# design 1

Design 1, gate-type map:
Bar = 20 µm.
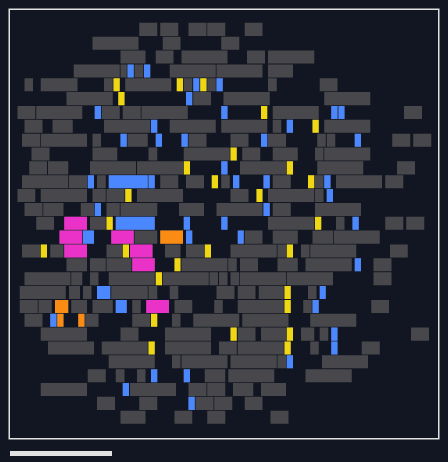

===== config.mk =====
export PLATFORM = sky130hd
export DESIGN_NAME = tdm_demux_flat
export DESIGN_NICKNAME = d
export VERILOG_FILES = /design/src/rtl/tdm_demux_if.sv /design/src/rtl/tdm_demux.sv /design/src/flat_wrapper.sv
export SDC_FILE = /design/constraint.sdc
export NUM_CORES = 1
export LEC_CHECK = 0
export CORE_MARGIN = 1
export CORE_UTILIZATION = 39
export DETAILED_ROUTE_END_ITERATION = 6
export GPL_TIMING_DRIVEN = 1
export MAX_ROUTING_LAYER = met4
export PLACE_DENSITY = 0.73
export SYNTH_ARGS = -nofsm -noshare
export SYNTH_HDL_FRONTEND = slang
export SYNTH_SLANG_ARGS = --single-unit

===== constraint.sdc =====
create_clock -name clk -period 2.4 [get_ports clk]
set_clock_uncertainty 0.1 [all_clocks]
set_input_delay 0.6 -clock clk [delete_from_list [all_inputs] [get_ports clk]]
set_output_delay 0.6 -clock clk [all_outputs]
set_load 0.03 [all_outputs]

===== src/rtl/tdm_demux_if.sv =====
`default_nettype none
// ============================================================================
// Module   : tdm_demux_if
// Brief    : TDM sample stream in, parallel frame and status out.
// Revision : 1.0
// ============================================================================
interface tdm_demux_if #(
  parameter int NCH = 4,
  parameter int W   = 8
);
  logic [W-1:0]     din;
  logic             din_valid;
  logic             fsync;
  logic [NCH*W-1:0] ch_data;
  logic             frame_valid;
  logic             locked;
  logic             sync_err;

  modport master (
    output din, din_valid, fsync,
    input  ch_data, frame_valid, locked, sync_err
  );

  modport slave (
    input  din, din_valid, fsync,
    output ch_data, frame_valid, locked, sync_err
  );
endinterface
`default_nettype wire


===== src/rtl/tdm_demux.sv =====
`default_nettype none
// ============================================================================
// Module   : tdm_demux
// Brief    : Locks to frame sync, steers samples into slots, publishes frames.
// Revision : 1.0
// ============================================================================
module tdm_demux #(
  parameter int NCH = 4,
  parameter int W   = 8
) (
  input  wire logic     clk,
  input  wire logic     rst_n,
  tdm_demux_if.slave    bus
);

  localparam int SW = (NCH > 1) ? $clog2(NCH) : 1;
  localparam logic [SW-1:0] C_LAST = SW'(NCH - 1);
  localparam logic [SW-1:0] C_ONE  = SW'(1);

  typedef enum logic [0:0] {
    HUNT   = 1'b0,
    LOCKED = 1'b1
  } state_t;

  state_t           state_q, state_d;
  logic [SW-1:0]    slot_q, slot_d;
  logic [NCH*W-1:0] shadow_q, shadow_d;
  logic [NCH*W-1:0] ch_data_q, ch_data_d;
  logic             frame_valid_q, frame_valid_d;
  logic             sync_err_q, sync_err_d;

  always_ff @(posedge clk or negedge rst_n) begin
    if (!rst_n) begin
      state_q       <= HUNT;
      slot_q        <= '0;
      shadow_q      <= '0;
      ch_data_q     <= '0;
      frame_valid_q <= 1'b0;
      sync_err_q    <= 1'b0;
    end else begin
      state_q       <= state_d;
      slot_q        <= slot_d;
      shadow_q      <= shadow_d;
      ch_data_q     <= ch_data_d;
      frame_valid_q <= frame_valid_d;
      sync_err_q    <= sync_err_d;
    end
  end

  always_comb begin
    state_d       = state_q;
    slot_d        = slot_q;
    shadow_d      = shadow_q;
    ch_data_d     = ch_data_q;
    frame_valid_d = 1'b0;
    sync_err_d    = 1'b0;
    if (bus.din_valid) begin
      unique case (state_q)
        HUNT: begin
          if (bus.fsync) begin
            shadow_d[W-1:0] = bus.din;
            slot_d          = C_ONE;
            state_d         = LOCKED;
          end
        end
        LOCKED: begin
          if (bus.fsync) begin
            // Early sync restarts the frame; stale shadow slots get overwritten.
            sync_err_d      = (slot_q != '0);
            shadow_d[W-1:0] = bus.din;
            slot_d          = C_ONE;
          end else if (slot_q == '0) begin
            sync_err_d = 1'b1;
            state_d    = HUNT;
          end else if (slot_q == C_LAST) begin
            ch_data_d                    = shadow_q;
            ch_data_d[(NCH-1)*W +: W]    = bus.din;
            frame_valid_d                = 1'b1;
            slot_d                       = '0;
          end else begin
            shadow_d[int'(slot_q)*W +: W] = bus.din;
            slot_d                        = slot_q + C_ONE;
          end
        end
        default: state_d = HUNT;
      endcase
    end
  end

  assign bus.ch_data     = ch_data_q;
  assign bus.frame_valid = frame_valid_q;
  assign bus.sync_err    = sync_err_q;
  assign bus.locked      = (state_q == LOCKED);

endmodule
`default_nettype wire


===== src/flat_wrapper.sv =====
// flat-port wrapper written by rule: the top's interface ports become plain ports
module tdm_demux_flat 
#(
  parameter int NCH = 4,
  parameter int W   = 8
)
  (clk, rst_n, bus_din, bus_din_valid, bus_fsync, bus_ch_data, bus_frame_valid, bus_locked, bus_sync_err);
  tdm_demux_if #(.NCH(NCH), .W(W)) bus_i ();
  input  wire logic clk;
  input  wire logic rst_n;
  input wire logic [$bits(bus_i.din)-1:0] bus_din;
  input wire logic [$bits(bus_i.din_valid)-1:0] bus_din_valid;
  input wire logic [$bits(bus_i.fsync)-1:0] bus_fsync;
  output wire logic [$bits(bus_i.ch_data)-1:0] bus_ch_data;
  output wire logic [$bits(bus_i.frame_valid)-1:0] bus_frame_valid;
  output wire logic [$bits(bus_i.locked)-1:0] bus_locked;
  output wire logic [$bits(bus_i.sync_err)-1:0] bus_sync_err;
  assign bus_i.din = bus_din;
  assign bus_i.din_valid = bus_din_valid;
  assign bus_i.fsync = bus_fsync;
  assign bus_ch_data = bus_i.ch_data;
  assign bus_frame_valid = bus_i.frame_valid;
  assign bus_locked = bus_i.locked;
  assign bus_sync_err = bus_i.sync_err;
  tdm_demux #(.NCH(NCH), .W(W)) u_core (.clk(clk), .rst_n(rst_n), .bus(bus_i));
endmodule

# design 2

==> src/rtl/trigger_seq.sv <==
`default_nettype none
// ---------------------------------------------------------------------------
// trigger_seq : CH-channel phase-staggered trigger pulse generator, Rev 1.0
// ---------------------------------------------------------------------------
module trigger_seq #(
   parameter int CH          = 4,
   parameter int CW          = 20,
   parameter int PW          = 12,
   parameter int BW          = 8,
   parameter bit ACTIVE_HIGH = 1'b1
) (
   input  logic          i_clk100M,
   input  logic          rst_n,
   input  logic          en,
   input  logic [CW-1:0] cycle,
   input  logic [PW-1:0] pulse_w,
   input  logic [CW-1:0] stagger,
   input  logic [BW-1:0] burst,
   output logic [CH-1:0] q,
   output logic          busy,
   output logic          done,
   output logic          cfg_err
);

   localparam int            EW     = CW + PW + 4;
   localparam logic [CH-1:0] IDLE_Q = ACTIVE_HIGH ? '0 : '1;

   typedef enum logic [1:0] {
      S_IDLE = 2'd0,
      S_RUN  = 2'd1,
      S_HOLD = 2'd2
   } state_t;

   state_t        state, state_nx;
   logic          en_d;
   logic [CW-1:0] cnt, cnt_nx;
   logic [BW-1:0] pc, pc_nx;
   logic [CW-1:0] cyc_s, stg_s;
   logic [PW-1:0] pw_s;
   logic [BW-1:0] bst_s;
   logic [CH-1:0] q_nx, act;
   logic          done_nx, err_nx, load;
   logic          cfg_ok, wrap, last_period;

   // Checked at the live inputs, in a width wide enough that no term wraps.
   logic [EW-1:0] cyc_x, pw_x, span_x;
   assign cyc_x  = EW'(cycle);
   assign pw_x   = EW'(pulse_w);
   assign span_x = EW'(CH - 1) * EW'(stagger) + pw_x;
   assign cfg_ok = (pw_x >= EW'(1)) && (cyc_x >= EW'(2)) &&
                   (pw_x < cyc_x) && (span_x <= cyc_x);

   assign wrap        = (cnt == cyc_s - CW'(1));
   assign last_period = (bst_s != '0) && (pc == bst_s - BW'(1));

   for (genvar k = 0; k < CH; k++) begin : g_ch
      logic [EW-1:0] off;
      assign off    = EW'(k) * EW'(stg_s);
      assign act[k] = (EW'(cnt) >= off) && (EW'(cnt) < off + EW'(pw_s));
   end

   always_comb begin
      state_nx = state;
      cnt_nx   = cnt;
      pc_nx    = pc;
      q_nx     = IDLE_Q;
      done_nx  = 1'b0;
      err_nx   = 1'b0;
      load     = 1'b0;
      unique case (state)
         S_IDLE: begin
            if (en && !en_d) begin
               if (cfg_ok) begin
                  load     = 1'b1;
                  state_nx = S_RUN;
                  cnt_nx   = '0;
                  pc_nx    = '0;
               end else begin
                  err_nx = 1'b1;
               end
            end
         end
         S_RUN: begin
            // Abort is checked first so it beats a coincident burst end.
            if (!en) begin
               state_nx = S_IDLE;
            end else if (wrap && last_period) begin
               done_nx  = 1'b1;
               state_nx = S_HOLD;
            end else begin
               q_nx   = act ^ IDLE_Q;
               cnt_nx = wrap ? '0 : cnt + CW'(1);
               if (wrap && (pc != '1))
                  pc_nx = pc + BW'(1);
            end
         end
         S_HOLD: begin
            if (!en)
               state_nx = S_IDLE;
         end
         default: state_nx = S_IDLE;
      endcase
   end

   always_ff @(posedge i_clk100M) begin
      if (!rst_n) begin
         state   <= S_IDLE;
         en_d    <= 1'b0;
         cnt     <= '0;
         pc      <= '0;
         q       <= IDLE_Q;
         done    <= 1'b0;
         cfg_err <= 1'b0;
         cyc_s   <= '0;
         stg_s   <= '0;
         pw_s    <= '0;
         bst_s   <= '0;
      end else begin
         state   <= state_nx;
         en_d    <= en;
         cnt     <= cnt_nx;
         pc      <= pc_nx;
         q       <= q_nx;
         done    <= done_nx;
         cfg_err <= err_nx;
         if (load) begin
            cyc_s <= cycle;
            stg_s <= stagger;
            pw_s  <= pulse_w;
            bst_s <= burst;
         end
      end
   end

   assign busy = (state == S_RUN);

endmodule
`default_nettype wire

==> config.mk <==
export PLATFORM = sky130hd
export DESIGN_NAME = trigger_seq
export DESIGN_NICKNAME = d
export VERILOG_FILES = /design/src/rtl/trigger_seq.sv
export SDC_FILE = /design/constraint.sdc
export NUM_CORES = 1
export LEC_CHECK = 0
export CORE_MARGIN = 4
export CORE_UTILIZATION = 30
export DETAILED_ROUTE_END_ITERATION = 6
export PLACE_DENSITY = 0.54
export SLEW_MARGIN = 30
export SYNTH_ARGS = -nofsm -noshare
export SYNTH_HDL_FRONTEND = slang
export SYNTH_SLANG_ARGS = --single-unit
export TNS_END_PERCENT = 20
==> constraint.sdc <==
create_clock -name i_clk100M -period 6.1 [get_ports i_clk100M]
set_clock_uncertainty 0.2 [all_clocks]
set_input_delay 1.83 -clock i_clk100M [delete_from_list [all_inputs] [get_ports i_clk100M]]
set_output_delay 1.83 -clock i_clk100M [all_outputs]
set_load 0.01 [all_outputs]
# design 3

## config.mk

```make
export PLATFORM = sky130hd
export DESIGN_NAME = grf_wb_arbiter
export DESIGN_NICKNAME = d
export VERILOG_FILES = /design/src/rtl/grf_wb_arb_pkg.sv /design/src/rtl/grf_wb_arbiter_fifo.sv /design/src/rtl/grf_wb_arbiter.sv
export SDC_FILE = /design/constraint.sdc
export NUM_CORES = 1
export LEC_CHECK = 0
export CAP_MARGIN = 20
export CORE_MARGIN = 5
export CORE_UTILIZATION = 53
export CTS_CLUSTER_DIAMETER = 40
export CTS_CLUSTER_SIZE = 25
export DETAILED_ROUTE_END_ITERATION = 10
export GPL_ROUTABILITY_DRIVEN = 1
export GPL_TIMING_DRIVEN = 0
export PLACE_DENSITY = 0.84
export SLEW_MARGIN = 0
export SYNTH_ARGS = -nofsm -noshare
export SYNTH_HDL_FRONTEND = slang
export SYNTH_SLANG_ARGS = --single-unit
```

## constraint.sdc

```tcl
create_clock -name clk -period 4.95 [get_ports clk]
set_input_delay 0.7425 -clock clk [delete_from_list [all_inputs] [get_ports clk]]
set_output_delay 0.7425 -clock clk [all_outputs]
set_load 0.1 [all_outputs]
```

## src/rtl/grf_wb_arb_pkg.sv

```systemverilog
// Shared types for the GRF write-port arbiter: late-write payload, grant select
// and the register-zero constant.
package grf_wb_arb_pkg;

    typedef struct packed {
        logic [4:0]  addr;
        logic [31:0] data;
        logic [31:0] pc;
    } wb_entry_t;

    typedef enum logic [1:0] {
        GNT_NONE,
        GNT_WB,
        GNT_SEC
    } gnt_sel_t;

    localparam logic [4:0] REG_ZERO = 5'd0;

    // One-hot register decode; $0 never counts as pending.
    function automatic logic [31:0] regDecode(input logic [4:0] a);
        return (a == REG_ZERO) ? 32'd0 : (32'd1 << a);
    endfunction

endpackage

```

## src/rtl/grf_wb_arbiter_fifo.sv

```systemverilog
// wb_arb_fifo: circular buffer of late GRF writes. Pointers carry one extra wrap
// bit so full and empty are told apart without a separate counter.
module wb_arb_fifo
    import grf_wb_arb_pkg::*;
#(
    parameter int DEPTH = 4
) (
    input  logic             clk,
    input  logic             reset_n,
    input  logic             push,
    input  wb_entry_t        pushEntry,
    input  logic             pop,
    output wb_entry_t        head,
    output logic             full,
    output logic             empty,
    output wb_entry_t        entries [DEPTH],
    output logic [DEPTH-1:0] liveMask
);
    localparam int IW = $clog2(DEPTH);

    logic [IW:0]   wrPtr;
    logic [IW:0]   rdPtr;
    logic [IW:0]   count;
    logic [IW-1:0] offset;

    // NOTE: sequential state uses non-blocking assignments so every flop samples
    // pre-edge values regardless of block evaluation order.
    always_ff @(posedge clk or negedge reset_n) begin
        if (!reset_n) begin
            wrPtr <= '0;
            rdPtr <= '0;
        end else begin
            if (push) wrPtr <= wrPtr + 1'b1;
            if (pop)  rdPtr <= rdPtr + 1'b1;
        end
    end

    // NOTE: the storage array is deliberately not reset; validity comes from the
    // pointers alone, so stale payload is never observed.
    always_ff @(posedge clk) begin
        if (push) entries[wrPtr[IW-1:0]] <= pushEntry;
    end

    assign head  = entries[rdPtr[IW-1:0]];
    assign empty = (wrPtr == rdPtr);
    assign full  = (wrPtr[IW] != rdPtr[IW]) && (wrPtr[IW-1:0] == rdPtr[IW-1:0]);

    // Slots still holding a write after this cycle's pop (the head drops out).
    always_comb begin
        // NOTE: every combinational output gets a default first so no path
        // leaves it unassigned and infers a latch.
        count    = wrPtr - rdPtr;
        offset   = '0;
        liveMask = '0;
        for (int i = 0; i < DEPTH; i++) begin
            offset      = IW'(i) - rdPtr[IW-1:0];
            liveMask[i] = ({1'b0, offset} < count) && !(pop && (offset == '0));
        end
    end

endmodule

```

## src/rtl/grf_wb_arbiter.sv

```systemverilog
// grf_wb_arbiter: shares the GRF write port between write-back and one buffered
// late requester. Optional same-cycle bypass under macro GRF_WB_ARB_BYPASS_EN.
module grf_wb_arbiter
    import grf_wb_arb_pkg::*;
#(
    parameter int DEPTH        = 4,
    parameter int STARVE_LIMIT = 3
) (
    input  logic        clk,
    input  logic        reset_n,
    input  logic        wbEn,
    input  logic [4:0]  wbAddr,
    input  logic [31:0] wbData,
    input  logic [31:0] wbPc,
    input  logic        secValid,
    output logic        secReady,
    input  logic [4:0]  secAddr,
    input  logic [31:0] secData,
    input  logic [31:0] secPc,
    output logic        grfWe,
    output logic [4:0]  grfWa,
    output logic [31:0] grfWd,
    output logic [31:0] grfPc,
    output logic        stallPipe,
    output logic [31:0] pendMask
);
    localparam int CW = $clog2(STARVE_LIMIT + 1);

    wb_entry_t        wbEntry;
    wb_entry_t        secEntry;
    wb_entry_t        fifoHead;
    wb_entry_t        grantEntry;
    wb_entry_t        entries [DEPTH];
    logic [DEPTH-1:0] liveMask;
    logic             fifoFull;
    logic             fifoEmpty;
    logic             fifoPush;
    logic             fifoPop;
    logic             bypassTake;
    logic             starveHit;
    gnt_sel_t         gntSel;
    logic [CW-1:0]    starveCnt;
    logic [31:0]      maskNext;

    assign wbEntry  = '{wbAddr, wbData, wbPc};
    assign secEntry = '{secAddr, secData, secPc};

    wb_arb_fifo #(.DEPTH(DEPTH)) u_fifo (
        .clk      (clk),
        .reset_n  (reset_n),
        .push     (fifoPush),
        .pushEntry(secEntry),
        .pop      (fifoPop),
        .head     (fifoHead),
        .full     (fifoFull),
        .empty    (fifoEmpty),
        .entries  (entries),
        .liveMask (liveMask)
    );

    always_comb begin
        bypassTake = 1'b0;
`ifdef GRF_WB_ARB_BYPASS_EN
        bypassTake = fifoEmpty && !wbEn && !stallPipe && secValid;
`endif
        gntSel     = GNT_NONE;
        grantEntry = fifoHead;
        if (stallPipe) begin
            gntSel = GNT_SEC;
        end else if (wbEn) begin
            gntSel     = GNT_WB;
            grantEntry = wbEntry;
        end else if (!fifoEmpty) begin
            gntSel = GNT_SEC;
        end else if (bypassTake) begin
            gntSel     = GNT_SEC;
            grantEntry = secEntry;
        end
    end

    // Readiness looks only at registered fullness, never at this cycle's pop.
    assign secReady  = !fifoFull;
    assign fifoPush  = secValid && !fifoFull && !bypassTake;
    assign fifoPop   = (gntSel == GNT_SEC) && !fifoEmpty;
    assign starveHit = !fifoEmpty && (gntSel == GNT_WB);

    assign grfWe = reset_n && (gntSel != GNT_NONE) && (grantEntry.addr != REG_ZERO);
    assign grfWa = grfWe ? grantEntry.addr : '0;
    assign grfWd = grfWe ? grantEntry.data : '0;
    assign grfPc = grfWe ? grantEntry.pc   : '0;

    always_comb begin
        maskNext = fifoPush ? regDecode(secAddr) : '0;
        for (int i = 0; i < DEPTH; i++) begin
            if (liveMask[i]) maskNext = maskNext | regDecode(entries[i].addr);
        end
    end

    // The stall rises as the counter reaches the limit and falls with the pop it forces.
    always_ff @(posedge clk or negedge reset_n) begin
        if (!reset_n) begin
            starveCnt <= '0;
            stallPipe <= 1'b0;
            pendMask  <= '0;
        end else begin
            if (fifoPop) begin
                starveCnt <= '0;
                stallPipe <= 1'b0;
            end else if (starveHit && (starveCnt != CW'(STARVE_LIMIT))) begin
                starveCnt <= starveCnt + 1'b1;
                if (starveCnt == CW'(STARVE_LIMIT - 1)) stallPipe <= 1'b1;
            end
            pendMask <= maskNext;
        end
    end

endmodule

```

# design 4

`src/rtl/rom_arbiter_pkg.sv`:
```
// rom_arbiter_pkg: shared ROM word/depth defaults and arbiter port IDs
package rom_arbiter_pkg;
  localparam int ROM_WORDSIZE = 32;
  localparam int ROM_COL_MAX = 64;
  typedef enum logic {ARB_PORT_F = 1'b0, ARB_PORT_D = 1'b1} arb_port_e;
endpackage

```
`src/rtl/rom_arb_rsp_reg.sv`:
```
// rom_arb_rsp_reg: per-port response register; valid pulses on load, data/err hold otherwise; sync active-low reset
module rom_arb_rsp_reg #(
  parameter int WORDSIZE = 32
) (
  input  logic                clk,
  input  logic                reset,
  input  logic                load,
  input  logic                load_err,
  input  logic [WORDSIZE-1:0] load_data,
  output logic                valid,
  output logic                err,
  output logic [WORDSIZE-1:0] data
);
  always_ff @(posedge clk)
    if (!reset) begin
      valid <= 1'b0;
      err <= 1'b0;
      data <= '0;
    end else begin
      valid <= load;
      if (load) begin
        err <= load_err;
        data <= load_data;
      end
    end
endmodule

```
`src/rtl/rom_arbiter.sv`:
```
// rom_arbiter: shares the ROM read port between fetch (F) and data (D); ports: clk, reset (sync active-low), f_/d_ valid/addr/ready/rsp_*, rom_addr, rom_data; ROM_ARB_RR_EN selects round-robin, else D has fixed priority
module rom_arbiter
  import rom_arbiter_pkg::*;
#(
  parameter int WORDSIZE = ROM_WORDSIZE,
  parameter int ROM_DEPTH = ROM_COL_MAX,
  parameter int ADDR_W = 32
) (
  input  logic                clk,
  input  logic                reset,
  input  logic                f_valid,
  input  logic [ADDR_W-1:0]   f_addr,
  output logic                f_ready,
  output logic                f_rsp_valid,
  output logic [WORDSIZE-1:0] f_rsp_data,
  output logic                f_rsp_err,
  input  logic                d_valid,
  input  logic [ADDR_W-1:0]   d_addr,
  output logic                d_ready,
  output logic                d_rsp_valid,
  output logic [WORDSIZE-1:0] d_rsp_data,
  output logic                d_rsp_err,
  output logic [31:0]         rom_addr,
  input  logic [WORDSIZE-1:0] rom_data
);
  arb_port_e last_grant;
  logic grant_f, grant_d, bad;
  logic [ADDR_W-1:0] addr;
  logic [WORDSIZE-1:0] word;
`ifdef ROM_ARB_RR_EN
  assign grant_d = reset && d_valid && (!f_valid || last_grant == ARB_PORT_F);
`else
  logic unused_last_grant;
  assign grant_d = reset && d_valid;
  assign unused_last_grant = last_grant;
`endif
  assign grant_f = reset && f_valid && !grant_d;
  assign f_ready = grant_f;
  assign d_ready = grant_d;
  assign addr = grant_d ? d_addr : f_addr;
  assign bad = (addr[1:0] != 2'b00) || (addr[ADDR_W-1:2] >= (ADDR_W-2)'(ROM_DEPTH));
  // Errored requests never touch the ROM, so the address bus idles at 0.
  assign rom_addr = ((grant_f || grant_d) && !bad) ? 32'({addr[ADDR_W-1:2], 2'b00}) : '0;
  assign word = bad ? '0 : rom_data;
  always_ff @(posedge clk)
    if (!reset) last_grant <= ARB_PORT_D;
    else if (grant_f || grant_d) last_grant <= grant_d ? ARB_PORT_D : ARB_PORT_F;
  rom_arb_rsp_reg #(.WORDSIZE(WORDSIZE)) u_f_rsp (
    .clk(clk), .reset(reset), .load(grant_f), .load_err(bad), .load_data(word),
    .valid(f_rsp_valid), .err(f_rsp_err), .data(f_rsp_data)
  );
  rom_arb_rsp_reg #(.WORDSIZE(WORDSIZE)) u_d_rsp (
    .clk(clk), .reset(reset), .load(grant_d), .load_err(bad), .load_data(word),
    .valid(d_rsp_valid), .err(d_rsp_err), .data(d_rsp_data)
  );
endmodule

```
`config.mk`:
```
export PLATFORM = sky130hd
export DESIGN_NAME = rom_arbiter
export DESIGN_NICKNAME = d
export VERILOG_FILES = /design/src/rtl/rom_arbiter_pkg.sv /design/src/rtl/rom_arb_rsp_reg.sv /design/src/rtl/rom_arbiter.sv
export SDC_FILE = /design/constraint.sdc
export NUM_CORES = 1
export LEC_CHECK = 0
export CAP_MARGIN = 20
export CORE_AREA = 4 4 100 102
export CTS_CLUSTER_DIAMETER = 80
export DETAILED_ROUTE_END_ITERATION = 10
export DIE_AREA = 0 0 104 106
export PLACE_DENSITY_LB_ADDON = 0.12
export SYNTH_ARGS = -nofsm -noshare
export SYNTH_HDL_FRONTEND = slang
export SYNTH_SLANG_ARGS = --single-unit
```
`constraint.sdc`:
```
create_clock -name clk -period 1.7 [get_ports clk]
set_input_delay 0.255 -clock clk [delete_from_list [all_inputs] [get_ports clk]]
set_output_delay 0.255 -clock clk [all_outputs]
set_load 0.05 [all_outputs]
```
# design 5

## config.mk

```make
export PLATFORM = sky130hd
export DESIGN_NAME = shift_reg_univ
export DESIGN_NICKNAME = d
export VERILOG_FILES = /design/src/rtl/shift_reg_univ_pkg.sv /design/src/rtl/shift_reg_univ_step.sv /design/src/rtl/shift_reg_univ.sv
export SDC_FILE = /design/constraint.sdc
export NUM_CORES = 1
export LEC_CHECK = 0
export CAP_MARGIN = 25
export CORE_MARGIN = 1
export CORE_UTILIZATION = 46
export CTS_CLUSTER_SIZE = 12
export DETAILED_ROUTE_END_ITERATION = 10
export GPL_ROUTABILITY_DRIVEN = 0
export GPL_TIMING_DRIVEN = 0
export HOLD_SLACK_MARGIN = 0.08
export PLACE_DENSITY = 0.76
export SLEW_MARGIN = 20
export SYNTH_ARGS = -nofsm -noshare
export SYNTH_HDL_FRONTEND = slang
export SYNTH_HIERARCHICAL = 1
export SYNTH_SLANG_ARGS = --single-unit
```

## constraint.sdc

```tcl
create_clock -name clk -period 1.8 [get_ports clk]
set_input_delay 0.36 -clock clk [delete_from_list [all_inputs] [get_ports clk]]
set_output_delay 0.36 -clock clk [all_outputs]
set_load 0.01 [all_outputs]
```

## src/rtl/shift_reg_univ_pkg.sv

```systemverilog
// Shared mode codes, sequencer states and helpers
// for the universal shift register.
package shift_pkg;

  localparam logic [2:0] MODE_HOLD = 3'b000;
  localparam logic [2:0] MODE_SRL  = 3'b001;
  localparam logic [2:0] MODE_SLL  = 3'b010;
  localparam logic [2:0] MODE_LOAD = 3'b011;
  localparam logic [2:0] MODE_ROR  = 3'b100;
  localparam logic [2:0] MODE_ROL  = 3'b101;
  localparam logic [2:0] MODE_SRA  = 3'b110;
  localparam logic [2:0] MODE_CLR  = 3'b111;

  typedef enum logic {
    ST_IDLE = 1'b0,
    ST_BUSY = 1'b1
  } state_t;

  // Modes that move bits and eject one through sout.
  function automatic logic is_shift_mode(
    input logic [2:0] m
  );
    return (m == MODE_SRL) ||
           (m == MODE_SLL) ||
           (m == MODE_ROR) ||
           (m == MODE_ROL) ||
           (m == MODE_SRA);
  endfunction

endpackage

```

## src/rtl/shift_reg_univ_step.sv

```systemverilog
// One combinational step of the shift register,
// shared by single-step and sequenced operation.
module shift_step_unit
  import shift_pkg::*;
#(
  parameter int WIDTH = 8
) (
  input  logic [WIDTH-1:0] q,
  input  logic [2:0]       mode,
  input  logic [WIDTH-1:0] data,
  input  logic             Rin,
  input  logic             Lin,
  output logic [WIDTH-1:0] nq,
  output logic             ej,
  output logic             sv
);

  // Decode the mode into next value and ejected bit.
  always_comb begin
    nq = q;
    ej = 1'b0;
    sv = 1'b0;
    unique case (mode)
      MODE_HOLD: begin
        nq = q;
      end
      MODE_SRL: begin
        nq = {Rin, q[WIDTH-1:1]};
        ej = q[0];
        sv = 1'b1;
      end
      MODE_SLL: begin
        nq = {q[WIDTH-2:0], Lin};
        ej = q[WIDTH-1];
        sv = 1'b1;
      end
      MODE_LOAD: begin
        nq = data;
      end
      MODE_ROR: begin
        nq = {q[0], q[WIDTH-1:1]};
        ej = q[0];
        sv = 1'b1;
      end
      MODE_ROL: begin
        nq = {q[WIDTH-2:0], q[WIDTH-1]};
        ej = q[WIDTH-1];
        sv = 1'b1;
      end
      MODE_SRA: begin
        nq = {q[WIDTH-1], q[WIDTH-1:1]};
        ej = q[0];
        sv = 1'b1;
      end
      MODE_CLR: begin
        nq = '0;
      end
      default: begin
        nq = q;
      end
    endcase
  end

endmodule

```

## src/rtl/shift_reg_univ.sv

```systemverilog
// Universal shift register with a multi-step
// sequencer and busy/done handshake.
module shift_reg_univ
  import shift_pkg::*;
#(
  parameter int WIDTH = 8,
  parameter int AMT_W = $clog2(WIDTH + 1)
) (
  input  logic             clk,
  input  logic             clr,
  input  logic             en,
  input  logic             start,
  input  logic [2:0]       mode,
  input  logic [AMT_W-1:0] amt,
  input  logic [WIDTH-1:0] data,
  input  logic             Rin,
  input  logic             Lin,
  output logic [WIDTH-1:0] Qout,
  output logic             sout,
  output logic             busy,
  output logic             done
);

  state_t           state_q, state_d;
  logic [WIDTH-1:0] q_q, q_d;
  logic             sout_q, sout_d;
  logic             done_q, done_d;
  logic [AMT_W-1:0] cnt_q, cnt_d;
  logic [2:0]       mode_q, mode_d;

  logic [2:0]       step_mode;
  logic [WIDTH-1:0] step_q;
  logic             step_ej;
  logic             step_sv;

  // While sequencing, the latched mode drives the step.
  assign step_mode = (state_q == ST_BUSY) ? mode_q : mode;

  shift_step_unit #(
    .WIDTH(WIDTH)
  ) u_step (
    .q   (q_q),
    .mode(step_mode),
    .data(data),
    .Rin (Rin),
    .Lin (Lin),
    .nq  (step_q),
    .ej  (step_ej),
    .sv  (step_sv)
  );

  // Next-state, register value, sout and done pulse.
  always_comb begin
    state_d = state_q;
    q_d     = q_q;
    sout_d  = sout_q;
    done_d  = 1'b0;
    cnt_d   = cnt_q;
    mode_d  = mode_q;
    unique case (state_q)
      ST_IDLE: begin
        if (start) begin
          mode_d = mode;
          cnt_d  = amt;
          if (amt == '0) begin
            done_d = 1'b1;
          end else if (!is_shift_mode(mode)) begin
            q_d    = step_q;
            done_d = 1'b1;
          end else begin
            state_d = ST_BUSY;
          end
        end else if (en) begin
          q_d = step_q;
          if (step_sv) begin
            sout_d = step_ej;
          end
        end
      end
      ST_BUSY: begin
        q_d   = step_q;
        cnt_d = cnt_q - AMT_W'(1);
        if (step_sv) begin
          sout_d = step_ej;
        end
        if (cnt_q == AMT_W'(1)) begin
          state_d = ST_IDLE;
          done_d  = 1'b1;
        end
      end
      default: begin
        state_d = ST_IDLE;
      end
    endcase
  end

  // State and datapath registers.
  always_ff @(posedge clk or negedge clr) begin
    if (!clr) begin
      state_q <= ST_IDLE;
      q_q     <= '0;
      sout_q  <= 1'b0;
      done_q  <= 1'b0;
      cnt_q   <= '0;
      mode_q  <= MODE_HOLD;
    end else begin
      state_q <= state_d;
      q_q     <= q_d;
      sout_q  <= sout_d;
      done_q  <= done_d;
      cnt_q   <= cnt_d;
      mode_q  <= mode_d;
    end
  end

  assign Qout = q_q;
  assign sout = sout_q;
  assign busy = (state_q == ST_BUSY);
  assign done = done_q;

endmodule

```

Design 3, M3 wires:
Cells faint in the background.
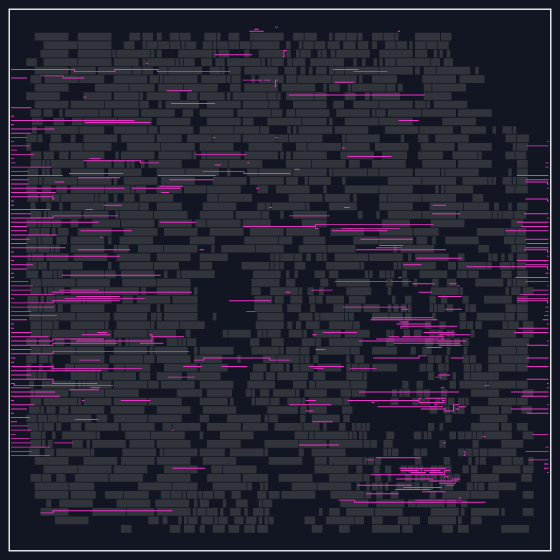
The layer carries 2950 µm of wire. The layer holds 8.1% of the routed length.
WL final: 36400 µm
via count: 9275
routing usage on met3: 6.29%

==> notes.md, design 3 <==
flow finished, numbers: status=finished, final reports clean, Crit path buffers/inverters=7, clock root cell=clkbuf_16, xor/xnor share=0.479%, CP max-delay cell=clkdlybuf4s15_2, area delta synth->final=29.4%, Clk power=2.70 mW, Post-synth EDFFs=276, detailed-route DRC error count=0, Critical Path, Cell by Cell=buf_6, buf_4, buf_2, inv_1, ha_1, nand2_2, nor3_1, o21bai_1, nand3_2, buf_12, buf_12, a21oi_2, clkdlybuf4s15_2, Worst-Margin Slew=1070 ps, Max-area cell share=58.8%, Leakage=6.45 nW, Synthesized Nets=1080, H-Tree Level Count=2
==> design 3: cell usage after synthesis, drive strengths merged, types with 2 or more instances <==
cell and count:
edfxtp 276, nand2 155, a21oi 69, mux4 69, o22ai 62, nor2 46, dfrtp 41, or3 35
clkbuf 27, buf 23, ha 17, nand3 14, nand3b 12, inv 10, o21ai 9, nand4b 8
nor2b 6, or3b 6, nand4 5, and2 4, o211ai 4, nand2b 3, xnor2 3, nor3 2
xor2 2
==> design 3: routing by layer <==
layer	vias up	wire (µm)	global-route usage (%)
met1	4608	14200	30.7
li1	4149	-	-
met2	427	18200	40.8
met4	4	1050	7.85
met3	87	2950	6.29
met5	-	25	0
==> design 3: sequential cells by signal, summed over array words and instances, names as in the netlist <==
register / count
starveCnt: 2
u_fifo.wrPtr: 3
u_fifo.rdPtr: 3
pendMask: 32
u_fifo.entries: 276
stallPipe: 1
==> design 3: cell type report <==
class	instances	area [µm²]
Buffer	49	323
Clock buffer	40	980
Inverter	10	37.5
Sequential cell	317	9310
Multi-Input combinational cell	543	4440
Clock inverter	27	264
Antenna cell	1	2.50
Timing Repair Buffer	250	2460
Tap cell	335	419
Fill cell	1785	7890
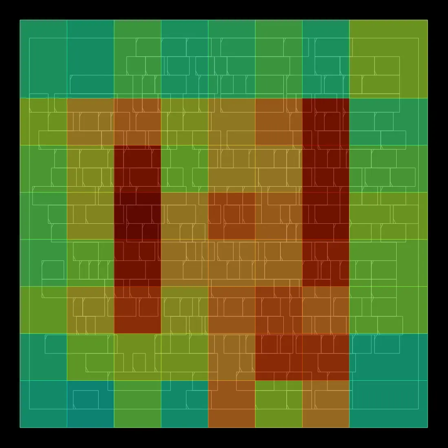
Design 5: routing congestion
final core occ: 69.3%
Routed WL per cell: 17.8 µm

Design 5, routed clock nets over the placement:
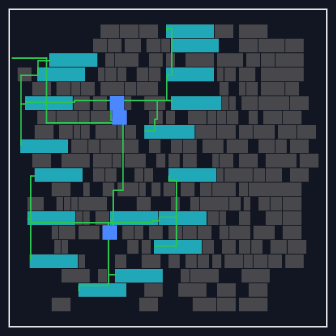
Key: clock-net drivers = blue [count 3]; flip-flops = cyan [count 18]; clock wires = green [length 223 µm]
There are 4 routed clock nets.
Clk power: 0.193 mW
clock share of power: 4.6%

==> notes.md, design 5 <==
flow finished, numbers: violated checks=setup timing, met2 Track Usage GR=45.6%, setup ws final=-159 ps, pin count of the biggest net entering global routing=19, design area=0.00215 mm², setup TNS=-852 ps, post-route insts no fill=260, Crit path required time=1950 ps, Max clock buf depth=2, Net Switching=1.85 mW, startpoint types=flop, Max-area cell share=29.3%, status=finished with violations, RSZ-0062 raised after global routing=true, gr usage total=27.2%, Comb area=0.00107 mm², first-pass GRT wire length=7330 µm, HP Start=mode_q[2], layout cells sized above 1=28.2%, dpl cells=246, clock buffer count=3, tool warnings=30, post-DP HPWL=2960 µm, post-CTS setup buffer count=8, Max Clk Rate=510 MHz, Synthesized Nets=194, final setup violating endpoints=9, WL met1=1960 µm, Filler cells=263, Hold Buf Count CTS=0, top cells by area=dfrtp_1 29%, o22ai_1 5.3%, o211ai_1 4.9%, final hold violations=0, ClkCell Share=1.05%, final-stage net count=241
## design 5: cells by family after synthesis
logic type | count (synthesis) | share of synthesized area [%]
flip-flops | 18 | 29.3
buffers and inverters | 20 | 9.29
AND-OR/OR-AND | 66 | 30.3
AND/OR/NAND/NOR | 52 | 19.8
adder cells (fa/ha/maj) | 2 | 1.63
multiplexers | 11 | 8.48
XOR/XNOR | 2 | 1.14
## design 5: registers in the layout (all words and copies together) (netlist names)
signal	count
cnt_q	4
mode_q	3
busy	1
Qout	8
done	1
sout	1
## design 5: Yosys cell counts, drive strengths merged
cell type / n
and3: 3
clkinv: 1
nor3: 6
mux4: 1
a221oi: 3
nand2b: 6
a31oi: 3
o21ai: 15
dfrtp: 18
ha: 2
o32ai: 1
a211oi: 6
nor3b: 1
a2bb2oi: 3
or4: 1
nand4bb: 1
mux2i: 4
nor2: 4
o211ai: 10
o311a: 1
and2b: 1
or3: 2
o221a: 3
a21oi: 7
nor2b: 11
o22ai: 13
mux2: 6
nor4: 1
buf: 13
nand3: 1
nand2: 14
clkbuf: 2
inv: 4
xnor2: 2
o22a: 1
Design 1, drive-strength map:
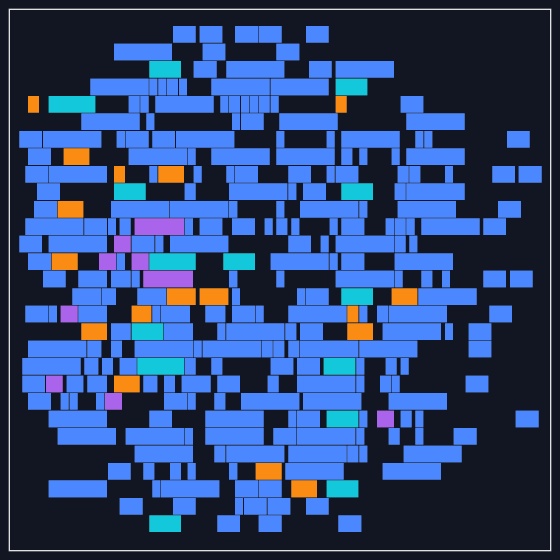
Key: x3 and x4 = purple [cells 9, share 3.1%]; x1 and smaller = blue [cells 253, share 86%]; x2 = orange [cells 17, share 5.8%]; x6 and larger = cyan [cells 14, share 4.8%]
design area: 0.00339 mm²
area delta synth->final: 29.1%
setup ws final: 281 ps
Non-Clock Buffer Count: 55

Notes on 'gate-type map' of design 1 above:
Key: inv cells = yellow [cells 28, most used inv_1]; fa/ha/maj cells = magenta [cells 7, most used ha_1, where middle left]; nand cells = blue [cells 46, most used nand2_1]; nor cells = orange [cells 4, most used nor2_1]
Top cell excl fill/tap: dfrtp_1
logic share of the area: 27.2%
post-route insts no fill: 370

==> notes.md, design 1 <==
flow finished, numbers: Leakage=1.65 nW, violated checks=DRC, reg2reg setup slack=280 ps, critical path type=flop to flop, ClkCell Share=5.24%, pre-CTS setup slack=68.4 ps, hold_ws=144 ps, r2r endpoint=u_core.shadow_q[4], startpoint types=flop, number of diodes=0, ys flops=61, crit path to=u_core.shadow_q[4], TritonRoute pass-1 iters=6, Crit path arrival time=2290 ps, vias in the first global route=1900, Peak VDD IR=0.656 mV, status=finished with violations, GR Overflow Total=0, post-synthesis cell type count=29, Num CTS Buffers=9, met2 wire len=2320 µm, post-synthesis async set-or-reset flop share=100%, dominant non-sequential cell family after synthesis=multiplexers, via count=1783, final core occ=52.8%, setup TNS=0 ps, worst r2r src=u_core.slot_q[0], Core Util at FP=40.9%, met3 wire len=238 µm, Worst-Margin Slew=526 ps, Combinational Power Share=45.2%, Critical Path, Cell by Cell=inv_1, ha_1, ha_1, a21boi_2, a21boi_2, buf_12, mux2i_1, CTS tree=done, final setup violating endpoints=0, final hold violations=0, Seq. pwr=1.70 mW, comb pwr=2.08 mW, Skew-Pair Late Insertion Delay=350 ps, Largest Pwr Group=combinational cells, clock share of power=17.8%, detailed-route DRC error count=6, yosys stat chip area=0.00263 mm², final-stage net count=307
## design 1: worst min path at each step
stage | slack [ps] | startpoint | endpoint | cells past startpoint
after floorplan | 200 | rst_n | u_core.bus.ch_data[0] | 0
after global placement | 360 | u_core.bus.ch_data[4] | u_core.bus.ch_data[4] | 2
after detailed placement | 380 | u_core.bus.ch_data[12] | u_core.bus.ch_data[12] | 2
after CTS | 160 | rst_n | u_core.bus.ch_data[29] | 2
after global routing | 170 | rst_n | u_core.bus.ch_data[29] | 2
final | 140 | rst_n | u_core.bus.ch_data[29] | 2
## design 1: state kept, by name, indices dropped and copies added, names as in the netlist
| register | flops |
|---|---|
| u_core.bus.ch_data | 32 |
| u_core.bus.sync_err | 1 |
| u_core.shadow_q | 24 |
| u_core.slot_q | 2 |
| u_core.bus.frame_valid | 1 |
| u_core.bus.locked | 1 |
## design 1: synthesized netlist by cell type, drive strengths merged, types with 3 or more instances
library cell  number  area (µm²)
o21ai             32         160
buf                9        61.3
nand2             41         154
ha                 7        87.6
inv               28         105
dfrtp             61        1530
mux2i             24         240
mux2               8        90.1
nand4              3        48.8
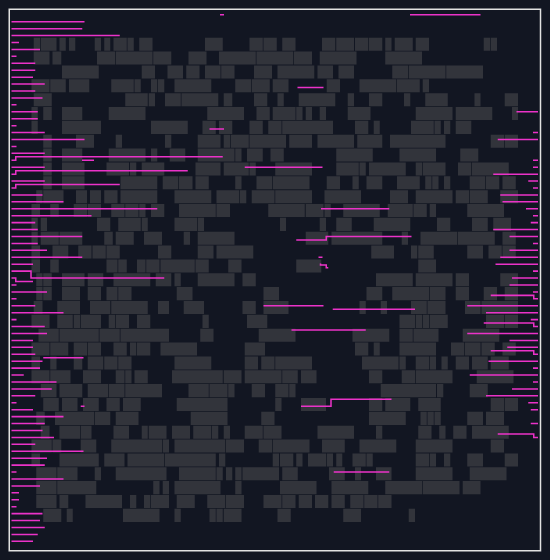
Design 4: M3 wires
Cells faint in the background.
The layer carries 946 µm of wire. The wires run mostly horizontal.
WL final: 10700 µm
routing usage on met3: 7.16%
via count: 3005

Design 4, routing congestion:
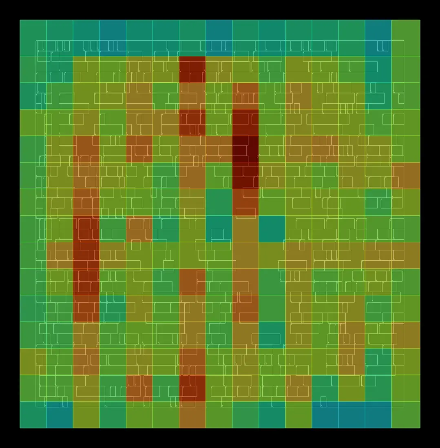
GRT met1 Usage: 21.0%
GRT Max-Usage Layer: met2

==> notes.md, design 4 <==
flow finished, numbers: status=finished with violations, violated checks=setup timing, Crit path arrival time=1940 ps, sequential share of cell area=25.7%, Crit path buffers/inverters=2, Top delay family on crit path=AND-OR/OR-AND gates, xor/xnor share=0%, post-DP HPWL=7810 µm, gr usage total=19.3%, Syn Inst Count=303, clock share of power=40.9%, H-Tree Level Count=3, comb pwr=0.566 mW, Peak VDD IR=0.438 mV, Clk power=1.50 mW, Hold Buf Count CTS=0, Largest Pwr Group=sequential cells, layout cells sized above 1=42.0%, Critical Path, Cell by Cell=clkdlybuf4s15_2, nor4_4, a21oi_2, a221o_2, a2111oi_4, clkbuf_16, critical path capture point type=primary output, main flop type=dfxtp_1, # Cells Yosys=303, Yosys top cell by area=dfxtp_1, Max Clk Rate=455 MHz, ClkCell Share=4.21%, area delta synth->final=83.6%, Largest cell class=non-clock buffers, count leader, synth=nand2_1, number of diodes=0, post-synthesis cell type count=28, final core occ=58.1%, # IOs=202, final setup violating endpoints=6, adder share=0%, post-CTS setup buffer count=22, Routed WL per cell=17.2 µm, crit-path max FO=5, setup ws final=-495 ps, AO/OA Area Share=26.3%, startpoint types=input port, routability-driven placement congestion ratio=0.748, inverter count=3
==> design 4: worst min-delay path: stages <==
cell             delay (ps)
clkdlybuf4s15_2         200
buf_4                   140
a31oi_1                  80
==> design 4: metal layers <==
layer | wire (µm) | track usage, % | up-vias
li1 | - | - | 1441
met1 | 4050 | 21.0 | 1408
met2 | 5470 | 35.1 | 141
met3 | 946 | 7.16 | 15
met4 | 200 | 5.32 | 0
met5 | 0 | 0 | -
==> design 4: per-stage QoR <==
step | TNS (ps) | cell area, µm² | total power, mW | instances | hold WS [ps]
after floorplan | -3300 | 3090 | 1.93 | 328 | 355
after global placement | -35270 | 4820 | 2.21 | 589 | 438
after detailed placement | -36010 | 4820 | 2.21 | 589 | 444
after CTS | -3170 | 5310 | 3.71 | 627 | 334
after global routing | -3100 | 5290 | 3.83 | 621 | 390
final | -2810 | 5290 | 3.67 | 621 | 374
==> design 4: path summary, 6_finish.rpt <==
kind                            cells past startpoint  slack (ps)          endpoint        startpoint
worst min register to register                      2         450  u_f_rsp.data[11]  u_f_rsp.data[11]
worst min-delay path                                3         370       u_d_rsp.err           d_valid
worst max-delay path                                6        -500       rom_addr[6]        d_addr[30]
worst max register to register                      2        1000       u_d_rsp.err       u_d_rsp.err
Design 2, gate-type map:
Bar = 50 µm.
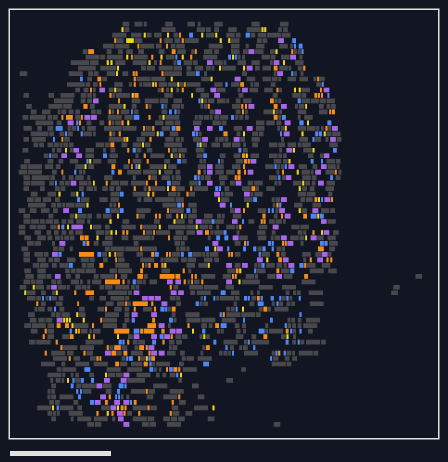
Key: inv cells = yellow [cells 118, most used inv_1]; xor and xnor cells = purple [cells 116, most used xnor2_1]; nand cells = blue [cells 185, most used nand2_1]; nor cells = orange [cells 246, most used nor2_1]
logic share of the area: 67.2%
post-route insts no fill: 2276
Top cell excl fill/tap: ha_1

==> notes.md, design 2 <==
flow finished, numbers: area delta synth->final=22.5%, post-synthesis async set-or-reset flop share=0%, Max clock buf depth=2, final setup violating endpoints=90, remaining antenna violation count after routing=0, pin count of the biggest net entering global routing=46, H-Tree Level Count=3, met2 wire len=18100 µm, non-clk buf share=11.2%, RSZ-0062 raised after global routing=true, violated checks=setup timing, min Tclk post-route=6500 ps, initial antenna violation count=0, Combinational Power Share=55.5%, initial DRC count=699, dpl cells=2244, Yosys top cell by area=ha_1, critical path type=input port to flop, HP Start=pc[1], inverter count=118, WL final=40100 µm, maxcap violations=0, DP Area=0.0146 mm², Reg2Reg Depth=24, CTS clk-pin slew, worst paths=70 ps, Hold Buf Count CTS=0, WL met1=19300 µm, AO/OA Area Share=21.9%, reg2reg setup slack=810 ps, via count=12100, final core occ=37.3%, Syn Inst Count=1579, clock root cell=clkbuf_16, Crit path arrival time=6600 ps, top cells by area=ha_1 25%, dfxtp_1 15%, a21oi_1 6.3%, GR Overflow Total=0, crit-path max FO=8, startpoint types=input port, port bufs=69, setup ws final=-398 ps, Worst slew margin=41.9%, uppermost layer routed=met4, status=finished with violations, register area=0.00194 mm², most numerous logic cells after layout=241 x ha_1, 170 x nor2_1, 135 x a21oi_1, 111 x inv_1, 101 x buf_4
==> design 2: how the worst max path moves through the flow <==
stage	slack, ps	to	depth (start not counted)
2_1_floorplan	-260	bst_s[0]	24
3_3_place_gp	-1340	cnt[12]	27
3_5_place_dp	-1470	pc[4]	27
4_1_cts	-520	stg_s[13]	29
5_1_grt	-630	stg_s[17]	27
6_report	-400	stg_s[8]	22
==> design 2: worst max-delay path: stages <==
cell           delay [ps]
dlygate4sd2_1         280
fa_1                  530
ha_4                  300
nand3_1               120
a2bb2oi_4             210
a2111oi_4             540
nor2_2                 80
buf_4                 160
xnor2_1               120
ha_1                  300
a21o_1                190
a21o_1                180
a211oi_2              180
o211a_1               190
o21ai_1                60
or4b_4                540
nor4_4                220
buf_6                 170
buf_12                100
buf_12                130
a21oi_2                50
nor2_1                110
==> design 2: sequential cells by signal, summed over array words and instances (netlist names) <==
register,count
cyc_s,20
pc,8
bst_s,8
stg_s,20
q,4
cfg_err,1
state,2
done,1
pw_s,12
en_d,1
cnt,20
==> design 2: repair_timing <==
item | CTS | global route
pin swaps | 35 | 55
cloned | 5 | 0
buffers inserted | 10 | 5
gates resized | 87 | 30
endpoints found under the setup margin | 90 | 90

# design 6

Design 6, routed clock nets over the placement:
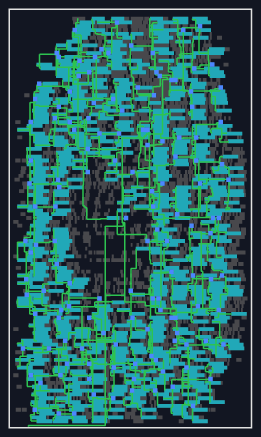

### config.mk
export PLATFORM = sky130hd
export DESIGN_NAME = branch_resolve_queue_flat
export DESIGN_NICKNAME = d
export VERILOG_FILES = /design/src/rtl/branch_resolve_queue_pkg.sv /design/src/rtl/branch_resolve_queue_if.sv /design/src/rtl/branch_resolve_queue_storage.sv /design/src/rtl/branch_resolve_queue.sv /design/src/flat_wrapper.sv
export SDC_FILE = /design/constraint.sdc
export NUM_CORES = 1
export LEC_CHECK = 0
export ABC_AREA = 1
export CORE_ASPECT_RATIO = 1.75
export CORE_MARGIN = 2
export CORE_UTILIZATION = 56
export CTS_BUF_LIST = sky130_fd_sc_hd__clkbuf_4
export DETAILED_ROUTE_END_ITERATION = 7
export GPL_TIMING_DRIVEN = 0
export PLACE_DENSITY = 0.79
export SKIP_CTS_REPAIR_TIMING = 1
export SYNTH_ARGS = -nofsm -noshare
export SYNTH_HDL_FRONTEND = slang
export SYNTH_SLANG_ARGS = --single-unit
### constraint.sdc
create_clock -name clk -period 5.6 [get_ports clk]
set_input_delay 0.84 -clock clk [delete_from_list [all_inputs] [get_ports clk]]
set_output_delay 0.84 -clock clk [all_outputs]
set_load 0.05 [all_outputs]
### src/rtl/branch_resolve_queue_pkg.sv
// Shared types and constants for the branch resolve queue and its predictor-side consumers.
package branch_resolve_queue_pkg;

  localparam int unsigned IDX_W    = 7;
  localparam int unsigned DEF_PC_W = 32;

  // 2-bit PHT saturating-counter encoding driven by the update strobe.
  typedef enum logic [1:0] {
    PHT_SNT = 2'b00,
    PHT_WNT = 2'b01,
    PHT_WT  = 2'b10,
    PHT_ST  = 2'b11
  } pht_state_e;

  typedef struct packed {
    logic [DEF_PC_W-1:0] pc;
    logic                taken;
    logic [IDX_W-1:0]    idx;
    logic [DEF_PC_W-1:0] target;
  } brq_entry_t;

endpackage

### src/rtl/branch_resolve_queue_if.sv
// Fetch push, execute resolve and predictor-update/redirect signals of the branch resolve queue.
interface branch_resolve_queue_if #(
  parameter int unsigned PC_W  = branch_resolve_queue_pkg::DEF_PC_W,
  parameter int unsigned IDX_W = branch_resolve_queue_pkg::IDX_W,
  parameter int unsigned CNT_W = 4
);
  logic             push_valid;
  logic             push_ready;
  logic [PC_W-1:0]  push_pc;
  logic             push_taken;
  logic [IDX_W-1:0] push_idx;
  logic [PC_W-1:0]  push_target;
  logic             res_valid;
  logic             res_ready;
  logic             res_taken;
  logic [PC_W-1:0]  res_target;
  logic             upd_valid;
  logic [IDX_W-1:0] upd_idx;
  logic             upd_taken;
  logic             mispredict;
  logic [PC_W-1:0]  redirect_pc;
  logic [CNT_W-1:0] count;

  modport master (
    output push_valid, push_pc, push_taken, push_idx, push_target,
    output res_valid, res_taken, res_target,
    input  push_ready, res_ready, upd_valid, upd_idx, upd_taken,
    input  mispredict, redirect_pc, count
  );

  modport slave (
    input  push_valid, push_pc, push_taken, push_idx, push_target,
    input  res_valid, res_taken, res_target,
    output push_ready, res_ready, upd_valid, upd_idx, upd_taken,
    output mispredict, redirect_pc, count
  );
endinterface

### src/rtl/branch_resolve_queue_storage.sv
// Entry register file for the branch resolve queue: one write port, one async read port at the head.
module brq_storage #(
  parameter  int unsigned DEPTH   = 8,
  parameter  type         entry_t = logic,
  localparam int unsigned PTR_W   = $clog2(DEPTH)
) (
  input  logic             clk,
  input  logic             wr_en,
  input  logic [PTR_W-1:0] wr_ptr,
  input  entry_t           wr_data,
  input  logic [PTR_W-1:0] rd_ptr,
  output entry_t           rd_data
);
  // Contents are don't-care until written, so no reset on the array.
  entry_t mem [DEPTH];

  always_ff @(posedge clk) begin
    if (wr_en) mem[wr_ptr] <= wr_data;
  end

  assign rd_data = mem[rd_ptr];
endmodule

### src/rtl/branch_resolve_queue.sv
// In-order queue of predicted branches: resolves the head, strobes the PHT update and redirects fetch on mispredict.
module branch_resolve_queue #(
  parameter int unsigned DEPTH = 8,
  parameter int unsigned PC_W  = branch_resolve_queue_pkg::DEF_PC_W,
  parameter int unsigned IDX_W = branch_resolve_queue_pkg::IDX_W
) (
  input logic                   clk,
  input logic                   resetn,
  branch_resolve_queue_if.slave brq
);
  import branch_resolve_queue_pkg::*;

  localparam int unsigned PTR_W = $clog2(DEPTH);
  localparam int unsigned CNT_W = PTR_W + 1;

  typedef struct packed {
    logic [PC_W-1:0]  pc;
    logic             taken;
    logic [IDX_W-1:0] idx;
    logic [PC_W-1:0]  target;
  } entry_t;

  logic [PTR_W-1:0] rd_ptr, wr_ptr, rd_ptr_nxt, wr_ptr_nxt;
  logic [CNT_W-1:0] count_q, count_nxt;
  entry_t           head, wr_entry;
  logic             full, empty, push_fire, res_fire, mispred_c, flush;

  logic             upd_valid_q, upd_taken_q, mispredict_q;
  logic [IDX_W-1:0] upd_idx_q;
  logic [PC_W-1:0]  redirect_pc_q;

  assign full      = (count_q == CNT_W'(DEPTH));
  assign empty     = (count_q == '0);
  assign push_fire = brq.push_valid & ~full;
  assign res_fire  = brq.res_valid & ~empty;

  assign mispred_c = (head.taken != brq.res_taken) |
                     (head.taken & brq.res_taken & (head.target != brq.res_target));
  assign flush     = res_fire & mispred_c;

  assign wr_entry = '{pc: brq.push_pc, taken: brq.push_taken, idx: brq.push_idx, target: brq.push_target};

  // A push landing on the flush edge is wrong-path and never written.
  brq_storage #(.DEPTH(DEPTH), .entry_t(entry_t)) u_storage (
    .clk     (clk),
    .wr_en   (push_fire & ~flush),
    .wr_ptr  (wr_ptr),
    .wr_data (wr_entry),
    .rd_ptr  (rd_ptr),
    .rd_data (head)
  );

  // Next pointer/occupancy; a mispredict empties the whole queue.
  always_comb begin
    rd_ptr_nxt = rd_ptr;
    wr_ptr_nxt = wr_ptr;
    count_nxt  = count_q;
    if (flush) begin
      rd_ptr_nxt = '0;
      wr_ptr_nxt = '0;
      count_nxt  = '0;
    end else begin
      if (push_fire) wr_ptr_nxt = wr_ptr + PTR_W'(1);
      if (res_fire)  rd_ptr_nxt = rd_ptr + PTR_W'(1);
      count_nxt = count_q + CNT_W'(push_fire) - CNT_W'(res_fire);
    end
  end

  always_ff @(posedge clk or negedge resetn) begin
    if (!resetn) begin
      rd_ptr        <= '0;
      wr_ptr        <= '0;
      count_q       <= '0;
      upd_valid_q   <= 1'b0;
      upd_idx_q     <= '0;
      upd_taken_q   <= 1'b0;
      mispredict_q  <= 1'b0;
      redirect_pc_q <= '0;
    end else begin
      rd_ptr       <= rd_ptr_nxt;
      wr_ptr       <= wr_ptr_nxt;
      count_q      <= count_nxt;
      upd_valid_q  <= res_fire;
      mispredict_q <= flush;
      if (res_fire) begin
        upd_idx_q   <= head.idx;
        upd_taken_q <= brq.res_taken;
      end
      if (flush) begin
        redirect_pc_q <= brq.res_taken ? brq.res_target : head.pc + PC_W'(4);
      end
    end
  end

  assign brq.push_ready  = ~full;
  assign brq.res_ready   = ~empty;
  assign brq.upd_valid   = upd_valid_q;
  assign brq.upd_idx     = upd_idx_q;
  assign brq.upd_taken   = upd_taken_q;
  assign brq.mispredict  = mispredict_q;
  assign brq.redirect_pc = redirect_pc_q;
  assign brq.count       = count_q;
endmodule

### src/flat_wrapper.sv
// flat-port wrapper written by rule: the top's interface ports become plain ports
module branch_resolve_queue_flat import branch_resolve_queue_pkg::*;
#(
  parameter int unsigned DEPTH = 8,
  parameter int unsigned PC_W  = branch_resolve_queue_pkg::DEF_PC_W,
  parameter int unsigned IDX_W = branch_resolve_queue_pkg::IDX_W
)
  (clk, resetn, brq_push_valid, brq_push_pc, brq_push_taken, brq_push_idx, brq_push_target, brq_res_valid, brq_res_taken, brq_res_target, brq_push_ready, brq_res_ready, brq_upd_valid, brq_upd_idx, brq_upd_taken, brq_mispredict, brq_redirect_pc, brq_count);
  branch_resolve_queue_if #(.PC_W(PC_W), .IDX_W(IDX_W), .CNT_W(($clog2(DEPTH) + 1))) brq_i ();
  input logic clk;
  input logic resetn;
  input wire logic [$bits(brq_i.push_valid)-1:0] brq_push_valid;
  input wire logic [$bits(brq_i.push_pc)-1:0] brq_push_pc;
  input wire logic [$bits(brq_i.push_taken)-1:0] brq_push_taken;
  input wire logic [$bits(brq_i.push_idx)-1:0] brq_push_idx;
  input wire logic [$bits(brq_i.push_target)-1:0] brq_push_target;
  input wire logic [$bits(brq_i.res_valid)-1:0] brq_res_valid;
  input wire logic [$bits(brq_i.res_taken)-1:0] brq_res_taken;
  input wire logic [$bits(brq_i.res_target)-1:0] brq_res_target;
  output wire logic [$bits(brq_i.push_ready)-1:0] brq_push_ready;
  output wire logic [$bits(brq_i.res_ready)-1:0] brq_res_ready;
  output wire logic [$bits(brq_i.upd_valid)-1:0] brq_upd_valid;
  output wire logic [$bits(brq_i.upd_idx)-1:0] brq_upd_idx;
  output wire logic [$bits(brq_i.upd_taken)-1:0] brq_upd_taken;
  output wire logic [$bits(brq_i.mispredict)-1:0] brq_mispredict;
  output wire logic [$bits(brq_i.redirect_pc)-1:0] brq_redirect_pc;
  output wire logic [$bits(brq_i.count)-1:0] brq_count;
  assign brq_i.push_valid = brq_push_valid;
  assign brq_i.push_pc = brq_push_pc;
  assign brq_i.push_taken = brq_push_taken;
  assign brq_i.push_idx = brq_push_idx;
  assign brq_i.push_target = brq_push_target;
  assign brq_i.res_valid = brq_res_valid;
  assign brq_i.res_taken = brq_res_taken;
  assign brq_i.res_target = brq_res_target;
  assign brq_push_ready = brq_i.push_ready;
  assign brq_res_ready = brq_i.res_ready;
  assign brq_upd_valid = brq_i.upd_valid;
  assign brq_upd_idx = brq_i.upd_idx;
  assign brq_upd_taken = brq_i.upd_taken;
  assign brq_mispredict = brq_i.mispredict;
  assign brq_redirect_pc = brq_i.redirect_pc;
  assign brq_count = brq_i.count;
  branch_resolve_queue #(.DEPTH(DEPTH), .PC_W(PC_W), .IDX_W(IDX_W)) u_core (.clk(clk), .resetn(resetn), .brq(brq_i));
endmodule
# design 7

[src/rtl/dbus_arbiter.sv]
// rtl/dbus_arbiter.sv - data-bus arbiter: J1 core at top priority, masters A/B round-robin in free slots
module dbus_arbiter #(
   parameter int AW = 16,
   parameter int DW = 16
) (
   input  logic          clk,
   input  logic          reset,
   input  logic [AW-1:0] c_adr,
   input  logic          c_re,
   input  logic          c_we,
   input  logic [DW-1:0] c_dat_o,
   output logic [DW-1:0] c_dat_i,
   input  logic          a_req,
   input  logic          a_we,
   input  logic [AW-1:0] a_adr,
   input  logic [DW-1:0] a_dat_o,
   output logic [DW-1:0] a_dat_i,
   output logic          a_ack,
   input  logic          b_req,
   input  logic          b_we,
   input  logic [AW-1:0] b_adr,
   input  logic [DW-1:0] b_dat_o,
   output logic [DW-1:0] b_dat_i,
   output logic          b_ack,
   output logic [AW-1:0] m_adr,
   output logic          m_re,
   output logic          m_we,
   output logic [DW-1:0] m_dat_o,
   input  logic [DW-1:0] m_dat_i,
   output logic [1:0]    m_owner
);

   // Owner of the previous slot, i.e. who the slave's read data belongs to this cycle.
   typedef enum logic [1:0] {IDLE, C_RESP, A_RESP, B_RESP} resp_t;

   resp_t state;
   logic  a_ack_q;
   logic  b_ack_q;
   logic  rr_b;       // 0: A wins the next contested slot, 1: B wins it
   logic  core_sel;
   logic  a_elig;
   logic  b_elig;
   logic  grant_a;
   logic  grant_b;

   // Slot decision: core first; a master in its ack cycle sits out so it cannot be granted twice.
   always_comb begin
      core_sel = ~reset & (c_re | c_we);
      a_elig   = ~reset & a_req & ~a_ack_q;
      b_elig   = ~reset & b_req & ~b_ack_q;
      grant_a  = ~core_sel & a_elig & (~b_elig | ~rr_b);
      grant_b  = ~core_sel & b_elig & (~a_elig |  rr_b);
   end

   // Slave-side mux; the core path is a pure pass-through so it adds no latency.
   always_comb begin
      m_adr   = c_adr;
      m_dat_o = c_dat_o;
      m_re    = 1'b0;
      m_we    = 1'b0;
      m_owner = 2'd0;
      if (core_sel) begin
         m_re    = c_re;
         m_we    = c_we;
         m_owner = 2'd1;
      end else if (grant_a) begin
         m_adr   = a_adr;
         m_dat_o = a_dat_o;
         m_re    = ~a_we;
         m_we    = a_we;
         m_owner = 2'd2;
      end else if (grant_b) begin
         m_adr   = b_adr;
         m_dat_o = b_dat_o;
         m_re    = ~b_we;
         m_we    = b_we;
         m_owner = 2'd3;
      end
   end

   // Response routing; a reset landing in the ack cycle suppresses that ack outright.
   always_comb begin
      c_dat_i = m_dat_i;
      a_dat_i = (state == A_RESP) ? m_dat_i : '0;
      b_dat_i = (state == B_RESP) ? m_dat_i : '0;
      a_ack   = a_ack_q & ~reset;
      b_ack   = b_ack_q & ~reset;
   end

   // Response state, pending acks and round-robin pointer (flips only on a contested grant).
   always_ff @(posedge clk) begin
      if (reset) begin
         state   <= IDLE;
         a_ack_q <= 1'b0;
         b_ack_q <= 1'b0;
         rr_b    <= 1'b0;
      end else begin
         if (core_sel)     state <= C_RESP;
         else if (grant_a) state <= A_RESP;
         else if (grant_b) state <= B_RESP;
         else              state <= IDLE;
         a_ack_q <= grant_a;
         b_ack_q <= grant_b;
         if (grant_a && b_elig) rr_b <= 1'b1;
         if (grant_b && a_elig) rr_b <= 1'b0;
      end
   end

endmodule

[config.mk]
export PLATFORM = sky130hd
export DESIGN_NAME = dbus_arbiter
export DESIGN_NICKNAME = d
export VERILOG_FILES = /design/src/rtl/dbus_arbiter.sv
export SDC_FILE = /design/constraint.sdc
export NUM_CORES = 1
export LEC_CHECK = 0
export CORE_MARGIN = 3
export CORE_UTILIZATION = 24
export DETAILED_ROUTE_END_ITERATION = 12
export PLACE_DENSITY = 0.89
export SYNTH_ARGS = -nofsm -noshare
export SYNTH_HDL_FRONTEND = slang
export SYNTH_SLANG_ARGS = --single-unit
[constraint.sdc]
create_clock -name clk -period 2.1 [get_ports clk]
set_input_delay 0.42 -clock clk [delete_from_list [all_inputs] [get_ports clk]]
set_output_delay 0.42 -clock clk [all_outputs]
set_load 0.02 [all_outputs]
# design 8

$ cat config.mk
export PLATFORM = sky130hd
export DESIGN_NAME = countdown_timer
export DESIGN_NICKNAME = d
export VERILOG_FILES = /design/src/rtl/countdown_timer.sv
export SDC_FILE = /design/constraint.sdc
export NUM_CORES = 1
export LEC_CHECK = 0
export ABC_AREA = 1
export CELL_PAD_IN_SITES_DETAIL_PLACEMENT = 1
export CELL_PAD_IN_SITES_GLOBAL_PLACEMENT = 1
export CORE_MARGIN = 2
export CORE_UTILIZATION = 46
export DETAILED_ROUTE_END_ITERATION = 16
export PLACE_DENSITY_LB_ADDON = 0.25
export SLEW_MARGIN = 20
export SYNTH_ARGS = -nofsm -noshare
export SYNTH_HDL_FRONTEND = slang
export SYNTH_SLANG_ARGS = --single-unit
$ cat constraint.sdc
create_clock -name clk -period 4.1 [get_ports clk]
set_input_delay 0.82 -clock clk [delete_from_list [all_inputs] [get_ports clk]]
set_output_delay 0.82 -clock clk [all_outputs]
set_load 0.02 [all_outputs]
$ cat src/rtl/countdown_timer.sv
// Round countdown timer: a synchronised rising edge on time_f loads time_v seconds,
// counts down at one second per TICKS_PER_SEC clocks and raises end_f at zero.
module countdown_timer #(
  parameter int TICKS_PER_SEC = 50_000_000,
  parameter int PW            = 26
) (
  input  logic       clk,
  input  logic       rst,
  input  logic       time_f,
  input  logic [4:0] time_v,
  input  logic       stop,
  output logic       end_f,
  output logic       running,
  output logic [4:0] sec_left,
  output logic [3:0] sec_tens,
  output logic [3:0] sec_ones,
  output logic       sec_tick
);

  localparam logic [1:0] IDLE = 2'd0;
  localparam logic [1:0] RUN  = 2'd1;
  localparam logic [1:0] DONE = 2'd2;

  localparam logic [PW-1:0] PRESC_MAX = PW'(TICKS_PER_SEC - 1);

  logic [1:0]    state, state_next;
  logic [PW-1:0] prescaler, presc_next;
  logic [4:0]    sec_next;
  logic [3:0]    tens_next, ones_next;
  logic          tick_next;

  logic time_s1, time_s2, time_s3;
  logic stop_s1, stop_s2;
  logic load;

  assign load    = time_s2 & ~time_s3;
  assign running = (state == RUN);
  assign end_f   = (state == DONE);

  always_ff @(posedge clk or posedge rst) begin
    if (rst) begin
      time_s1 <= 1'b0;
      time_s2 <= 1'b0;
      time_s3 <= 1'b0;
      stop_s1 <= 1'b0;
      stop_s2 <= 1'b0;
    end else begin
      // NOTE: non-blocking assignments make this a real shift chain; blocking
      // ones would collapse the three flops into one in a single edge.
      time_s1 <= time_f;
      time_s2 <= time_s1;
      time_s3 <= time_s2;
      stop_s1 <= stop;
      stop_s2 <= stop_s1;
    end
  end

  always_comb begin
    // NOTE: every output of this block is given a default first, so no path
    // through the case can leave one unassigned and infer a latch.
    state_next = state;
    sec_next   = sec_left;
    presc_next = prescaler;
    tick_next  = 1'b0;
    if (load) begin
      sec_next   = time_v;
      presc_next = '0;
      state_next = (time_v != 5'd0) ? RUN : DONE;
    end else begin
      case (state)
        RUN: begin
          if (stop_s2) begin
            state_next = IDLE;
            presc_next = '0;
          end else if (prescaler == PRESC_MAX) begin
            presc_next = '0;
            tick_next  = 1'b1;
            // Reaching zero and expiring share one edge; also guards underflow.
            if (sec_left <= 5'd1) begin
              sec_next   = 5'd0;
              state_next = DONE;
            end else begin
              sec_next = sec_left - 5'd1;
            end
          end else begin
            presc_next = prescaler + PW'(1);
          end
        end
        DONE: begin
          sec_next   = 5'd0;
          presc_next = '0;
        end
        default: begin
          state_next = IDLE;
          presc_next = '0;
        end
      endcase
    end
  end

  // BCD is derived from the next count so the digits register alongside sec_left.
  always_comb begin
    if (sec_next >= 5'd30) begin
      tens_next = 4'd3;
      ones_next = 4'(sec_next - 5'd30);
    end else if (sec_next >= 5'd20) begin
      tens_next = 4'd2;
      ones_next = 4'(sec_next - 5'd20);
    end else if (sec_next >= 5'd10) begin
      tens_next = 4'd1;
      ones_next = 4'(sec_next - 5'd10);
    end else begin
      tens_next = 4'd0;
      ones_next = 4'(sec_next);
    end
  end

  always_ff @(posedge clk or posedge rst) begin
    if (rst) begin
      state     <= IDLE;
      prescaler <= '0;
      sec_left  <= 5'd0;
      sec_tens  <= 4'd0;
      sec_ones  <= 4'd0;
      sec_tick  <= 1'b0;
    end else begin
      state     <= state_next;
      prescaler <= presc_next;
      sec_left  <= sec_next;
      sec_tens  <= tens_next;
      sec_ones  <= ones_next;
      sec_tick  <= tick_next;
    end
  end

endmodule
# design 9

[src/rtl/chronos_pkg.sv]
// chronos_pkg -- shared definitions for the GVT (global virtual time) block.
//   CHR_*          : default geometry picked up by gvt_controller parameters
//   vt_t           : packed virtual-time value {ts, tb}; ordering is the
//                    unsigned order of the packed vector (ts first, then tb)
//   gvt_state_e    : GVT round FSM states
package chronos_pkg;

    localparam int CHR_N_TILES        = 4;
    localparam int CHR_TS_WIDTH       = 32;
    localparam int CHR_TB_WIDTH       = 32;
    localparam int CHR_LOG_GVT_PERIOD = 5;

    typedef struct packed {
        logic [CHR_TS_WIDTH-1:0] ts;
        logic [CHR_TB_WIDTH-1:0] tb;
    } vt_t;

    typedef enum logic [2:0] {
        ST_IDLE,
        ST_REQ,
        ST_COLLECT,
        ST_REDUCE,
        ST_PUBLISH
    } gvt_state_e;

endpackage

[src/rtl/vt_min_reg.sv]
// vt_min_reg -- registered two-input lexicographic compare-and-hold.
//   clk, rst  : clock, asynchronous active-high reset
//   load_i    : take vt_i unconditionally (first element of a reduction)
//   cmp_i     : replace held value when vt_i is strictly smaller
//   vt_i      : candidate {ts,tb} value
//   min_o     : currently held minimum
// Strict less-than keeps the earlier element on ties.
module vt_min_reg
    import chronos_pkg::*;
#(
    parameter int W = $bits(vt_t)
) (
    input  logic         clk,
    input  logic         rst,
    input  logic         load_i,
    input  logic         cmp_i,
    input  logic [W-1:0] vt_i,
    output logic [W-1:0] min_o
);

    logic [W-1:0] min_q, min_d;

    always_comb begin
        min_d = min_q;
        if (load_i) begin
            min_d = vt_i;
        end else if (cmp_i && (vt_i < min_q)) begin
            min_d = vt_i;
        end
    end

    always_ff @(posedge clk or posedge rst) begin
        if (rst) begin
            min_q <= '0;
        end else begin
            min_q <= min_d;
        end
    end

    assign min_o = min_q;

endmodule

[src/rtl/gvt_controller.sv]
// gvt_controller -- periodic GVT computation over N_TILES tiles.
// Every 2^LOG_GVT_PERIOD enabled idle cycles a round starts: all tiles get a
// one-cycle lvt_req, responses are latched until every tile has answered,
// then the minimum {ts,tb} is reduced one tile per cycle and published if it
// does not move GVT backwards.
//   clk, rst          : clock, asynchronous active-high reset
//   gvt_en            : enables starting new rounds (a running round always completes)
//   lvt_req           : request pulse to all tiles
//   lvt_valid/ts/tb   : per-tile LVT responses
//   gvt_ts/gvt_tb     : current GVT (shows the new value during the gvt_valid pulse)
//   gvt_valid         : one-cycle pulse on GVT update
//   gvt_regress_err   : sticky, set when a round's minimum is below GVT
// Optional macro GVT_STATS_EN adds stat_rounds / stat_max_collect outputs.
module gvt_controller
    import chronos_pkg::*;
#(
    parameter int N_TILES        = CHR_N_TILES,
    parameter int TS_WIDTH       = CHR_TS_WIDTH,
    parameter int TB_WIDTH       = CHR_TB_WIDTH,
    parameter int LOG_GVT_PERIOD = CHR_LOG_GVT_PERIOD
) (
    input  logic                               clk,
    input  logic                               rst,
    input  logic                               gvt_en,
    output logic [N_TILES-1:0]                 lvt_req,
    input  logic [N_TILES-1:0]                 lvt_valid,
    input  logic [N_TILES-1:0][TS_WIDTH-1:0]   lvt_ts,
    input  logic [N_TILES-1:0][TB_WIDTH-1:0]   lvt_tb,
    output logic [TS_WIDTH-1:0]                gvt_ts,
    output logic [TB_WIDTH-1:0]                gvt_tb,
    output logic                               gvt_valid,
    output logic                               gvt_regress_err
`ifdef GVT_STATS_EN
    ,
    output logic [31:0]                        stat_rounds,
    output logic [15:0]                        stat_max_collect
`endif
);

    localparam int VT_W  = TS_WIDTH + TB_WIDTH;
    localparam int IDX_W = (N_TILES > 1) ? $clog2(N_TILES) : 1;
    localparam int CNT_W = (LOG_GVT_PERIOD > 0) ? LOG_GVT_PERIOD : 1;
    localparam logic [CNT_W-1:0] CNT_TC   = (LOG_GVT_PERIOD > 0) ? {CNT_W{1'b1}} : '0;
    localparam logic [IDX_W-1:0] IDX_LAST = IDX_W'(N_TILES - 1);

    gvt_state_e                       state_q, state_d;
    logic [CNT_W-1:0]                 cnt_q, cnt_d;
    logic [N_TILES-1:0]               rcvd_q, rcvd_d;
    logic [N_TILES-1:0][VT_W-1:0]     lat_q, lat_d;
    logic [IDX_W-1:0]                 idx_q, idx_d;
    logic [VT_W-1:0]                  gvt_q, gvt_d;
    logic                             err_q, err_d;
    logic [VT_W-1:0]                  min_vt;
    logic                             pub_ok;

    // Reduction: tile 0 loads, later tiles compare against the held minimum.
    vt_min_reg #(.W(VT_W)) u_min (
        .clk    (clk),
        .rst    (rst),
        .load_i (state_q == ST_REDUCE && idx_q == '0),
        .cmp_i  (state_q == ST_REDUCE),
        .vt_i   (lat_q[idx_q]),
        .min_o  (min_vt)
    );

    assign pub_ok = (min_vt >= gvt_q);

    always_comb begin
        state_d = state_q;
        cnt_d   = cnt_q;
        rcvd_d  = rcvd_q;
        lat_d   = lat_q;
        idx_d   = idx_q;
        gvt_d   = gvt_q;
        err_d   = err_q;
        unique case (state_q)
            ST_IDLE: begin
                if (!gvt_en) begin
                    cnt_d = '0;
                end else if (cnt_q == CNT_TC) begin
                    cnt_d   = '0;
                    state_d = ST_REQ;
                end else begin
                    cnt_d = cnt_q + 1'b1;
                end
            end
            ST_REQ: begin
                // Fresh round: only strobes seen in this cycle count.
                rcvd_d  = lvt_valid;
                state_d = ST_COLLECT;
            end
            ST_COLLECT: begin
                rcvd_d = rcvd_q | lvt_valid;
                if (&rcvd_d) begin
                    idx_d   = '0;
                    state_d = ST_REDUCE;
                end
            end
            ST_REDUCE: begin
                if (idx_q == IDX_LAST) begin
                    idx_d   = '0;
                    state_d = ST_PUBLISH;
                end else begin
                    idx_d = idx_q + 1'b1;
                end
            end
            ST_PUBLISH: begin
                if (pub_ok) begin
                    gvt_d = min_vt;
                end else begin
                    err_d = 1'b1;
                end
                state_d = ST_IDLE;
            end
            default: state_d = ST_IDLE;
        endcase
        if (state_q == ST_REQ || state_q == ST_COLLECT) begin
            for (int i = 0; i < N_TILES; i++) begin
                if (lvt_valid[i]) begin
                    lat_d[i] = {lvt_ts[i], lvt_tb[i]};
                end
            end
        end
    end

    always_ff @(posedge clk or posedge rst) begin
        if (rst) begin
            state_q <= ST_IDLE;
            cnt_q   <= '0;
            rcvd_q  <= '0;
            lat_q   <= '0;
            idx_q   <= '0;
            gvt_q   <= '0;
            err_q   <= 1'b0;
        end else begin
            state_q <= state_d;
            cnt_q   <= cnt_d;
            rcvd_q  <= rcvd_d;
            lat_q   <= lat_d;
            idx_q   <= idx_d;
            gvt_q   <= gvt_d;
            err_q   <= err_d;
        end
    end

    assign lvt_req         = (state_q == ST_REQ) ? '1 : '0;
    assign gvt_valid       = (state_q == ST_PUBLISH) && pub_ok;
    // Bypass so the pulse cycle already carries the new GVT.
    assign {gvt_ts, gvt_tb} = gvt_valid ? min_vt : gvt_q;
    assign gvt_regress_err = err_q;

`ifdef GVT_STATS_EN
    logic [31:0] rounds_q, rounds_d;
    logic [15:0] coll_q, coll_d, cmax_q, cmax_d, coll_inc;

    always_comb begin
        rounds_d = rounds_q;
        coll_d   = coll_q;
        cmax_d   = cmax_q;
        coll_inc = (coll_q == 16'hFFFF) ? coll_q : coll_q + 16'd1;
        case (state_q)
            ST_REQ:     coll_d = '0;
            ST_COLLECT: begin
                coll_d = coll_inc;
                if (state_d == ST_REDUCE && coll_inc > cmax_q) begin
                    cmax_d = coll_inc;
                end
            end
            ST_PUBLISH: rounds_d = rounds_q + 32'd1;
            default: ;
        endcase
    end

    always_ff @(posedge clk or posedge rst) begin
        if (rst) begin
            rounds_q <= '0;
            coll_q   <= '0;
            cmax_q   <= '0;
        end else begin
            rounds_q <= rounds_d;
            coll_q   <= coll_d;
            cmax_q   <= cmax_d;
        end
    end

    assign stat_rounds      = rounds_q;
    assign stat_max_collect = cmax_q;
`endif

endmodule

[config.mk]
export PLATFORM = sky130hd
export DESIGN_NAME = gvt_controller
export DESIGN_NICKNAME = d
export VERILOG_FILES = /design/src/rtl/chronos_pkg.sv /design/src/rtl/vt_min_reg.sv /design/src/rtl/gvt_controller.sv
export SDC_FILE = /design/constraint.sdc
export NUM_CORES = 1
export LEC_CHECK = 0
export CORE_ASPECT_RATIO = 0.6
export CORE_UTILIZATION = 60
export CTS_BUF_LIST = sky130_fd_sc_hd__clkbuf_8
export DETAILED_ROUTE_END_ITERATION = 7
export PLACE_DENSITY = 0.93
export SYNTH_ARGS = -nofsm -noshare
export SYNTH_HDL_FRONTEND = slang
export SYNTH_SLANG_ARGS = --single-unit
[constraint.sdc]
create_clock -name clk -period 31.6 [get_ports clk]
set_input_delay 4.74 -clock clk [delete_from_list [all_inputs] [get_ports clk]]
set_output_delay 4.74 -clock clk [all_outputs]
set_load 0.005 [all_outputs]

==> gallery <==
Gate-type map.
(a)
Bar = 20 µm.
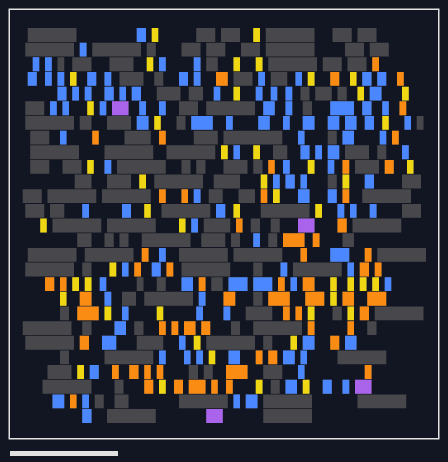
(b)
Bar = 20 µm.
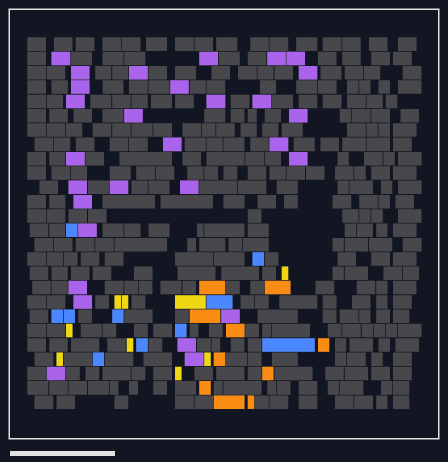
(c)
Bar = 50 µm.
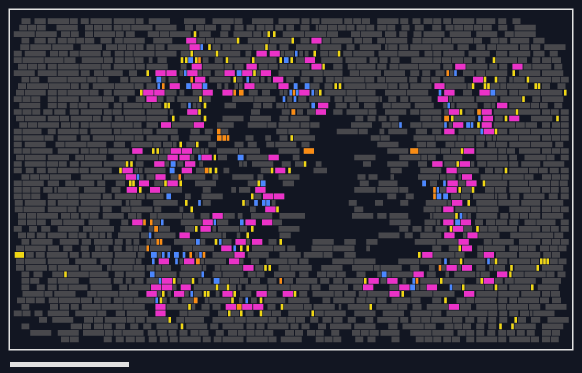
(d)
Bar = 50 µm.
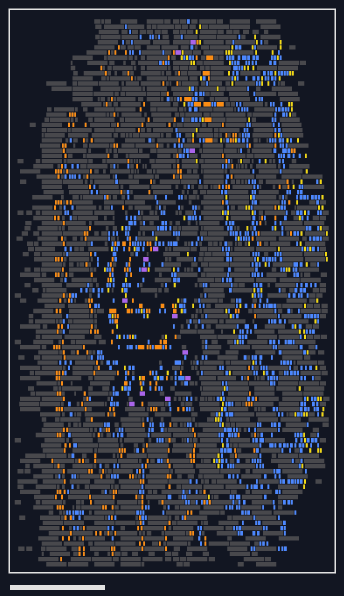
| picture | from |
|---|---|
| (b) | design 7 |
| (d) | design 6 |
| (a) | design 8 |
| (c) | design 9 |
The one with the largest die is (d).
The one with the most cells is (d).

Design 7, M3 wires:
Cells faint in the background.
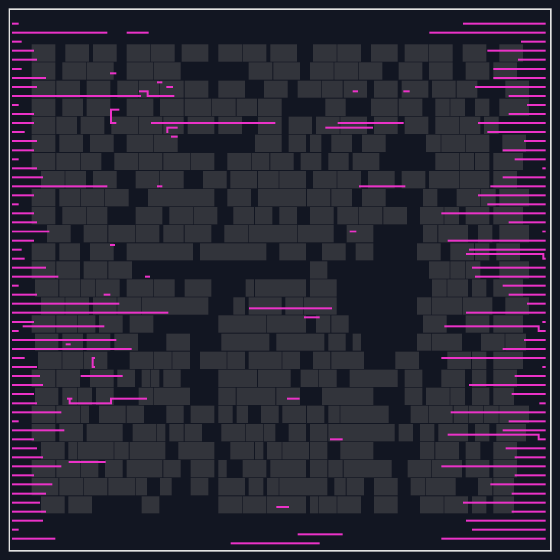
The wires run mostly horizontal. 134 nets have wire on it.
WL final: 8670 µm
via count: 2467
routing usage on met3: 5.43%

==> notes.md, design 7 <==
flow finished, numbers: first-pass GRT wire length=12700 µm, post-DP HPWL=6440 µm, critical path capture point type=primary output, Pwr Total=1.02 mW, final-stage net count=516, H-Tree Level Count=1, status=finished with violations, uppermost layer routed=met4, inverter count=9, final setup violating endpoints=12, power density over cell area=255 mW/mm², critical path type=input port to primary output, Top cell excl fill/tap=clkdlybuf4s50_1, Hold Buf Count CTS=0, Chip Width=81.3 µm, DP Area=0.00356 mm², Syn Inst Count=178, # Cells Yosys=178, number of diodes=0, Skew-Pair Late Insertion Delay=220 ps, Reg2Reg Depth=4, CP peak stage delay=340 ps, violated checks=setup timing, GRT met1 Usage=23.9%, Levels on crit path=7, setup ws final=-37.5 ps
[design 7: cell families after synthesis]
| family | share of synthesized area, % |
|---|---|
| simple gates | 43.1 |
| flops | 7.36 |
| compound gates | 31.7 |
| buf+inv | 17.8 |
[design 7: Yosys cell counts (all sizes together)]
master	n	area share (%)
nor2b	6	2.8
a21oi	1	0.37
nor4bb	1	0.74
clkinv	1	0.28
o31ai	2	1.1
or3	1	0.83
buf	19	10
dfxtp	5	7.4
or4	1	0.55
nand2b	2	0.92
and2	16	7.4
and3	16	7.4
nor3	2	1.5
o21bai	2	1.1
and4	26	17
clkbuf	18	5.0
nor2	1	0.28
o221ai	6	3.9
o211a	1	0.74
a221o	27	20
o21ai	1	0.64
nand4bb	1	0.83
o211ai	6	3.3
nand4	7	3.2
a32o	1	0.74
inv	8	2.2
[design 7: power breakdown]
part	switching (mW)	internal, mW
combinational	0.291	0.451
clock	0.0478	0.130
sequential	0.00299	0.0992
total	0.341	0.681
[design 7: sequential cells by signal, summed over array words and instances, names as in the netlist]
signal,count
state,2
rr_b,1
b_ack_q,1
a_ack_q,1
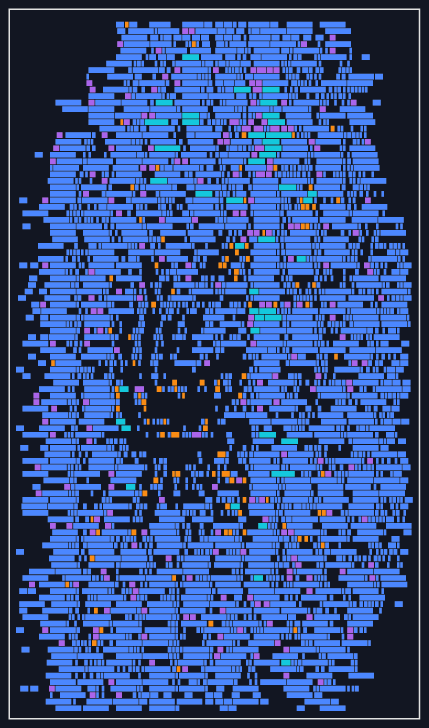
Design 6: drive-strength map
Key: x2 = orange [cells 101, share 3.4%]; x3 and x4 = purple [cells 224, share 7.5%]; x6 and larger = cyan [cells 43, share 1.4%]; x1 and smaller = blue [cells 2637, share 88%]
setup ws final: 192 ps
Non-Clock Buffer Count: 322
area delta synth->final: 17.2%
design area: 0.0319 mm²

About 'routed clock nets over the placement' of design 6:
Key: clock-net drivers = blue [count 136]; flip-flops = cyan [count 628]; clock wires = green [length 7400 µm]
Position of the flops: spread over the die.
clock share of power: 19.5%
Max Clock Skew: 74.2 ps
Skew-Pair Late Insertion Delay: 920 ps

==> notes.md, design 6 <==
flow finished, numbers: status=finished, final reports clean, final core occ=66.7%, ys flops=628, Leakage=12.5 nW, Worst-Margin Slew=917 ps, GR Overflow Total=0, Die Y=296 µm, crit-path max FO=20, row cnt=106, Yosys top cell by area=edfxtp_1, Clock Sinks=628, tool warnings=29, maxcap violations=0, Synth Seq Share=68.3%, Max clock buf depth=3, vias in the first global route=21400, main flop type=edfxtp_1, Crit path top cell by count=buf_2, power density over cell area=538 mW/mm², reg2reg setup slack=190 ps, initial DRC count=2319, # Cells Yosys=2579, routability-driven placement congestion ratio=0.927, Top cell excl fill/tap=nand2_1, initial antenna violation count=6, post-synthesis async set-or-reset flop share=8.28%, # IOs=157, Syn Inst Count=2579, Max Clk Rate=185 MHz, Routed WL per cell=23.1 µm, Core Util at FP=56.9%, Crit path required time=6180 ps, final setup violating endpoints=0, Post-synth EDFFs=576, WL final=84600 µm, setup TNS=0 ps, Top delay family on crit path=buffers and inverters, H-Tree Level Count=4, Pwr Total=17.2 mW, Crit path arrival time=5980 ps, most numerous logic cells after layout=693 x nand2_1, 576 x edfxtp_1, 356 x nor2_1, 230 x nand3_1, 185 x clkbuf_4
-- design 6: state kept, by name, indices dropped and copies added (netlist names) --
register                count
u_core.brq.upd_idx          7
u_core.rd_ptr               3
u_core.brq.upd_valid        1
u_core.wr_ptr               3
u_core.brq.count            4
u_core.u_storage.mem      576
u_core.brq.upd_taken        1
u_core.brq.redirect_pc     32
u_core.brq.mispredict       1
-- design 6: routing by layer --
metal / global-route usage (%) / vias up
li1: - / 9473
met1: 36.7 / 9915
met2: 57.4 / 1511
met3: 6.87 / 409
met4: 27.2 / 4
met5: 0 / -
-- design 6: power breakdown --
| group | total (mW) | internal, mW | switching [mW] |
|---|---|---|---|
| Sequential | 6.10 | 5.79 | 0.304 |
| Clock | 3.36 | 1.63 | 1.73 |
| Combinational | 7.72 | 2.19 | 5.52 |
| Total | 17.2 | 9.61 | 7.56 |
-- design 6: layout make-up --
cell class	count	area (µm²)	share of cell area, %
Sequential cell	628	18600	58.3
Tap cell	648	811	2.54
Clock buffer	185	1390	4.35
Multi-Input combinational cell	1646	7310	22.9
Inverter	177	664	2.08
Clock inverter	47	241	0.756
Timing Repair Buffer	194	2170	6.80
Antenna cell	5	12.5	0.0392
Buffer	128	723	2.27
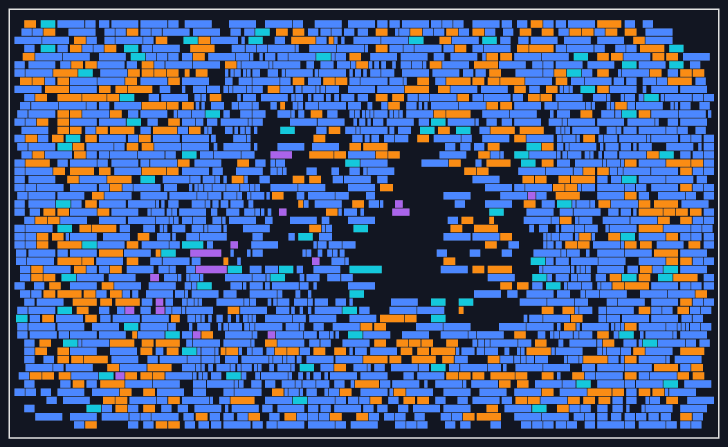
Design 9: drive-strength map
Key: x2 = orange [cells 388, share 21%]; x1 and smaller = blue [cells 1330, share 73%]; x3 and x4 = purple [cells 16, share 0.88%]; x6 and larger = cyan [cells 81, share 4.5%]
area delta synth->final: 24.7%
design area: 0.0244 mm²
setup ws final: 21240 ps
Non-Clock Buffer Count: 341

==> notes.md, design 9 <==
flow finished, numbers: critical path capture point type=primary output, CP max-delay cell=buf_4, logic share of the area=36.0%, detailed-route DRC error count=0, CTS clk-pin slew, worst paths=70 ps, post-route insts no fill=2235, inverter count=140, post-synthesis cell type count=50, Comb area=0.00879 mm², Max Clock Skew=44.7 ps, startpoint types=flop, CP peak stage delay=940 ps, launch point of the worst path=u_min.min_o[47], setup TNS=0 ps, DP Area=0.0232 mm², Mapped Area=0.0196 mm², RSZ-0062 raised after global routing=false, Worst-Margin Slew=1150 ps, xor/xnor share=0.0447%, Peak VDD IR=0.0816 mV, Chip Width=235 µm, first-pass GRT wire length=82500 µm, layout cells sized above 1=26.7%, post-CTS setup buffer count=0, MI comb cells=836, number of diodes=4, Crit path required time=26860 ps, status=finished, final reports clean, Reg with most FFs=lat_q, yosys stat chip area=0.0196 mm², ys flops=399, Simple Share, Synth=3.19%, Synthesized Nets=1831, initial DRC count=856, Largest cell class=sequential cells, dominant non-sequential cell family after synthesis=multiplexers, Hold Buf Count CTS=0, initial antenna violation count=8, Slew Viols, Final=0
-- design 9: cells in the mapped netlist, drive strengths merged (4+ instances only) --
cell / n / share of area, %
nand4: 17 / 0.54
nor2: 20 / 0.38
mux2i: 63 / 3.2
mux4: 64 / 7.4
o21a: 4 / 0.15
clkbuf: 36 / 0.69
o22ai: 4 / 0.13
inv: 140 / 2.7
a21o: 10 / 0.38
a21oi: 51 / 1.4
dfrtp: 399 / 51
buf: 26 / 0.94
nand3: 9 / 0.23
mux2: 322 / 18
and2: 5 / 0.16
ha: 131 / 8.4
nor4: 4 / 0.16
o21ai: 29 / 0.74
nor3: 8 / 0.20
nand2: 45 / 0.86
a211oi: 13 / 0.52
-- design 9: per-layer routing --
layer / global-route usage [%] / wire length [µm] / part of all wire, % / up-vias
li1: - / - / - / 5863
met1: 44.3 / 22900 / 43 / 6796
met2: 52.0 / 24800 / 47 / 496
met3: 8.05 / 3940 / 7.5 / 84
met4: 9.67 / 1160 / 2.2 / 8
met5: 0 / 46 / 0.087 / -
-- design 9: report_power, final --
group | internal [mW] | switching (mW)
registers | 0.769 | 0.163
clock network | 0.226 | 0.201
logic | 0.718 | 0.665
Design 8, drive-strength map:
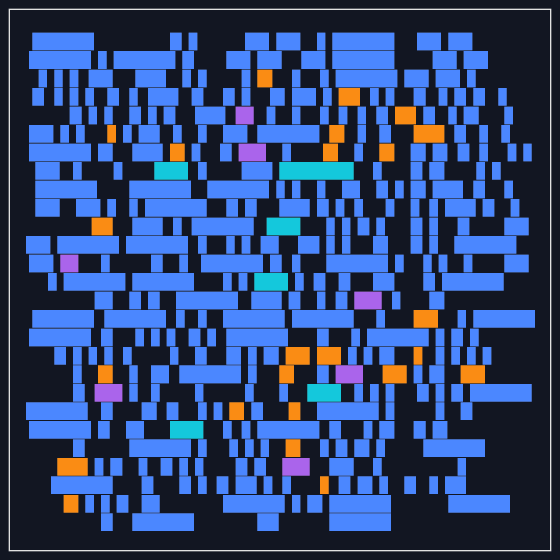
Key: x1 and smaller = blue [cells 328, share 90%]; x6 and larger = cyan [cells 6, share 1.6%]; x3 and x4 = purple [cells 7, share 1.9%]; x2 = orange [cells 24, share 6.6%]
Non-Clock Buffer Count: 24
setup ws final: 1390 ps
area delta synth->final: 15.5%
design area: 0.00302 mm²

==> notes.md, design 8 <==
flow finished, numbers: CP max-delay cell=dfrtp_1, Syn Inst Count=337, count leader, synth=nand2_1, Crit path buffers/inverters=1, CP peak stage delay=380 ps, Reg power frac=39.2%, Clock Sinks=44, number of diodes=0, power density over cell area=427 mW/mm², post-DP HPWL=5000 µm, post-synthesis cell type count=39, Clk power=0.331 mW, Resized Gates After CTS=0, Yosys warnings=0, Commonest cells post-synth=67 x nand2_1, 44 x dfrtp_1, 43 x inv_1, Seq. pwr=0.506 mW, Crit path top cell by count=nand2_1, Levels on crit path=20, Worst slew margin=52.1%, initial antenna violation count=0, main flop type=dfrtp_1, Core Util at FP=47.5%, Skew-Pair Late Insertion Delay=300 ps, setup TNS=0 ps, pin count of the biggest net entering global routing=45, cell internal pwr=0.822 mW, vias per cell=5.24, Top delay family on crit path=simple AND/OR/NAND/NOR gates, layout cells sized above 1=10.1%, tool warnings=31, Max Clock Skew=3.43 ps, yosys stat chip area=0.00262 mm², Leakage=1.32 nW, initial DRC count=95, Slew Viols, Final=0, Hold Path End=stop_s2, final-stage net count=383, gr usage total=23.4%, status=finished, final reports clean
[design 8: state kept, by name (all words and copies together), names as in the netlist]
signal	flops
sec_tick	1
sec_ones	4
stop_s1	1
sec_tens	2
time_s2	1
stop_s2	1
prescaler	26
state	2
sec_left	4
time_s3	1
time_s1	1
[design 8: routing by layer]
layer	GRT usage [%]	up-vias	wire (µm)
met5	0	-	0
met4	6.38	0	69
met3	3.39	7	111
met2	37.5	21	3150
met1	33.3	1116	3250
li1	-	1148	-
[design 8: metrics by stage]
step                      cells  hold WS, ps
after floorplan             338          331
after global routing        437          358
after CTS                   437          357
after detailed placement    429          336
final                       437          353
after global placement      429          332
[design 8: layout make-up]
cell class	count	area, µm²
Fill cell	711	2480
Multi-Input combinational cell	241	1310
Sequential cell	44	1100
Timing Repair Buffer	24	235
Inverter	48	180
Tap cell	72	90.1
Clock buffer	6	72.6
Clock inverter	2	35.0
[design 8: kinds of logic (layout without fill, tap and decap cells)]
kind of cell	Yosys count	after routing	synth area share [%]
AOI/OAI and AO/OA	46	46	10.4
xor gates and xnor gates	4	4	1.34
adders and majority gates	10	10	4.78
buffers and inverters	53	80	8.03
DFF	44	44	42.1
other	1	2	0.143
and+or+nand+nor	179	179	33.3


==> screenshots <==
Routing congestion.
panel A
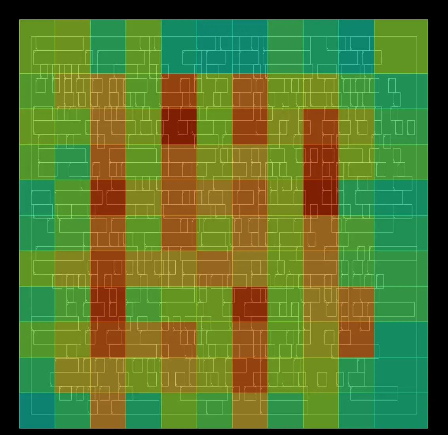
panel B
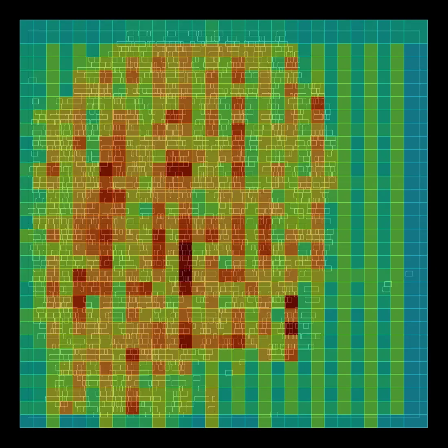
panel C
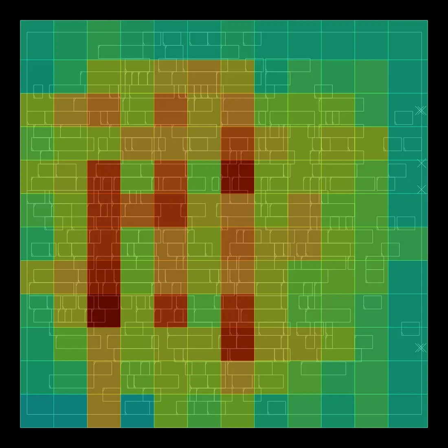
panel D
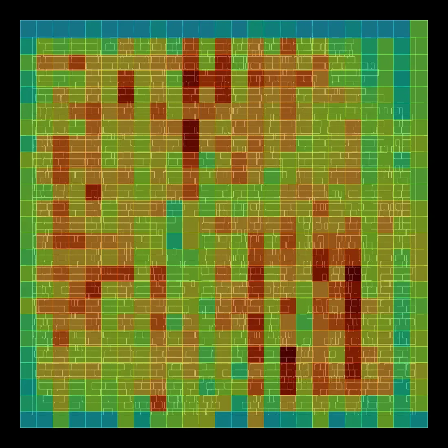
panel E
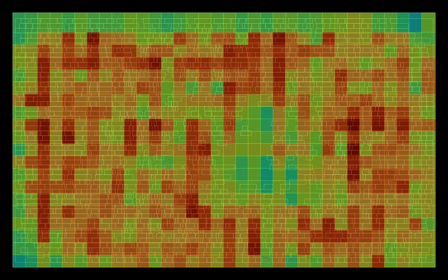
panel F
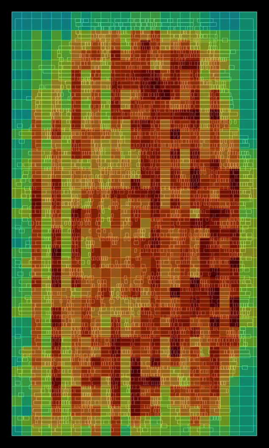
- panel B = design 2
- panel A = design 8
- panel D = design 3
- panel F = design 6
- panel C = design 1
- panel E = design 9


==> screenshots <==
M3 wires.
Cells faint in the background.
image #1
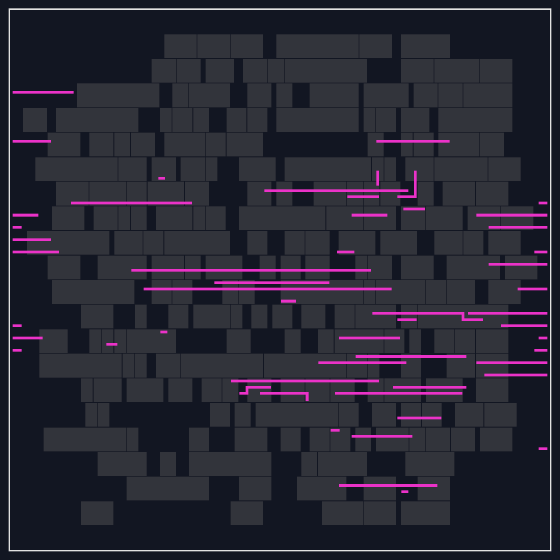
image #2
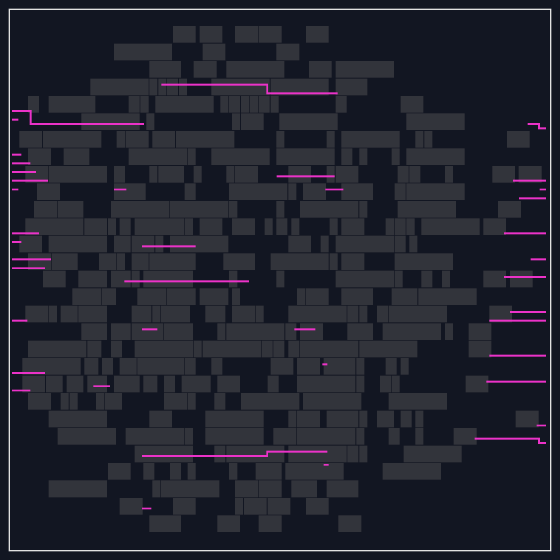
image #3
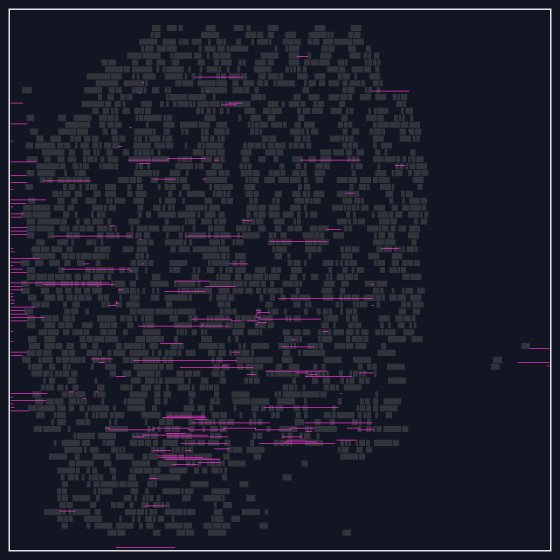
image #4
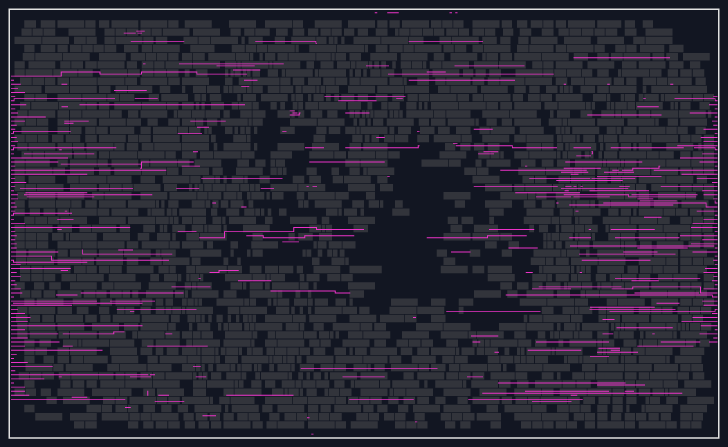
image #5
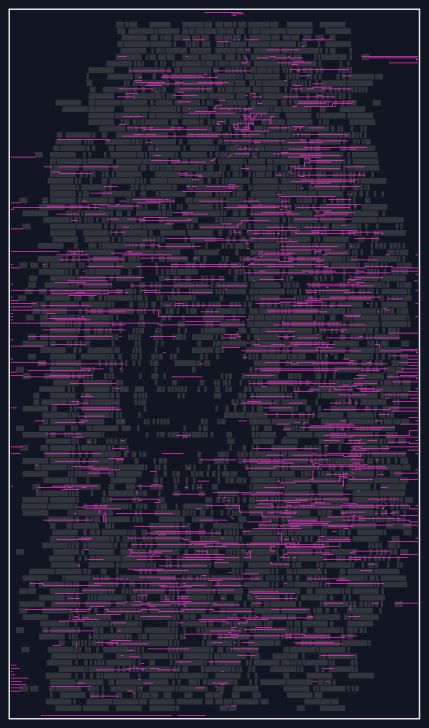
image #6
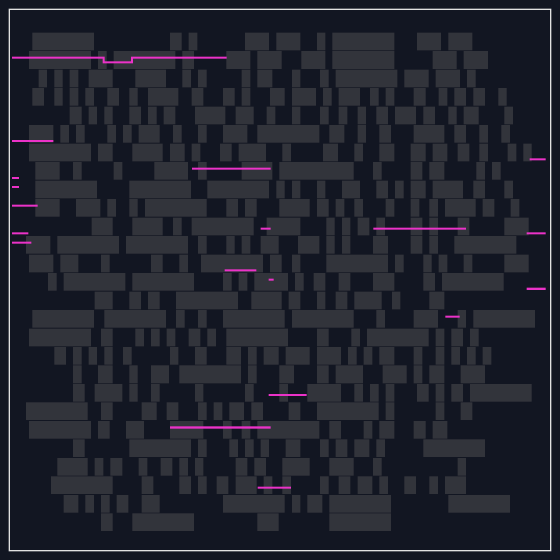
- image #6 = design 8
- image #5 = design 6
- image #1 = design 5
- image #2 = design 1
- image #4 = design 9
- image #3 = design 2

Power and IR drop assume default switching activity.
